# roi_stats

==> roi_stats/wire_density.png <==
Bar = 50 µm. The die is cut into 15 by 25 equal tiles; dark blue is low, red is high, scaled to the fullest tile. Values are wire area over tile area, all layers added.
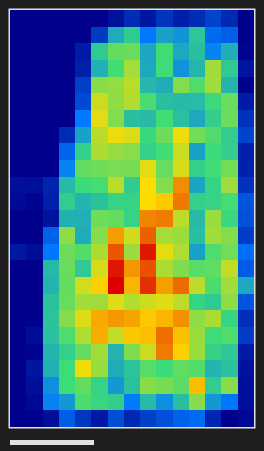

[config.mk]
export PLATFORM = sky130hd
export DESIGN_NAME = roi_stats
export DESIGN_NICKNAME = d
export VERILOG_FILES = /design/src/rtl/roi_stats.sv
export SDC_FILE = /design/constraint.sdc
export NUM_CORES = 1
export LEC_CHECK = 0
export ABC_CLOCK_PERIOD_IN_PS = 3500
export CAP_MARGIN = 10
export CELL_PAD_IN_SITES_DETAIL_PLACEMENT = 2
export CELL_PAD_IN_SITES_GLOBAL_PLACEMENT = 2
export CORE_ASPECT_RATIO = 1.75
export CORE_MARGIN = 4
export CORE_UTILIZATION = 35
export CTS_BUF_LIST = sky130_fd_sc_hd__clkbuf_4
export DETAILED_ROUTE_END_ITERATION = 10
export PLACE_DENSITY = 0.85
export SYNTH_ARGS = -nofsm -noshare
export SYNTH_HDL_FRONTEND = slang
export SYNTH_SLANG_ARGS = --single-unit
[constraint.sdc]
create_clock -name clk_i -period 3.5 [get_ports clk_i]
set_clock_uncertainty 0.15 [all_clocks]
set_input_delay 0.7 -clock clk_i [delete_from_list [all_inputs] [get_ports clk_i]]
set_output_delay 0.7 -clock clk_i [all_outputs]
set_load 0.05 [all_outputs]
[src/rtl/roi_stats.sv]
// rtl/roi_stats.sv - per-frame pixel count/sum/min/max engine with APB shadow registers (option: ROI_STATS_IRQ_EN)
module roi_stats #(
    parameter int BIT_D = 8,
    parameter int BIT_C = 32,
    parameter int BIT_A = 3
) (
    input  logic             clk_i,
    input  logic             arst_i,
    input  logic [BIT_D-1:0] tdata_i,
    input  logic             tvalid_i,
    input  logic             tlast_i,
    input  logic [BIT_A-1:0] apb_paddr_i,
    input  logic [BIT_C-1:0] apb_pwdata_i,
    input  logic             apb_pwrite_i,
    input  logic             apb_psel_i,
    input  logic             apb_penable_i,
    output logic [BIT_C-1:0] apb_prdata_o,
    output logic             apb_pready_o,
    output logic             apb_pslverr_o,
    output logic             frame_done_o
`ifdef ROI_STATS_IRQ_EN
    ,
    output logic             irq_o
`endif
);

    localparam logic [BIT_C-1:0] C_MAX = {BIT_C{1'b1}};
    localparam logic [BIT_D-1:0] D_MAX = {BIT_D{1'b1}};

    localparam logic [BIT_A-1:0] IDX_CTRL   = BIT_A'(0);
    localparam logic [BIT_A-1:0] IDX_COUNT  = BIT_A'(1);
    localparam logic [BIT_A-1:0] IDX_SUM    = BIT_A'(2);
    localparam logic [BIT_A-1:0] IDX_MINMAX = BIT_A'(3);
    localparam logic [BIT_A-1:0] IDX_FRAMES = BIT_A'(4);
    localparam logic [BIT_A-1:0] IDX_STATUS = BIT_A'(5);

    logic             ctrl_en;
    logic             ctrl_mask;
    logic [BIT_C-1:0] cnt, sum;
    logic [BIT_D-1:0] mn, mx;
    logic [BIT_C-1:0] sh_cnt, sh_sum, frames;
    logic [BIT_D-1:0] sh_min, sh_max;
    logic             irq_pend;

    logic             beat_acc, frame_end;
    logic             wr_access, rd_setup, ctrl_wr, status_clr, discard;
    logic [BIT_C-1:0] cnt_nx, sum_nx;
    logic [BIT_C:0]   sum_wide;
    logic [BIT_D-1:0] min_nx, max_nx;
    logic [BIT_C-1:0] rd_val;
    logic             unused_pwdata;

    assign beat_acc   = tvalid_i & ctrl_en;
    assign frame_end  = beat_acc & tlast_i;
    assign wr_access  = apb_psel_i & apb_penable_i & apb_pwrite_i;
    assign rd_setup   = apb_psel_i & ~apb_penable_i & ~apb_pwrite_i;
    assign ctrl_wr    = wr_access & (apb_paddr_i == IDX_CTRL);
    assign status_clr = wr_access & (apb_paddr_i == IDX_STATUS) & apb_pwdata_i[0];
    // Only a 1->0 transition of enable throws away the frame in flight.
    assign discard    = ctrl_wr & ctrl_en & ~apb_pwdata_i[0];

    assign unused_pwdata = ^apb_pwdata_i;

    // Saturating next values for the live accumulators, including the current pixel.
    always_comb begin
        cnt_nx   = (cnt == C_MAX) ? cnt : cnt + 1'b1;
        sum_wide = {1'b0, sum} + {{(BIT_C + 1 - BIT_D){1'b0}}, tdata_i};
        sum_nx   = sum_wide[BIT_C] ? C_MAX : sum_wide[BIT_C-1:0];
        min_nx   = (tdata_i < mn) ? tdata_i : mn;
        max_nx   = (tdata_i > mx) ? tdata_i : mx;
    end

    // Control register: enable, plus the interrupt mask when that option is built.
    always_ff @(posedge clk_i) begin
        if (arst_i) begin
            ctrl_en <= 1'b0;
        end else if (ctrl_wr) begin
            ctrl_en <= apb_pwdata_i[0];
        end
    end

`ifdef ROI_STATS_IRQ_EN
    // Interrupt mask-enable bit of CTRL.
    always_ff @(posedge clk_i) begin
        if (arst_i) begin
            ctrl_mask <= 1'b0;
        end else if (ctrl_wr) begin
            ctrl_mask <= apb_pwdata_i[1];
        end
    end

    assign irq_o = irq_pend & ctrl_mask;
`else
    assign ctrl_mask = 1'b0;
`endif

    // Live accumulators: restart on frame end, on disable and on reset.
    always_ff @(posedge clk_i) begin
        if (arst_i || discard || frame_end) begin
            cnt <= '0;
            sum <= '0;
            mn  <= D_MAX;
            mx  <= '0;
        end else if (beat_acc) begin
            cnt <= cnt_nx;
            sum <= sum_nx;
            mn  <= min_nx;
            mx  <= max_nx;
        end
    end

    // Snapshot shadows and the completed-frame counter, loaded on the tlast beat.
    always_ff @(posedge clk_i) begin
        if (arst_i) begin
            sh_cnt <= '0;
            sh_sum <= '0;
            sh_min <= D_MAX;
            sh_max <= '0;
            frames <= '0;
        end else if (frame_end) begin
            sh_cnt <= cnt_nx;
            sh_sum <= sum_nx;
            sh_min <= min_nx;
            sh_max <= max_nx;
            frames <= frames + 1'b1;
        end
    end

    // Pending flag: a completing frame wins over a simultaneous write-1-to-clear.
    always_ff @(posedge clk_i) begin
        if (arst_i) begin
            irq_pend <= 1'b0;
        end else if (frame_end) begin
            irq_pend <= 1'b1;
        end else if (status_clr) begin
            irq_pend <= 1'b0;
        end
    end

    // One-cycle completion pulse following the tlast edge.
    always_ff @(posedge clk_i) begin
        if (arst_i) begin
            frame_done_o <= 1'b0;
        end else begin
            frame_done_o <= frame_end;
        end
    end

    // Register read mux; unmapped indices read as zero.
    always_comb begin
        rd_val = '0;
        case (apb_paddr_i)
            IDX_CTRL: begin
                rd_val[0] = ctrl_en;
                rd_val[1] = ctrl_mask;
            end
            IDX_COUNT:  rd_val = sh_cnt;
            IDX_SUM:    rd_val = sh_sum;
            IDX_MINMAX: rd_val[2*BIT_D-1:0] = {sh_max, sh_min};
            IDX_FRAMES: rd_val = frames;
            IDX_STATUS: rd_val[0] = irq_pend;
            default:    rd_val = '0;
        endcase
    end

    // Read data is captured in the setup phase and held through the access phase.
    always_ff @(posedge clk_i) begin
        if (arst_i) begin
            apb_prdata_o <= '0;
        end else if (rd_setup) begin
            apb_prdata_o <= rd_val;
        end
    end

    assign apb_pready_o  = 1'b1;
    assign apb_pslverr_o = apb_psel_i & apb_penable_i & (apb_paddr_i > IDX_STATUS);

endmodule

# audio_sample_player_flat

===== src/rtl/audio_pkg.sv =====
// Shared types and constants for the audio sample player.
package audio_pkg;

  localparam int unsigned MEM_ADDR_W     = 19;
  localparam int unsigned SAMPLE_W       = 8;
  // 50 MHz system clock / 16 kHz sample rate
  localparam int unsigned DEF_SAMPLE_DIV = 3125;

  typedef logic [MEM_ADDR_W-1:0] addr_t;
  typedef logic [SAMPLE_W-1:0]   sample_t;

  typedef enum logic [2:0] {
    StIdle,
    StArm,
    StFetch,
    StWait,
    StDrain,
    StDone
  } state_e;

endpackage


===== src/rtl/audio_sample_player_if.sv =====
// Memory read port between the sample player and the IO controller.
interface audio_sample_player_if;
  import audio_pkg::*;

  logic    audio_req;
  addr_t   audio_addr;
  sample_t mem_data;
  logic    data_ready;

  modport master (
    output audio_req,
    output audio_addr,
    input  mem_data,
    input  data_ready
  );

  modport slave (
    input  audio_req,
    input  audio_addr,
    output mem_data,
    output data_ready
  );

endinterface


===== src/rtl/pwm_dac.sv =====
// 8-bit PWM DAC: free-running period counter, duty reloaded only at period boundaries.
module pwm_dac
  import audio_pkg::*;
#(
  parameter sample_t IDLE_LEVEL = 8'h80
) (
  input  logic    clk,
  input  logic    clr,
  input  sample_t sample,
  output logic    pwm
);

  logic [SAMPLE_W-1:0] pc_q;
  sample_t             duty_q;

  // Reload on the last count so every period (pc 0..255) uses a single duty value.
  always_ff @(posedge clk) begin
    if (clr) begin
      pc_q   <= '0;
      duty_q <= IDLE_LEVEL;
    end else begin
      pc_q <= pc_q + SAMPLE_W'(1);
      if (pc_q == '1) begin
        duty_q <= sample;
      end
    end
  end

  assign pwm = (pc_q < duty_q);

endmodule


===== src/rtl/audio_sample_player.sv =====
// Streams PCM samples from shared memory at a fixed rate into a PWM DAC.
module audio_sample_player
  import audio_pkg::*;
#(
  parameter addr_t       BASE_ADDR  = 19'd3,
  parameter int unsigned SAMPLE_DIV = DEF_SAMPLE_DIV,
  parameter sample_t     IDLE_LEVEL = 8'h80
) (
  input  logic                         clk,
  input  logic                         clr,
  input  logic                         start,
  input  addr_t                        stopPos,
  audio_sample_player_if.master        mem,
  output logic                         audio_done,
  output logic                         audio_pwm,
  output logic                         audio_en,
  output logic                         underrun
);

  localparam int unsigned   DivW    = $clog2(SAMPLE_DIV);
  localparam logic [DivW-1:0] DivLast = DivW'(SAMPLE_DIV - 1);

  state_e          state_q;
  addr_t           stop_q;
  addr_t           addr_q;
  logic [DivW-1:0] div_q;
  sample_t         buf_q;
  logic            buf_valid_q;
  sample_t         sample_q;
  logic            req_q;
  logic            done_q;
  logic            en_q;
  logic            underrun_q;

  logic counting;
  logic tick;

  assign counting = (state_q == StFetch) || (state_q == StWait) || (state_q == StDrain);
  assign tick     = counting && (div_q == DivLast);

  // Playback FSM, sample-rate divider, one-entry prefetch buffer and registered outputs.
  always_ff @(posedge clk) begin
    if (clr) begin
      state_q     <= StIdle;
      stop_q      <= '0;
      addr_q      <= '0;
      div_q       <= '0;
      buf_q       <= '0;
      buf_valid_q <= 1'b0;
      sample_q    <= IDLE_LEVEL;
      req_q       <= 1'b0;
      done_q      <= 1'b0;
      en_q        <= 1'b0;
      underrun_q  <= 1'b0;
    end else begin
      done_q <= 1'b0;
      if (counting) begin
        div_q <= tick ? '0 : div_q + DivW'(1);
      end

      case (state_q)
        StIdle: begin
          if (start) begin
            underrun_q <= 1'b0;
            en_q       <= 1'b1;
            state_q    <= StArm;
          end
        end

        StArm: begin
          // stopPos is only valid from this cycle on
          stop_q      <= stopPos;
          addr_q      <= BASE_ADDR;
          div_q       <= '0;
          buf_valid_q <= 1'b0;
          if (stopPos <= BASE_ADDR) begin
            en_q    <= 1'b0;
            done_q  <= 1'b1;
            state_q <= StDone;
          end else begin
            req_q   <= 1'b1;
            state_q <= StFetch;
          end
        end

        StFetch, StWait: begin
          if (state_q == StFetch && mem.data_ready) begin
            buf_q       <= mem.mem_data;
            buf_valid_q <= 1'b1;
            addr_q      <= addr_q + addr_t'(1);
            req_q       <= 1'b0;
            state_q     <= StWait;
          end
          // A tick with an empty buffer holds the current sample; any fetch keeps going.
          if (tick) begin
            if (buf_valid_q) begin
              sample_q    <= buf_q;
              buf_valid_q <= 1'b0;
              if (addr_q < stop_q) begin
                req_q   <= 1'b1;
                state_q <= StFetch;
              end else begin
                state_q <= StDrain;
              end
            end else begin
              underrun_q <= 1'b1;
            end
          end
        end

        StDrain: begin
          if (tick) begin
            en_q    <= 1'b0;
            done_q  <= 1'b1;
            state_q <= StDone;
          end
        end

        StDone: begin
          sample_q <= IDLE_LEVEL;
          state_q  <= StIdle;
        end

        default: begin
          state_q <= StIdle;
        end
      endcase
    end
  end

  assign mem.audio_req  = req_q;
  assign mem.audio_addr = addr_q;
  assign audio_done     = done_q;
  assign audio_en       = en_q;
  assign underrun       = underrun_q;

  pwm_dac #(
    .IDLE_LEVEL(IDLE_LEVEL)
  ) u_pwm_dac (
    .clk   (clk),
    .clr   (clr),
    .sample(sample_q),
    .pwm   (audio_pwm)
  );

endmodule

===== src/flat_wrapper.sv =====
// flat-port wrapper written by rule: the top's interface ports become plain ports
module audio_sample_player_flat import audio_pkg::*;
#(
  parameter addr_t       BASE_ADDR  = 19'd3,
  parameter int unsigned SAMPLE_DIV = DEF_SAMPLE_DIV,
  parameter sample_t     IDLE_LEVEL = 8'h80
)
  (clk, clr, start, stopPos, audio_done, audio_pwm, audio_en, underrun, mem_audio_req, mem_audio_addr, mem_mem_data, mem_data_ready);
  audio_sample_player_if mem_i ();
  input  logic clk;
  input  logic clr;
  input  logic start;
  input  addr_t stopPos;
  output logic audio_done;
  output logic audio_pwm;
  output logic audio_en;
  output logic underrun;
  output wire logic [$bits(mem_i.audio_req)-1:0] mem_audio_req;
  output wire logic [$bits(mem_i.audio_addr)-1:0] mem_audio_addr;
  input wire logic [$bits(mem_i.mem_data)-1:0] mem_mem_data;
  input wire logic [$bits(mem_i.data_ready)-1:0] mem_data_ready;
  assign mem_audio_req = mem_i.audio_req;
  assign mem_audio_addr = mem_i.audio_addr;
  assign mem_i.mem_data = mem_mem_data;
  assign mem_i.data_ready = mem_data_ready;
  audio_sample_player #(.BASE_ADDR(BASE_ADDR), .SAMPLE_DIV(SAMPLE_DIV), .IDLE_LEVEL(IDLE_LEVEL)) u_core (.clk(clk), .clr(clr), .start(start), .stopPos(stopPos), .mem(mem_i), .audio_done(audio_done), .audio_pwm(audio_pwm), .audio_en(audio_en), .underrun(underrun));
endmodule

===== config.mk =====
export PLATFORM = sky130hd
export DESIGN_NAME = audio_sample_player_flat
export DESIGN_NICKNAME = d
export VERILOG_FILES = /design/src/rtl/audio_pkg.sv /design/src/rtl/audio_sample_player_if.sv /design/src/rtl/pwm_dac.sv /design/src/rtl/audio_sample_player.sv /design/src/flat_wrapper.sv
export SDC_FILE = /design/constraint.sdc
export NUM_CORES = 1
export LEC_CHECK = 0
export CAP_MARGIN = 40
export CORE_MARGIN = 1
export CORE_UTILIZATION = 59
export CTS_CLUSTER_SIZE = 40
export DETAILED_ROUTE_END_ITERATION = 12
export GPL_TIMING_DRIVEN = 0
export PLACE_DENSITY = 0.83
export SYNTH_ARGS = -nofsm -noshare
export SYNTH_HDL_FRONTEND = slang
export SYNTH_SLANG_ARGS = --single-unit

===== constraint.sdc =====
create_clock -name clk -period 5.57 [get_ports clk]
set_input_delay 0.8355 -clock clk [delete_from_list [all_inputs] [get_ports clk]]
set_output_delay 0.8355 -clock clk [all_outputs]
set_load 0.03 [all_outputs]


==> notes/layouts.md <==
Pictures saved along the way, in no particular order.

Cell classes on the final placement.
Fill, decap, tap and diode cells in gray.
(a)
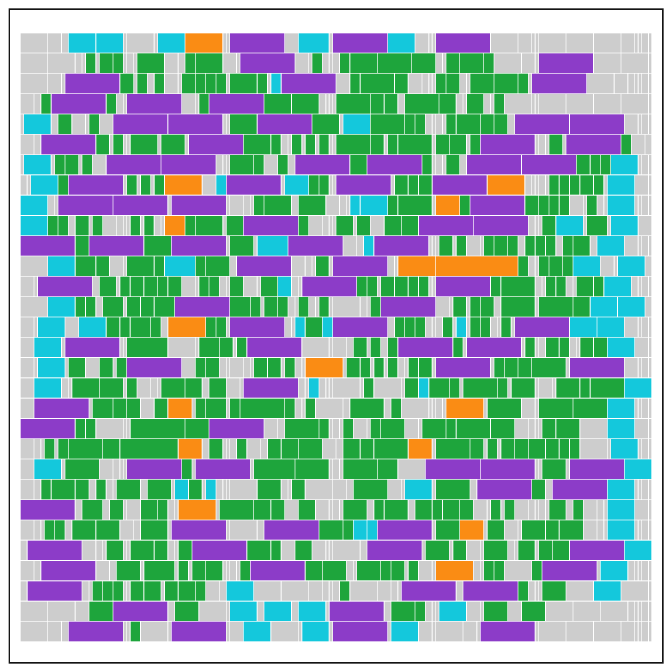
(b)
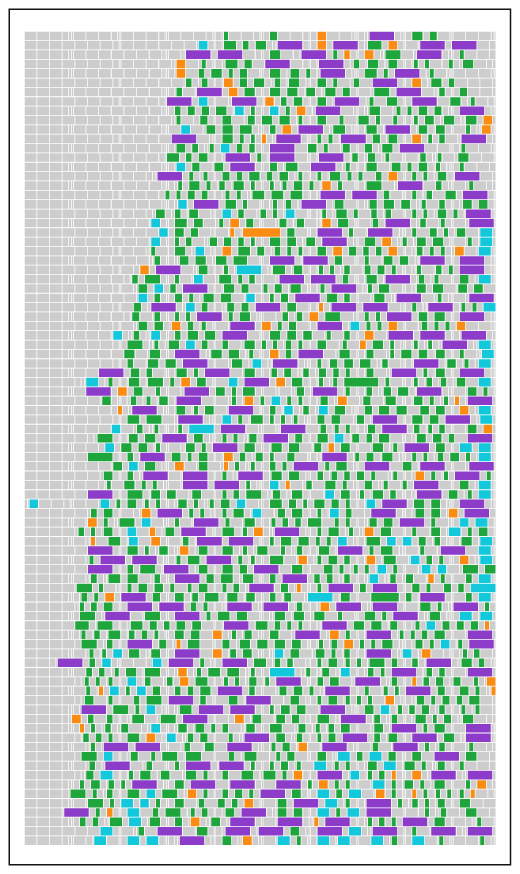
- roi_stats = (b)
- audio_sample_player_flat = (a)

Key to (a):
- all other logic: green (cells 399; share of their area 48%)
- clock drivers and dummy loads: orange (cells 16; share of their area 4.1%)
- other buffers and delay cells: cyan (cells 71; share of their area 12%)
- flops: purple (cells 90; share of their area 36%)

==> audio_sample_player_flat/met3.png <==
Bar = 20 µm.
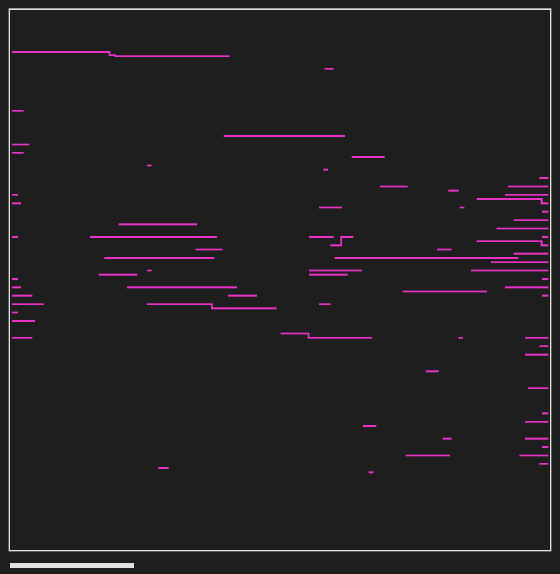
- longest straight run: 29.4 µm
- wire length on this layer: 410 µm
- main direction: horizontal
- nets with wire on the layer: 60

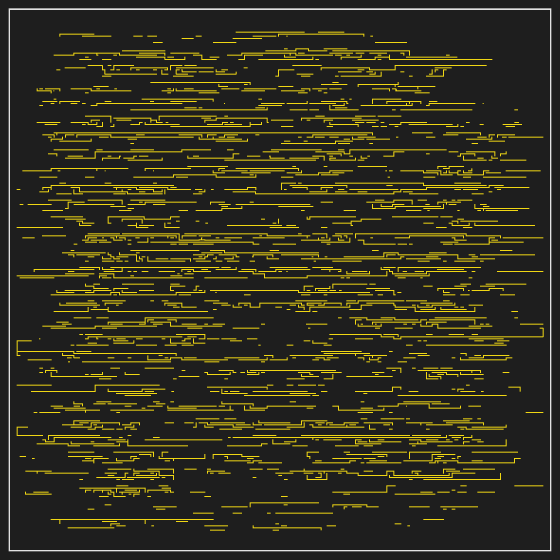
(audio_sample_player_flat/met1.png)
- wire length on this layer: 4380 µm
- longest straight run: 51.5 µm
- share of all routed wire: 46%
- main direction: horizontal
via count: 3718
GRT met1 Usage: 0.3444
routed wire length: 9.485 mm

==> out/qor.csv, audio_sample_player_flat <==
metric,value,unit
met1_length,4.383,mm
status,"complete, no violations",
detail_route.wl_per_cell,14.11,µm
nets,631,
synth.avg_cell_area,8.482,µm²
die-width,87.38,µm
post_cts_resize_count,0,
synth.top_cells.by_area,"sky130_fd_sc_hd__dfxtp_1, sky130_fd_sc_hd__ha_1, sky130_fd_sc_hd__nand2_1",
postSynth.topFlopCell,sky130_fd_sc_hd__dfxtp_1,
netlist.area_leader.share,0.4190,
layout.cells.non_filler,672,
synth-edff-count,0,
grt_setup_unrepaired,false,
cp-end-kind,primary output,
grt_residual_overflow,0,
power_switching,0.0004211,W
tritoncts_num_sinks,90,
power.largest_group,sequential cells,
routed_via_density,5.533,
min_period_over_period,0.5925,
min_period,3.300,ns
portBuffers,53,
reg2reg_setup_slack,3.39,ns
report.final.hold_viol_count,0,
synth_simple_gate_area_share,0.2325,
drcViolationCount,0,
number_of_warnings_the_tools_reported,27,
seq-cell-share,0.3494,
grt_max_degree,18,
area_delta_synth_final,19.90,%
p_total,0.001410,W
yosys_xor_share,0.05703,
final-max-slew-violation-count,0,
clk_pwr_share,0.331,
==> audio_sample_player_flat: sequential cells by signal, summed over array words and instances (netlist names), 3 cells and up <==
name	flops
u_core.buf_q	8
u_core.u_pwm_dac.duty_q	8
u_core.mem.audio_addr	19
u_core.u_pwm_dac.pc_q	8
u_core.state_q	3
u_core.stop_q	19
u_core.sample_q	8
u_core.div_q	12
==> audio_sample_player_flat: per-stage QoR <==
stage	worst slack [ns]	instance area, µm²
detailed placement	2.511	4951
finish	2.270	5156
global placement	2.513	4951
CTS	2.244	5156
global route	2.145	5156
floorplan	2.753	4300
==> audio_sample_player_flat: layout by cell type, fill, tap and decap left out, drive strengths merged, types with 2 or more instances in the layout <==
cell type	instances
a2111oi	3
a211o	3
a211oi	3
a21o	2
a21oi	50
and2	3
and3	6
and4	6
buf	6
clkbuf	20
clkdlybuf4s50	53
dfxtp	90
ha	29
inv	36
mux2i	15
nand2	73
nand2b	5
nand3	20
nand4	9
nor2	65
nor2b	5
nor3	4
nor3b	2
nor4	4
o21a	3
o21ai	13
or3	5
or4	2
xnor2	7
xor2	21
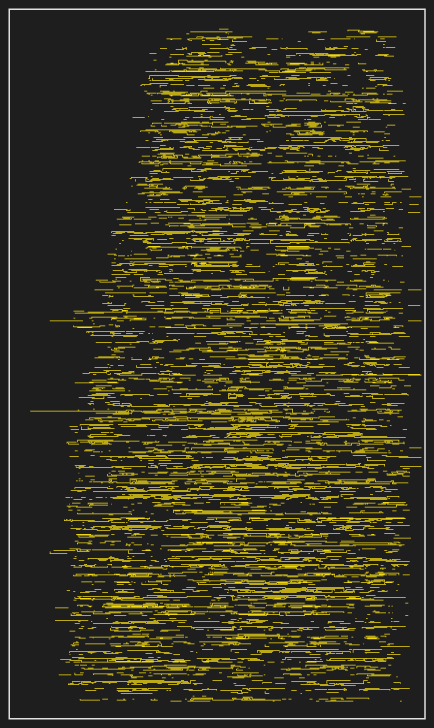
(roi_stats/met1.png)
- share of all routed wire: 37%
- nets with wire on the layer: 1461
- longest straight run: 47.4 µm
routed wire length: 46.19 mm
via count: 11400
GRT met1 Usage: 0.2472

About roi_stats/wire_density.png:
- densest ninth of the die: center
- fullest tile: 0.54
- nearly empty tiles: 18%
- emptiest ninth of the die: upper left
- tiles over half the peak: 40%
Wirelength per Cell: 23.96 µm
total global-route track usage: 0.2484

==> out/qor.csv, roi_stats <==
metric,value,unit
synthTopCellsByCount,"sky130_fd_sc_hd__dfxtp_1, sky130_fd_sc_hd__nor2_1, sky130_fd_sc_hd__nand2_1",
power.ir.vdd_worst,0.0001538,V
timing.rr.start,cnt[3],
inv_count,31,
min_path_cells,2,
yosys_warnings,0,
setup-violations-final,0,
nets,1560,
grt_setup_unrepaired,false,
rows,87,
report.final.hold_viol_count,0,
floorplan.core_area,32440,µm²
post-cts-setup-buffer-count,0,
layout.comb_gates.multi_input,1040,
cts_hold_buffers,0,
layout.cells.largest_class,logic gates,
reg2reg_setup_slack,0.48,ns
post_cts_resize_count,0,
placement.setup.worst_slack,-0.3302,ns
drive_above_1_share,0.1238,
status,"complete, no violations",
first_global_vias,12730,
synth-edff-count,0,
capture_point_of_the_worst_path,sh_sum[28],
final_core_util,0.4156,
clk_share,0.05206,
postSynthNetCount,1483,
aoi_share,0.1863,
synth_chip_area,11540,µm²
cts_made_buffers,57,
power-per-cell-area,387.3,nW/µm²
grt_antenna_before_repair,1,
antenna_cells,1,
clock_tree.htree_level_count,2,
grt_pass1_wl,72.19,mm
tritoncts,yes,
floorplan.core_util,0.3559,
roi_stats: critical path, stage by stage:
cell and delay [ns]:
sky130_fd_sc_hd__clkdlybuf4s50_1 0.52, sky130_fd_sc_hd__ha_1 0.31, sky130_fd_sc_hd__fa_1 0.44, sky130_fd_sc_hd__a211o_1 0.34
sky130_fd_sc_hd__a211o_1 0.39, sky130_fd_sc_hd__and3_1 0.20, sky130_fd_sc_hd__nand3_1 0.10, sky130_fd_sc_hd__mux2_2 0.36
sky130_fd_sc_hd__a22o_1 0.23
roi_stats: metrics by stage:
stage	hold slack, ns	TNS (ns)	area, µm²	total power (W)
2_1_floorplan	0.2787	0	11540	0.002825
3_3_place_gp	0.2892	-8.530	12780	0.002947
3_5_place_dp	0.3201	-11.03	12780	0.002957
4_1_cts	0.2504	0	13480	0.005284
5_1_grt	0.2995	0	13480	0.005429
6_report	0.3299	0	13480	0.005222
roi_stats: report_power, final:
| group | switching [W] | leakage [nW] | total (W) | internal, W |
|---|---|---|---|---|
| sequential | 0.00000696 | 1.83 | 0.00260 | 0.00259 |
| clock | 0.00123 | 0.417 | 0.00231 | 0.00109 |
| combinational | 0.000211 | 2.34 | 0.000312 | 0.000100 |

# mmio_io_ctrl

==> mmio_io_ctrl/met3.png <==
Bar = 50 µm.
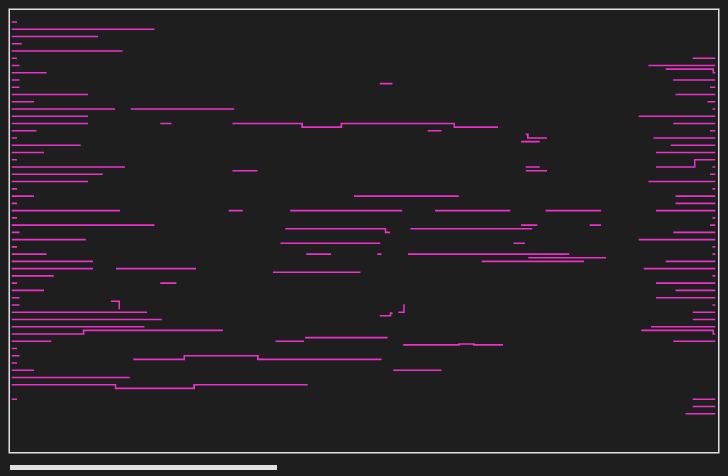

**src/rtl/mmio_pkg.sv**
```systemverilog
// Shared register map, CTRL bit layout and status type for the MMIO I/O controller.
package mmio_pkg;

   localparam logic [11:0] OFF_HEX   = 12'h000;
   localparam logic [11:0] OFF_LEDR  = 12'h020;
   localparam logic [11:0] OFF_KDATA = 12'h080;
   localparam logic [11:0] OFF_KCTRL = 12'h084;
   localparam logic [11:0] OFF_SDATA = 12'h090;
   localparam logic [11:0] OFF_SCTRL = 12'h094;
   localparam logic [11:0] OFF_TCNT  = 12'h100;
   localparam logic [11:0] OFF_TLIM  = 12'h104;
   localparam logic [11:0] OFF_TCTRL = 12'h108;

   localparam int RDY = 0;
   localparam int OVR = 1;
   localparam int IE  = 8;

   typedef struct packed {
      logic ie;
      logic ovr;
      logic rdy;
   } io_status_t;

   function automatic logic [31:0] ctrl_word(input io_status_t s);
      logic [31:0] w;
      w      = '0;
      w[RDY] = s.rdy;
      w[OVR] = s.ovr;
      w[IE]  = s.ie;
      return w;
   endfunction

endpackage

```
**src/rtl/io_debounce.sv**
```systemverilog
// Two-flop synchroniser plus stability counter; the debounced output only follows
// an input vector that has held still for DEBOUNCE_CYC cycles.
module io_debounce #(
   parameter int WIDTH        = 4,
   parameter int DEBOUNCE_CYC = 16
) (
   input  logic             clk,
   input  logic             reset,
   input  logic [WIDTH-1:0] din,
   output logic [WIDTH-1:0] dout,
   output logic             changed
);

   localparam int CW = $clog2(DEBOUNCE_CYC + 1);
   localparam logic [CW-1:0] CMAX = CW'(DEBOUNCE_CYC);

   logic [WIDTH-1:0] sync_p0, sync_p1, prev_p2;
   logic [CW-1:0]    cnt, cnt_next;
   logic             load;

   // cnt_next is the number of cycles, including this one, that sync_p1 has held its value
   always_comb begin
      if (sync_p1 != prev_p2) cnt_next = CW'(1);
      else if (cnt == CMAX)   cnt_next = CMAX;
      else                    cnt_next = cnt + CW'(1);
      load = (cnt_next == CMAX) && (sync_p1 != dout);
   end

   always_ff @(posedge clk or posedge reset) begin
      if (reset) begin
         sync_p0 <= '0;
         sync_p1 <= '0;
         prev_p2 <= '0;
         cnt     <= '0;
         dout    <= '0;
         changed <= 1'b0;
      end else begin
         sync_p0 <= din;
         sync_p1 <= sync_p0;
         prev_p2 <= sync_p1;
         cnt     <= cnt_next;
         changed <= load;
         if (load) dout <= sync_p1;
      end
   end

endmodule

```
**src/rtl/mmio_io_ctrl.sv**
```systemverilog
// Memory-mapped HEX/LEDR outputs and debounced KEY/SW inputs with status and irq.
// Optional timer block is compiled in when MMIO_TIMER_EN is defined.
module mmio_io_ctrl
   import mmio_pkg::*;
#(
   parameter int                 DBITS        = 32,
   parameter logic [DBITS-1:0]   BASEADDR     = 32'hFFFFF000,
   parameter int                 NKEY         = 4,
   parameter int                 NSW          = 10,
   parameter int                 NLEDR        = 10,
   parameter int                 HEXBITS      = 24,
   parameter logic [HEXBITS-1:0] HEXRESET     = 24'hFEDEAD,
   parameter int                 DEBOUNCE_CYC = 16
) (
   input  logic               clk,
   input  logic               reset,
   input  logic [DBITS-1:0]   addr,
   input  logic               wr_en,
   input  logic [DBITS-1:0]   wr_data,
   input  logic               rd_en,
   output logic [DBITS-1:0]   rd_data,
   output logic               sel,
   input  logic [NKEY-1:0]    key_n,
   input  logic [NSW-1:0]     sw,
   output logic [HEXBITS-1:0] hex_out,
   output logic [NLEDR-1:0]   ledr_out,
   output logic               irq
);

   logic [NKEY-1:0] kdata;
   logic [NSW-1:0]  sdata;
   logic            kchg, schg;
   io_status_t      kst, sst;
   logic            in_win;
   logic [11:0]     off;
   logic            hit_hex, hit_ledr, hit_kdata, hit_kctrl, hit_sdata, hit_sctrl;
   logic            tirq;
   logic            unused_ok;

   // set beats read-clear; a set with ready already high escalates to overrun
   function automatic io_status_t status_next(input io_status_t s, input logic set,
                                              input logic rdy_clr, input logic ctrl_wr,
                                              input logic [DBITS-1:0] wd);
      io_status_t n;
      n = s;
      if (ctrl_wr) begin
         n.ie = wd[IE];
         if (!wd[OVR]) n.ovr = 1'b0;
      end
      if (set) begin
         if (rdy_clr)    n.rdy = 1'b1;
         else if (s.rdy) n.ovr = 1'b1;
         else            n.rdy = 1'b1;
      end else if (rdy_clr) begin
         n.rdy = 1'b0;
      end
      return n;
   endfunction

   io_debounce #(.WIDTH(NKEY), .DEBOUNCE_CYC(DEBOUNCE_CYC)) u_key (
      .clk(clk), .reset(reset), .din(~key_n), .dout(kdata), .changed(kchg));

   io_debounce #(.WIDTH(NSW), .DEBOUNCE_CYC(DEBOUNCE_CYC)) u_sw (
      .clk(clk), .reset(reset), .din(sw), .dout(sdata), .changed(schg));

   assign in_win    = (addr[DBITS-1:12] == BASEADDR[DBITS-1:12]);
   assign off       = {addr[11:2], 2'b00};
   assign hit_hex   = in_win && (off == OFF_HEX);
   assign hit_ledr  = in_win && (off == OFF_LEDR);
   assign hit_kdata = in_win && (off == OFF_KDATA);
   assign hit_kctrl = in_win && (off == OFF_KCTRL);
   assign hit_sdata = in_win && (off == OFF_SDATA);
   assign hit_sctrl = in_win && (off == OFF_SCTRL);
   assign unused_ok = ^{wr_data, addr[1:0]};

`ifdef MMIO_TIMER_EN
   logic [DBITS-1:0] tcnt, tlim;
   io_status_t       tst;
   logic             hit_tlim, hit_tctrl, twrap;

   assign hit_tlim  = in_win && (off == OFF_TLIM);
   assign hit_tctrl = in_win && (off == OFF_TCTRL);
   assign twrap     = (tlim != '0) && (tcnt == tlim - DBITS'(1));
   assign tirq      = tst.rdy & tst.ie;

   always_ff @(posedge clk or posedge reset) begin
      if (reset) begin
         tcnt <= '0;
         tlim <= '0;
         tst  <= '0;
      end else begin
         if (wr_en && hit_tlim) begin
            tlim <= wr_data;
            tcnt <= '0;
         end else if (twrap) begin
            tcnt <= '0;
         end else if (tlim != '0) begin
            tcnt <= tcnt + DBITS'(1);
         end
         tst <= status_next(tst, twrap, wr_en && hit_tctrl && !wr_data[RDY],
                            wr_en && hit_tctrl, wr_data);
      end
   end
`else
   assign tirq = 1'b0;
`endif

   always_comb begin
      rd_data = '0;
      sel     = 1'b0;
      if (in_win) begin
         sel = 1'b1;
         case (off)
            OFF_HEX:   rd_data = DBITS'(hex_out);
            OFF_LEDR:  rd_data = DBITS'(ledr_out);
            OFF_KDATA: rd_data = DBITS'(kdata);
            OFF_KCTRL: rd_data = DBITS'(ctrl_word(kst));
            OFF_SDATA: rd_data = DBITS'(sdata);
            OFF_SCTRL: rd_data = DBITS'(ctrl_word(sst));
`ifdef MMIO_TIMER_EN
            OFF_TCNT:  rd_data = tcnt;
            OFF_TLIM:  rd_data = tlim;
            OFF_TCTRL: rd_data = DBITS'(ctrl_word(tst));
`endif
            default:   sel = 1'b0;
         endcase
      end
   end

   always_ff @(posedge clk or posedge reset) begin
      if (reset) begin
         hex_out  <= HEXRESET;
         ledr_out <= '0;
         kst      <= '0;
         sst      <= '0;
      end else begin
         if (wr_en && hit_hex)  hex_out  <= wr_data[HEXBITS-1:0];
         if (wr_en && hit_ledr) ledr_out <= wr_data[NLEDR-1:0];
         kst <= status_next(kst, kchg, rd_en && hit_kdata, wr_en && hit_kctrl, wr_data);
         sst <= status_next(sst, schg, rd_en && hit_sdata, wr_en && hit_sctrl, wr_data);
      end
   end

   assign irq = (kst.rdy & kst.ie) | (sst.rdy & sst.ie) | tirq;

endmodule

```
**config.mk**
```make
export PLATFORM = sky130hd
export DESIGN_NAME = mmio_io_ctrl
export DESIGN_NICKNAME = d
export VERILOG_FILES = /design/src/rtl/mmio_pkg.sv /design/src/rtl/io_debounce.sv /design/src/rtl/mmio_io_ctrl.sv
export SDC_FILE = /design/constraint.sdc
export NUM_CORES = 1
export LEC_CHECK = 0
export CORE_ASPECT_RATIO = 0.6
export CORE_MARGIN = 4
export CORE_UTILIZATION = 50
export CTS_CLUSTER_DIAMETER = 30
export DETAILED_ROUTE_END_ITERATION = 6
export HOLD_SLACK_MARGIN = 0.1
export PLACE_DENSITY_LB_ADDON = 0.15
export SYNTH_ARGS = -nofsm -noshare
export SYNTH_HDL_FRONTEND = slang
export SYNTH_SLANG_ARGS = --single-unit
```
**constraint.sdc**
```tcl
create_clock -name clk -period 7.8 [get_ports clk]
set_input_delay 1.56 -clock clk [delete_from_list [all_inputs] [get_ports clk]]
set_output_delay 1.56 -clock clk [all_outputs]
set_load 0.01 [all_outputs]
```
# sram_lsu_bridge

$ cat src/rtl/sram_bridge_pkg.sv
// Shared types for the LSU-to-SRAM bridge: access sizes, sequencer states and default depth.
package sram_bridge_pkg;

  localparam int NWORDS_DEF = 128;

  typedef enum logic [1:0] {
    SZ_B = 2'd0,
    SZ_H = 2'd1,
    SZ_W = 2'd2,
    SZ_D = 2'd3
  } size_e;

  typedef enum logic [1:0] {
    ST_IDLE = 2'd0,
    ST_ACC0 = 2'd1,
    ST_ACC1 = 2'd2,
    ST_RESP = 2'd3
  } state_e;

endpackage

$ cat src/rtl/sram_bridge_align.sv
// Combinational lane steering: store byte mask/data replication and load lane extract with sign/zero extension.
module sram_bridge_align
  import sram_bridge_pkg::*;
(
  input  size_e       size,
  input  logic [1:0]  lane,
  input  logic        uns,
  input  logic [31:0] wdata,
  input  logic [31:0] q,
  input  logic [31:0] lo,
  output logic [3:0]  wem,
  output logic [31:0] d,
  output logic [63:0] rdata
);

  logic [7:0]  byte_sel;
  logic [15:0] half_sel;

  assign byte_sel = q[{lane, 3'b000} +: 8];
  assign half_sel = lane[1] ? q[31:16] : q[15:0];

  always_comb begin
    wem   = 4'h0;
    d     = 32'h0;
    rdata = 64'h0;
    case (size)
      SZ_B: begin
        wem   = 4'b0001 << lane;
        d     = {4{wdata[7:0]}};
        rdata = {{56{~uns & byte_sel[7]}}, byte_sel};
      end
      SZ_H: begin
        wem   = lane[1] ? 4'b1100 : 4'b0011;
        d     = {2{wdata[15:0]}};
        rdata = {{48{~uns & half_sel[15]}}, half_sel};
      end
      SZ_W: begin
        wem   = 4'hF;
        d     = wdata;
        rdata = {{32{~uns & q[31]}}, q};
      end
      default: begin
        // Doubleword: q carries the high word, lo was captured one access earlier.
        wem   = 4'hF;
        d     = wdata;
        rdata = {q, lo};
      end
    endcase
  end

endmodule

$ cat src/rtl/sram_lsu_bridge.sv
// Sequencer between the LSU and a byte-maskable 32-bit SRAM macro; doublewords take two accesses.
// Define SRAM_BRIDGE_ALIGN_CHECK_EN to flag misaligned requests instead of silently aligning them.
module sram_lsu_bridge
  import sram_bridge_pkg::*;
#(
  parameter  int NWORDS = NWORDS_DEF,
  localparam int AW     = $clog2(NWORDS) + 2
) (
  input  logic          clk,
  input  logic          rst,
  input  logic          req_valid,
  output logic          req_ready,
  input  logic          req_we,
  input  logic [1:0]    req_size,
  input  logic          req_unsigned,
  input  logic [AW-1:0] req_addr,
  input  logic [63:0]   req_wdata,
  output logic          rsp_valid,
  output logic          rsp_err,
  output logic [63:0]   rsp_rdata,
  output logic          sram_me,
  output logic [AW-3:0] sram_adr,
  output logic          sram_we,
  output logic [3:0]    sram_wem,
  output logic [31:0]   sram_d,
  output logic          sram_oe,
  input  logic [31:0]   sram_q
);

  state_e        state, state_n;
  logic          we_q, uns_q, err_q;
  size_e         size_q;
  logic [AW-1:0] addr_q;
  logic [63:0]   wdata_q;
  logic [31:0]   lo_q;
  logic [2:0]    low_mask;
  logic          accept_err;
  logic [3:0]    al_wem;
  logic [31:0]   al_d;
  logic [63:0]   al_rdata;

  always_comb begin
    case (req_size)
      2'd1:    low_mask = 3'b001;
      2'd2:    low_mask = 3'b011;
      2'd3:    low_mask = 3'b111;
      default: low_mask = 3'b000;
    endcase
  end

`ifdef SRAM_BRIDGE_ALIGN_CHECK_EN
  assign accept_err = |(req_addr[2:0] & low_mask);
`else
  assign accept_err = 1'b0;
`endif

  // Request latches; without the check the sub-size address bits are dropped here.
  always_ff @(posedge clk or posedge rst) begin
    if (rst) begin
      state   <= ST_IDLE;
      we_q    <= 1'b0;
      uns_q   <= 1'b0;
      err_q   <= 1'b0;
      size_q  <= SZ_B;
      addr_q  <= '0;
      wdata_q <= '0;
      lo_q    <= '0;
    end else begin
      state <= state_n;
      if (state == ST_IDLE && req_valid) begin
        we_q    <= req_we;
        uns_q   <= req_unsigned;
        err_q   <= accept_err;
        size_q  <= size_e'(req_size);
        addr_q  <= {req_addr[AW-1:3], req_addr[2:0] & ~low_mask};
        wdata_q <= req_wdata;
      end
      if (state == ST_ACC1) lo_q <= sram_q;
    end
  end

  sram_bridge_align u_align (
    .size  (size_q),
    .lane  (addr_q[1:0]),
    .uns   (uns_q),
    .wdata (wdata_q[31:0]),
    .q     (sram_q),
    .lo    (lo_q),
    .wem   (al_wem),
    .d     (al_d),
    .rdata (al_rdata)
  );

  assign sram_oe = 1'b1;

  always_comb begin
    state_n   = state;
    req_ready = 1'b0;
    rsp_valid = 1'b0;
    rsp_err   = 1'b0;
    rsp_rdata = 64'h0;
    sram_me   = 1'b0;
    sram_adr  = '0;
    sram_we   = 1'b0;
    sram_wem  = 4'h0;
    sram_d    = 32'h0;
    case (state)
      ST_IDLE: begin
        req_ready = 1'b1;
        if (req_valid) state_n = accept_err ? ST_RESP : ST_ACC0;
      end
      ST_ACC0: begin
        sram_me  = 1'b1;
        sram_adr = addr_q[AW-1:2];
        sram_we  = we_q;
        sram_wem = we_q ? al_wem : 4'h0;
        sram_d   = we_q ? al_d : 32'h0;
        state_n  = (size_q == SZ_D) ? ST_ACC1 : ST_RESP;
      end
      ST_ACC1: begin
        // Doubleword base is 8-byte aligned, so the second word is just bit 0 set.
        sram_me  = 1'b1;
        sram_adr = {addr_q[AW-1:3], 1'b1};
        sram_we  = we_q;
        sram_wem = we_q ? 4'hF : 4'h0;
        sram_d   = we_q ? wdata_q[63:32] : 32'h0;
        state_n  = ST_RESP;
      end
      ST_RESP: begin
        rsp_valid = 1'b1;
        rsp_err   = err_q;
        if (!we_q && !err_q) rsp_rdata = al_rdata;
        state_n   = ST_IDLE;
      end
      default: state_n = ST_IDLE;
    endcase
  end

endmodule

$ cat config.mk
export PLATFORM = sky130hd
export DESIGN_NAME = sram_lsu_bridge
export DESIGN_NICKNAME = d
export VERILOG_FILES = /design/src/rtl/sram_bridge_pkg.sv /design/src/rtl/sram_bridge_align.sv /design/src/rtl/sram_lsu_bridge.sv
export SDC_FILE = /design/constraint.sdc
export NUM_CORES = 1
export LEC_CHECK = 0
export CELL_PAD_IN_SITES_DETAIL_PLACEMENT = 0
export CELL_PAD_IN_SITES_GLOBAL_PLACEMENT = 1
export CORE_UTILIZATION = 34
export DETAILED_ROUTE_END_ITERATION = 16
export PLACE_DENSITY = 0.8
export SKIP_LAST_GASP = 1
export SLEW_MARGIN = 40
export SYNTH_ARGS = -nofsm -noshare
export SYNTH_HDL_FRONTEND = slang
export SYNTH_SLANG_ARGS = --single-unit
$ cat constraint.sdc
create_clock -name clk -period 4.9 [get_ports clk]
set_input_delay 1.47 -clock clk [delete_from_list [all_inputs] [get_ports clk]]
set_output_delay 1.47 -clock clk [all_outputs]
set_load 0.005 [all_outputs]
# led_step_ctrl

**src/rtl/led_ctrl_pkg.sv**
```systemverilog
// Shared state encoding and widths for the LED step sequencer.
// The state values are visible on the state output port, so they must not be reordered.
package led_ctrl_pkg;

    localparam logic [1:0] ST_IDLE   = 2'd0;
    localparam logic [1:0] ST_RUN    = 2'd1;
    localparam logic [1:0] ST_PAUSED = 2'd2;

    localparam int STEP_CNT_W = 8;

    typedef enum logic [1:0] {
        S_IDLE   = ST_IDLE,
        S_RUN    = ST_RUN,
        S_PAUSED = ST_PAUSED
    } led_state_t;

endpackage

```
**src/rtl/button_debounce.sv**
```systemverilog
// Synchronises and debounces a raw push button.
// Produces a clean level (btn_db) and a one-cycle press pulse on its rising edge.
module button_debounce #(
    parameter int DEBOUNCE_CYCLES = 4
) (
    input  logic clk,
    input  logic rst,
    input  logic btn_raw,
    output logic btn_db,
    output logic press
);

    localparam int CNT_W = $clog2(DEBOUNCE_CYCLES + 1);
    localparam logic [CNT_W-1:0] CNT_LAST = CNT_W'(DEBOUNCE_CYCLES - 1);

    logic             sync_p0;
    logic             sync_p1;
    logic             btn_db_d;
    logic [CNT_W-1:0] stable_cnt;

    always_ff @(posedge clk) begin
        if (rst) begin
            sync_p0    <= 1'b0;
            sync_p1    <= 1'b0;
            btn_db     <= 1'b0;
            btn_db_d   <= 1'b0;
            press      <= 1'b0;
            stable_cnt <= '0;
        end else begin
            sync_p0  <= btn_raw;
            sync_p1  <= sync_p0;
            btn_db_d <= btn_db;
            // Registered edge detect: keeps the press-to-step path one flop deep.
            press    <= btn_db & ~btn_db_d;

            // Only a run of samples that disagree with btn_db counts; any agreeing sample restarts it.
            if (sync_p1 != btn_db) begin
                if (stable_cnt == CNT_LAST) begin
                    btn_db     <= sync_p1;
                    stable_cnt <= '0;
                end else begin
                    stable_cnt <= stable_cnt + CNT_W'(1);
                end
            end else begin
                stable_cnt <= '0;
            end
        end
    end

endmodule

```
**src/rtl/led_step_ctrl.sv**
```systemverilog
// Step sequencer for the LED colour cycler: idle/run/paused FSM with auto-step timer,
// single-step on press and long-hold resume. Emits isolated one-cycle step pulses only.
module led_step_ctrl
    import led_ctrl_pkg::*;
#(
    parameter int DEBOUNCE_CYCLES = 4,
    parameter int BASE_TICKS      = 8,
    parameter int LONG_CYCLES     = 16
) (
    input  logic                  clk,
    input  logic                  rst,
    input  logic                  btn_raw,
    input  logic                  auto_en,
    input  logic [1:0]            rate_sel,
    output logic                  step,
    output logic [1:0]            state,
    output logic                  btn_db,
    output logic [STEP_CNT_W-1:0] step_count
);

    localparam int TIMER_W = $clog2(BASE_TICKS << 3) + 1;
    localparam int HOLD_W  = $clog2(LONG_CYCLES) + 1;
    localparam logic [HOLD_W-1:0] HOLD_LAST = HOLD_W'(LONG_CYCLES - 1);

    function automatic logic [TIMER_W-1:0] reload_val(input logic [1:0] rs);
        reload_val = TIMER_W'(BASE_TICKS << rs);
    endfunction

    logic               press;
    led_state_t         cur_st;
    logic [TIMER_W-1:0] timer;
    logic [HOLD_W-1:0]  hold_cnt;
    logic               hold_arm;
    logic               expire;
    logic               fire;

    button_debounce #(
        .DEBOUNCE_CYCLES(DEBOUNCE_CYCLES)
    ) u_debounce (
        .clk    (clk),
        .rst    (rst),
        .btn_raw(btn_raw),
        .btn_db (btn_db),
        .press  (press)
    );

    assign state  = cur_st;
    assign expire = (timer <= TIMER_W'(1));

    // A press in RUN pauses instead of stepping, unless auto_en is dropping this cycle.
    always_comb begin
        fire = 1'b0;
        case (cur_st)
            S_IDLE:   fire = press;
            S_RUN:    fire = press ? !auto_en : (auto_en && expire);
            S_PAUSED: fire = press;
            default:  fire = 1'b0;
        endcase
        if (step) begin
            fire = 1'b0;
        end
    end

    always_ff @(posedge clk) begin
        if (rst) begin
            cur_st     <= S_IDLE;
            step       <= 1'b0;
            timer      <= '0;
            hold_cnt   <= '0;
            hold_arm   <= 1'b0;
            step_count <= '0;
        end else begin
            step <= fire;
            if (fire) begin
                step_count <= step_count + STEP_CNT_W'(1);
            end

            if (!auto_en) begin
                cur_st   <= S_IDLE;
                hold_cnt <= '0;
                hold_arm <= 1'b0;
            end else begin
                case (cur_st)
                    S_IDLE: begin
                        cur_st <= S_RUN;
                        timer  <= reload_val(rate_sel);
                    end
                    S_RUN: begin
                        if (press) begin
                            cur_st   <= S_PAUSED;
                            hold_cnt <= '0;
                            hold_arm <= 1'b0;
                        end else if (expire) begin
                            timer <= reload_val(rate_sel);
                        end else begin
                            timer <= timer - TIMER_W'(1);
                        end
                    end
                    S_PAUSED: begin
                        // Only the hold that follows a single-step press may resume RUN.
                        if (press) begin
                            hold_arm <= 1'b1;
                            hold_cnt <= '0;
                        end else if (!btn_db) begin
                            hold_arm <= 1'b0;
                            hold_cnt <= '0;
                        end else if (hold_arm) begin
                            if (hold_cnt == HOLD_LAST) begin
                                cur_st   <= S_RUN;
                                timer    <= reload_val(rate_sel);
                                hold_arm <= 1'b0;
                                hold_cnt <= '0;
                            end else begin
                                hold_cnt <= hold_cnt + HOLD_W'(1);
                            end
                        end
                    end
                    default: cur_st <= S_IDLE;
                endcase
            end
        end
    end

endmodule

```
**config.mk**
```make
export PLATFORM = sky130hd
export DESIGN_NAME = led_step_ctrl
export DESIGN_NICKNAME = d
export VERILOG_FILES = /design/src/rtl/led_ctrl_pkg.sv /design/src/rtl/button_debounce.sv /design/src/rtl/led_step_ctrl.sv
export SDC_FILE = /design/constraint.sdc
export NUM_CORES = 1
export LEC_CHECK = 0
export ABC_AREA = 1
export CORE_MARGIN = 10
export CORE_UTILIZATION = 55
export CTS_CLUSTER_DIAMETER = 100
export CTS_CLUSTER_SIZE = 16
export DETAILED_ROUTE_END_ITERATION = 8
export GPL_TIMING_DRIVEN = 0
export PLACE_DENSITY = 0.75
export SYNTH_ARGS = -nofsm -noshare
export SYNTH_HDL_FRONTEND = slang
export SYNTH_SLANG_ARGS = --single-unit
```
**constraint.sdc**
```tcl
create_clock -name clk -period 2.5 [get_ports clk]
set_input_delay 0.25 -clock clk [delete_from_list [all_inputs] [get_ports clk]]
set_output_delay 0.25 -clock clk [all_outputs]
set_load 0.03 [all_outputs]
```
# ring_meas_ctrl

==> src/rtl/ring_pkg.sv <==
// Shared types and constants for the ring-oscillator measurement controller.
package ring_pkg;

  typedef enum logic [2:0] {
    IDLE   = 3'd0,
    ARM    = 3'd1,
    RUN    = 3'd2,
    HALT   = 3'd3,
    RESULT = 3'd4
  } state_t;

  localparam int SAT_VAL    = 3000;
  localparam int NUM_MODES  = 4;
  localparam int SETTLE_DEF = 4;

endpackage

==> src/rtl/ring_gate_timer.sv <==
// Loadable down-counter; o_done pulses for one cycle on the last cycle of a
// loaded interval (load value N-1 gives an N-cycle interval).
module ring_gate_timer #(
  parameter int CNT_W = 16
) (
  input  logic             clk,
  input  logic             rst_n,
  input  logic             i_load,
  input  logic [CNT_W-1:0] i_val,
  output logic             o_done
);

  logic [CNT_W-1:0] r_cnt;
  logic             r_active;

  // Count down from the loaded value; a new load overrides an expiring interval.
  always_ff @(posedge clk or negedge rst_n) begin
    if (!rst_n) begin
      r_cnt    <= '0;
      r_active <= 1'b0;
    end else if (i_load) begin
      r_cnt    <= i_val;
      r_active <= 1'b1;
    end else if (r_active) begin
      if (r_cnt == '0) r_active <= 1'b0;
      else             r_cnt    <= r_cnt - 1'b1;
    end
  end

  assign o_done = r_active && (r_cnt == '0);

endmodule

==> src/rtl/ring_meas_ctrl.sv <==
// System-clock sequencer for the ring-oscillator worker: ARM (reset held,
// oscillator on), RUN (gate window), HALT (oscillator off, count settles),
// RESULT (valid/ready handshake), with optional sweep of all four modes.
module ring_meas_ctrl
  import ring_pkg::*;
#(
  parameter int GATE_W  = 16,
  parameter int SETTLE  = ring_pkg::SETTLE_DEF,
  parameter int DATA_W  = 12,
  parameter int SAT_VAL = ring_pkg::SAT_VAL
) (
  input  logic              clk,
  input  logic              rst_n,
  input  logic              start,
  input  logic              scan,
  input  logic [1:0]        mode_sel,
  input  logic [GATE_W-1:0] gate_len,
  input  logic              abort,
  input  logic [DATA_W-1:0] raw_data,
  output logic              ring_en,
  output logic              worker_reset,
  output logic [1:0]        mode,
  output logic              busy,
  output logic [DATA_W-1:0] result_data,
  output logic [1:0]        result_mode,
  output logic              result_sat,
  output logic              result_valid,
  input  logic              result_ready
);

  state_t              r_state;
  logic [GATE_W-1:0]   r_gate;
  logic                r_scan;
  logic [1:0]          r_mode;
  logic                r_ring_en;
  logic                r_worker_reset;
  logic                r_busy;
  logic [DATA_W-1:0]   r_res_data;
  logic [1:0]          r_res_mode;
  logic                r_res_sat;
  logic                r_res_valid;

  logic                w_done;
  logic                w_load;
  logic [GATE_W-1:0]   w_load_val;
  logic                w_hs;
  logic                w_more;

  assign w_hs   = r_res_valid && result_ready;
  assign w_more = r_scan && (r_mode != 2'(NUM_MODES - 1));

  // Reload the shared timer on every transition into ARM, RUN or HALT.
  always_comb begin
    w_load     = 1'b0;
    w_load_val = '0;
    if (!abort) begin
      case (r_state)
        IDLE: if (start) begin
          w_load     = 1'b1;
          w_load_val = GATE_W'(SETTLE - 1);
        end
        ARM: if (w_done) begin
          w_load     = 1'b1;
          w_load_val = r_gate - 1'b1;
        end
        RUN: if (w_done) begin
          w_load     = 1'b1;
          w_load_val = GATE_W'(SETTLE - 1);
        end
        RESULT: if (w_hs && w_more) begin
          w_load     = 1'b1;
          w_load_val = GATE_W'(SETTLE - 1);
        end
        default: ;
      endcase
    end
  end

  ring_gate_timer #(
    .CNT_W (GATE_W)
  ) u_timer (
    .clk    (clk),
    .rst_n  (rst_n),
    .i_load (w_load),
    .i_val  (w_load_val),
    .o_done (w_done)
  );

  // Measurement FSM; every output is set together with the state it belongs to.
  always_ff @(posedge clk or negedge rst_n) begin
    if (!rst_n) begin
      r_state        <= IDLE;
      r_gate         <= GATE_W'(1);
      r_scan         <= 1'b0;
      r_mode         <= 2'd0;
      r_ring_en      <= 1'b0;
      r_worker_reset <= 1'b1;
      r_busy         <= 1'b0;
      r_res_data     <= '0;
      r_res_mode     <= 2'd0;
      r_res_sat      <= 1'b0;
      r_res_valid    <= 1'b0;
    end else if (abort) begin
      // Result registers deliberately keep their last value.
      r_state        <= IDLE;
      r_ring_en      <= 1'b0;
      r_worker_reset <= 1'b1;
      r_busy         <= 1'b0;
      r_res_valid    <= 1'b0;
    end else begin
      case (r_state)
        IDLE: if (start) begin
          r_gate         <= (gate_len == '0) ? GATE_W'(1) : gate_len;
          r_scan         <= scan;
          r_mode         <= scan ? 2'd0 : mode_sel;
          r_state        <= ARM;
          r_ring_en      <= 1'b1;
          r_worker_reset <= 1'b1;
          r_busy         <= 1'b1;
        end
        ARM: if (w_done) begin
          r_state        <= RUN;
          r_worker_reset <= 1'b0;
        end
        RUN: if (w_done) begin
          r_state   <= HALT;
          r_ring_en <= 1'b0;
        end
        HALT: if (w_done) begin
          r_state        <= RESULT;
          r_worker_reset <= 1'b1;
          r_res_data     <= raw_data;
          r_res_sat      <= (raw_data == DATA_W'(SAT_VAL));
          r_res_mode     <= r_mode;
          r_res_valid    <= 1'b1;
        end
        RESULT: if (w_hs) begin
          r_res_valid <= 1'b0;
          if (w_more) begin
            r_mode    <= r_mode + 2'd1;
            r_state   <= ARM;
            r_ring_en <= 1'b1;
          end else begin
            r_state <= IDLE;
            r_busy  <= 1'b0;
          end
        end
        default: begin
          r_state        <= IDLE;
          r_ring_en      <= 1'b0;
          r_worker_reset <= 1'b1;
          r_busy         <= 1'b0;
          r_res_valid    <= 1'b0;
        end
      endcase
    end
  end

  assign ring_en      = r_ring_en;
  assign worker_reset = r_worker_reset;
  assign mode         = r_mode;
  assign busy         = r_busy;
  assign result_data  = r_res_data;
  assign result_mode  = r_res_mode;
  assign result_sat   = r_res_sat;
  assign result_valid = r_res_valid;

endmodule

==> config.mk <==
export PLATFORM = sky130hd
export DESIGN_NAME = ring_meas_ctrl
export DESIGN_NICKNAME = d
export VERILOG_FILES = /design/src/rtl/ring_pkg.sv /design/src/rtl/ring_gate_timer.sv /design/src/rtl/ring_meas_ctrl.sv
export SDC_FILE = /design/constraint.sdc
export NUM_CORES = 1
export LEC_CHECK = 0
export CORE_MARGIN = 3
export CORE_UTILIZATION = 54
export CTS_CLUSTER_SIZE = 8
export DETAILED_ROUTE_END_ITERATION = 10
export PLACE_DENSITY = 0.8
export SYNTH_ARGS = -nofsm -noshare
export SYNTH_HDL_FRONTEND = slang
export SYNTH_SLANG_ARGS = --single-unit
export TNS_END_PERCENT = 10
==> constraint.sdc <==
create_clock -name clk -period 7.65 [get_ports clk]
set_input_delay 1.53 -clock clk [delete_from_list [all_inputs] [get_ports clk]]
set_output_delay 1.53 -clock clk [all_outputs]
set_load 0.01 [all_outputs]
==> sram_lsu_bridge/final_clocks.png <==
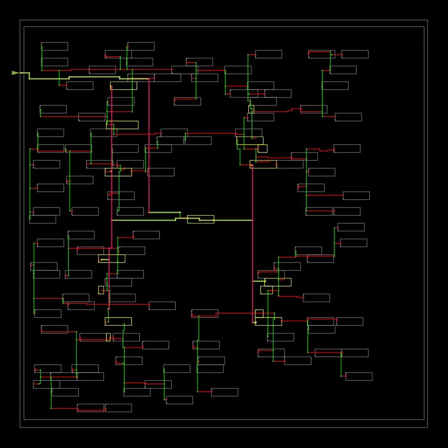
clock buffer count in the final layout: 10
clock buffer count from CTS: 9
Clock Sinks: 111

==> out/qor.csv, sram_lsu_bridge <==
metric,value,unit
min_path_cells,2,
biggestRegsByFlops,"wdata_q (64), lo_q (32), addr_q (9)",
largest_reg_flops,64,
postSynthCellCount,673,
sequential_cell_area,2779,µm²
timing.hold.worst_endpoint,addr_q[2],
crit_path_max_fanout,16,
status,"complete, no violations",
timing.rr.start,state[1],
busiest_layer,met2,
chipArea,19900,µm²
clock_tree.htree_level_count,3,
synth_chip_area,6574,µm²
p_total,0.005678,W
met2_usage,0.3519,
dpl-instance-area,9175,µm²
detail-route-antenna-nets,0,
finalWeightedCongestion,0.7852,
critical-path-top-delay-family,buffers and inverters,
timing.critical_path.from_type,primary input,
routed_via_density,4.908,
[sram_lsu_bridge: Yosys cell counts (all sizes together)]
cell    number
a221oi       7
nand2b       6
o221ai       1
nand4b       1
buf         25
or4          1
a31oi        1
a21boi      10
clkbuf      30
a22oi        8
o221a        1
ha           4
a211oi      19
and2        28
inv         14
mux2       120
nor2b       18
a21o         8
a21oi       19
nor3         1
nand2       51
o22ai        7
nor2       100
o21ai       50
o21a         2
dfrtp      111
a22o         1
or4b         1
conb         2
mux2i       26
[sram_lsu_bridge: metal layers]
layer / routed length (µm) / up-vias
met4: 405 / 0
met1: 8914 / 2686
met2: 9595 / 194
met5: 0 / -
met3: 1614 / 24
li1: - / 2755
[sram_lsu_bridge: worst reg2reg max path, stage by stage (launching register included)]
cell and delay (ns):
sky130_fd_sc_hd__dfrtp_1 0.43, sky130_fd_sc_hd__inv_1 0.11, sky130_fd_sc_hd__ha_1 0.37, sky130_fd_sc_hd__nand2_8 0.42, sky130_fd_sc_hd__mux2_2 0.46
[sram_lsu_bridge: what timing repair did]
action                     in CTS  in global routing
pin swaps                       1                  2
setup endpoints to repair      56                 43
buffers inserted                2                  1
gates resized                  10                  6
cloned                          0                  2
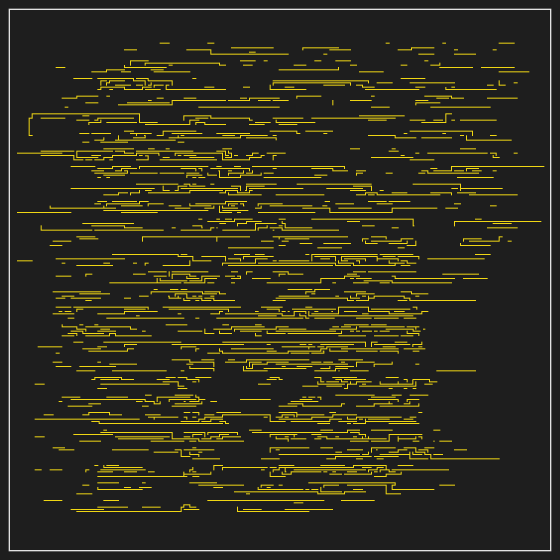
(ring_meas_ctrl/met1.png)
- nets with wire on the layer: 373
- main direction: horizontal
- share of all routed wire: 45%
- longest straight run: 22.1 µm
- wire length on this layer: 3400 µm
routed wire length: 7.542 mm
GRT met1 Usage: 0.3191
via count: 2717

==> out/qor.csv, ring_meas_ctrl <==
metric,value,unit
floorplan.io_pins,57,
multiInputGateArea,1700,µm²
timing.hold.ws,0.4754,ns
postSynthCellCount,312,
number_of_warnings_the_tools_reported,27,
grt_use_total,0.2271,
cap_viol_max_count,0,
nFlopsAndLatches,58,
layout.cells.non_filler,449,
dp_hpwl,5.426,mm
clock_tree.htree_level_count,3,
power_switching_share,0.3505,
yosys_warnings,0,
area_delta_synth_final,24.83,%
grt_setup_unrepaired,false,
top_layer_used,met4,
met2_usage,0.3418,
chipArea,6976,µm²
fillers,407,
final-max-slew-violation-count,0,
min_path_cells,2,
worst_slack,4.376,ns
status,"complete, no violations",
tapCellCount,72,
ring_meas_ctrl: registers in the layout (all words and copies together), names as in the netlist:
signal,flops
result_data,12
ring_en,1
u_timer.r_active,1
result_mode,2
r_gate,16
u_timer.r_cnt,16
busy,1
r_scan,1
result_sat,1
result_valid,1
mode,2
worker_reset,1
r_state,3
ring_meas_ctrl: worst max-delay path, stage by stage (launching register included):
cell,delay [ns]
sky130_fd_sc_hd__dfrtp_1,0.39
sky130_fd_sc_hd__inv_1,0.15
sky130_fd_sc_hd__ha_1,0.18
sky130_fd_sc_hd__or4b_1,0.52
sky130_fd_sc_hd__nor4_4,0.43
sky130_fd_sc_hd__and2_4,0.26
sky130_fd_sc_hd__nor3b_4,0.81
sky130_fd_sc_hd__mux2_2,0.43
ring_meas_ctrl: final timing paths:
kind                             startpoint              to  slack (ns)
setup / recovery           u_timer.r_cnt[0]  result_data[3]        4.38
max in group asynchronous             rst_n      r_gate[13]        5.83
hold / removal                 worker_reset    worker_reset        0.48
setup reg to reg           u_timer.r_cnt[0]  result_data[3]        4.38
hold reg to reg                worker_reset    worker_reset        0.48
min in group asynchronous             rst_n  result_data[5]        1.31
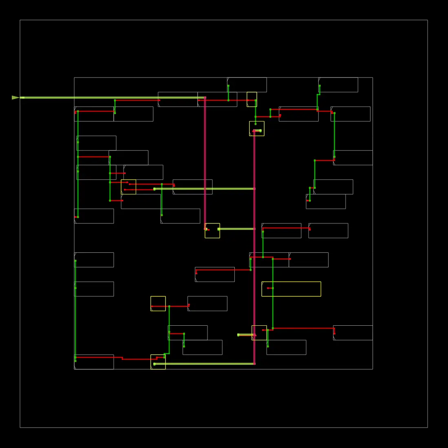
(led_step_ctrl/final_clocks.png)
clock network power: 0.000395 W
clock latency at the later pin of the worst-skew pair: 0.34 ns
clock buffer count from CTS: 5
setup skew after layout: 0.004029 ns
clock buffer count in the final layout: 5

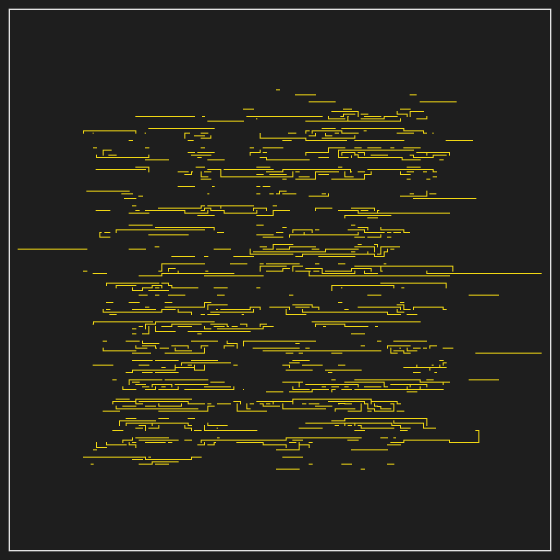
(led_step_ctrl/met1.png)
- longest straight run: 19.8 µm
- wire length on this layer: 1610 µm
- main direction: horizontal

==> out/qor.csv, led_step_ctrl <==
metric,value,unit
status,"complete, no violations",
number_of_warnings_the_tools_reported,30,
timing.rr.start,state[0],
finalWeightedCongestion,0.8723,
die_span_in_y,76.01,µm
rr_endpoint,timer[4],
grt_antenna_before_repair,0,
first_pass_iters,4,
drcViolationCount,0,
tritoncts_num_sinks,32,
timing.hold.ws,0.3317,ns
timing.hold.worst_endpoint,step_count[7],
routed_wirelength,3.243,mm
async_reset_ff_frac,0,
root_buffer,sky130_fd_sc_hd__clkbuf_4,
critical-path-top-delay-family,buffers and inverters,
area_delta_synth_final,17.11,%
-- led_step_ctrl: cells in the final DEF (no fill, tap or decap), types with 2 or more instances in the layout --
master                            instances
sky130_fd_sc_hd__nand4_1                  3
sky130_fd_sc_hd__ha_1                    10
sky130_fd_sc_hd__inv_2                    4
sky130_fd_sc_hd__nor2_2                   4
sky130_fd_sc_hd__nand3_2                  3
sky130_fd_sc_hd__xor2_1                   7
sky130_fd_sc_hd__xnor2_1                  2
sky130_fd_sc_hd__nand3_1                 19
sky130_fd_sc_hd__clkbuf_4                 5
sky130_fd_sc_hd__inv_1                   24
sky130_fd_sc_hd__a21oi_1                 22
sky130_fd_sc_hd__nand2_2                  6
sky130_fd_sc_hd__nand2_4                  2
sky130_fd_sc_hd__o21ai_0                  9
sky130_fd_sc_hd__nor2_1                  34
sky130_fd_sc_hd__clkbuf_1                 2
sky130_fd_sc_hd__nand2_1                 45
sky130_fd_sc_hd__dfxtp_1                 32
sky130_fd_sc_hd__clkdlybuf4s50_1         16
sky130_fd_sc_hd__o21ai_2                  2
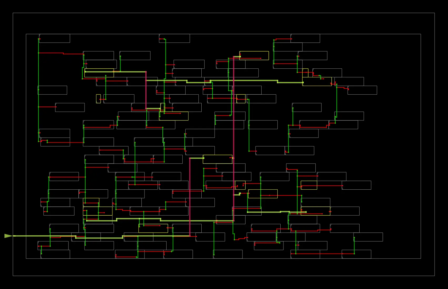
(mmio_io_ctrl/final_clocks.png)
clock buffer count in the final layout: 13
Clock Sinks: 108
setup skew after layout: 0.005311 ns
flip-flop and latch count: 108

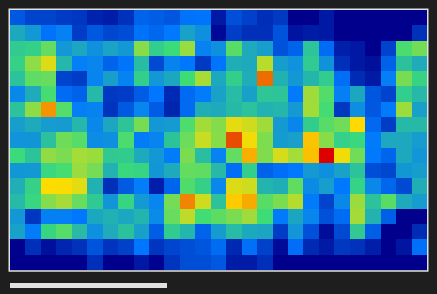
(mmio_io_ctrl/wire_density.png)
Bar = 50 µm. The die is cut into 27 by 17 equal tiles; dark blue is low, red is high, scaled to the fullest tile. Values are wire area over tile area, all layers added.
- mean over tiles: 0.17
- nearly empty tiles: 8.5%
- tiles over half the peak: 20%
- fullest tile: 0.54
total global-route track usage: 0.2202
Wirelength per Cell: 19.05 µm
routed wire length: 11.58 mm

Notes on mmio_io_ctrl/met3.png above:
- main direction: horizontal
- share of all routed wire: 11%
- longest straight run: 29.9 µm
- wire length on this layer: 1250 µm
- nets with wire on the layer: 121

==> out/qor.csv, mmio_io_ctrl <==
metric,value,unit
rows,26,
clk_share,0.04458,
timing.hold.ws,0.3477,ns
power-per-cell-area,171.0,nW/µm²
timing.hold.worst_endpoint,u_sw.sync_p1[2],
tapCellCount,112,
dpl-instance-area,6033,µm²
met3RoutedLength,1.253,mm
met1_length,5.104,mm
post-cts-setup-buffer-count,0,
routed_via_density,5.548,
antenna_cells,0,
setup_total_negative_slack,0,ns
drive_above_1_share,0.1935,
status,"complete, no violations",
[mmio_io_ctrl: report_power, final]
part	switching [W]	total, W	internal, W	leakage (nW)
clock	0.000195	0.000429	0.000234	0.136
sequential	0.00000868	0.000581	0.000572	1.34
combinational	0.0000295	0.0000703	0.0000409	1.28
[mmio_io_ctrl: kinds of logic (layout without fill, tap and decap cells)]
logic type                 Yosys count  after routing  synth area share
AOI/OAI and AO/OA                   34             34           0.05687
xor gates and xnor gates            35             35           0.06572
adders and majority gates            4              4           0.01073
buffers and inverters               32            161           0.03594
DFF                                108            108            0.5842
muxes                               56             56            0.1344
other                                1              8         0.0008039
and+or+nand+nor                     90             90            0.1113
[mmio_io_ctrl: sequential cells by signal, summed over array words and instances, names as in the netlist]
name           count
hex_out           24
ledr_out          10
u_sw.dout         10
u_sw.prev_p2      10
u_sw.sync_p0      10
u_sw.sync_p1      10
u_key.cnt          5
u_sw.cnt           5
u_key.dout         4
u_key.prev_p2      4
u_key.sync_p0      4
u_key.sync_p1      4
kst                3
sst                3
u_key.changed      1
u_sw.changed       1

==> notes/layouts.md <==
Pictures saved along the way, in no particular order.

Signal wires on met3.
shot_01.png
Bar = 20 µm.
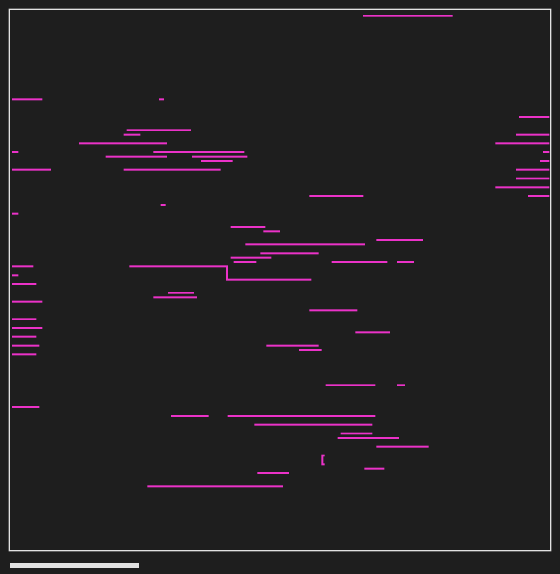
shot_02.png
Bar = 50 µm.
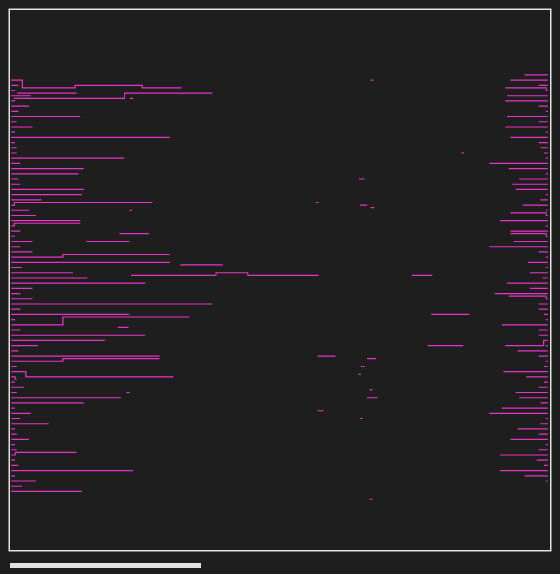
shot_03.png
Bar = 20 µm.
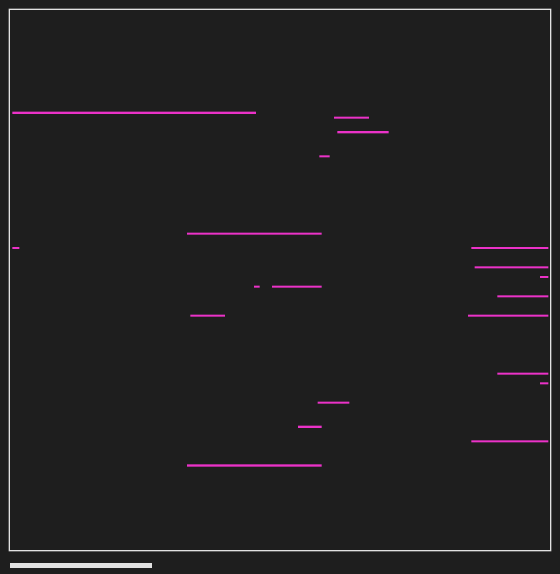
shot_03.png comes from led_step_ctrl.
shot_01.png comes from ring_meas_ctrl.
shot_02.png comes from sram_lsu_bridge.
- smallest die: shot_03.png
- largest die: shot_02.png

Key to shot_01.png:
- main direction: horizontal
- nets with wire on the layer: 52
- wire length on this layer: 413 µm
- share of all routed wire: 5.5%
- longest straight run: 22.5 µm



==> gallery <==
Routed metal per tile.
picture 1
Bar = 50 µm. The die is cut into 28 by 28 equal tiles; dark blue is low, red is high, scaled to the fullest tile. Values are wire area over tile area, all layers added.
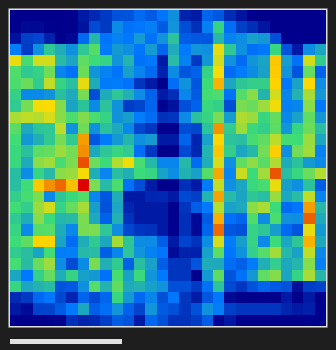
picture 2
Bar = 20 µm. The die is cut into 15 by 15 equal tiles; dark blue is low, red is high, scaled to the fullest tile. Values are wire area over tile area, all layers added.
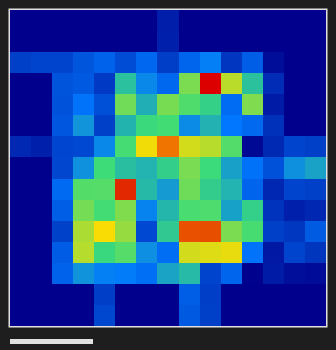
picture 3
Bar = 20 µm. The die is cut into 17 by 17 equal tiles; dark blue is low, red is high, scaled to the fullest tile. Values are wire area over tile area, all layers added.
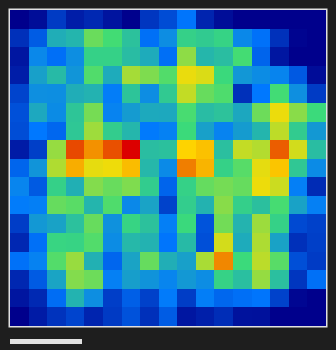
picture 4
Bar = 20 µm. The die is cut into 17 by 17 equal tiles; dark blue is low, red is high, scaled to the fullest tile. Values are wire area over tile area, all layers added.
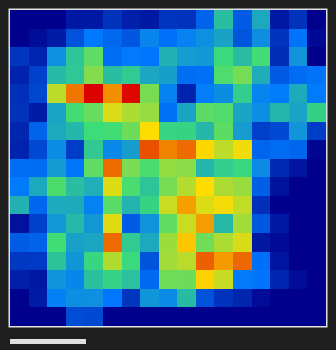
- picture 4 = ring_meas_ctrl
- picture 1 = sram_lsu_bridge
- picture 3 = audio_sample_player_flat
- picture 2 = led_step_ctrl
Of these, smallest die: picture 2
Of these, largest die: picture 1

Key to picture 2:
- densest ninth of the die: center
- emptiest ninth of the die: upper left
- fullest tile: 0.43
- tiles over half the peak: 16%


==> notes/layouts.md <==
Pictures saved along the way, in no particular order.

Clock wiring as the flow saved it.
Plate I
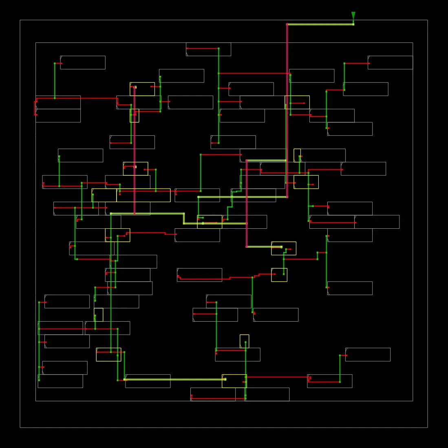
Plate II
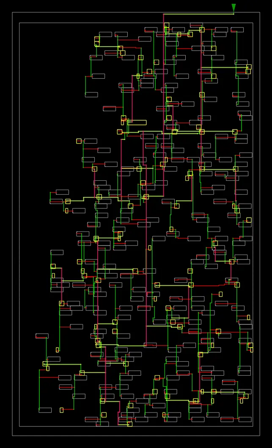
Plate III
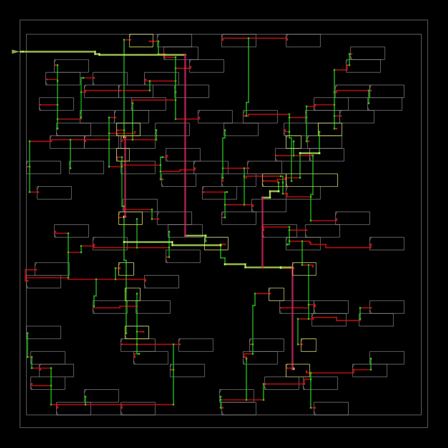
- most sequential cells: Plate II
- fewest sequential cells: Plate I
audio_sample_player_flat: Plate III
roi_stats: Plate II
ring_meas_ctrl: Plate I

Power is estimated from default activity; no workload was simulated.
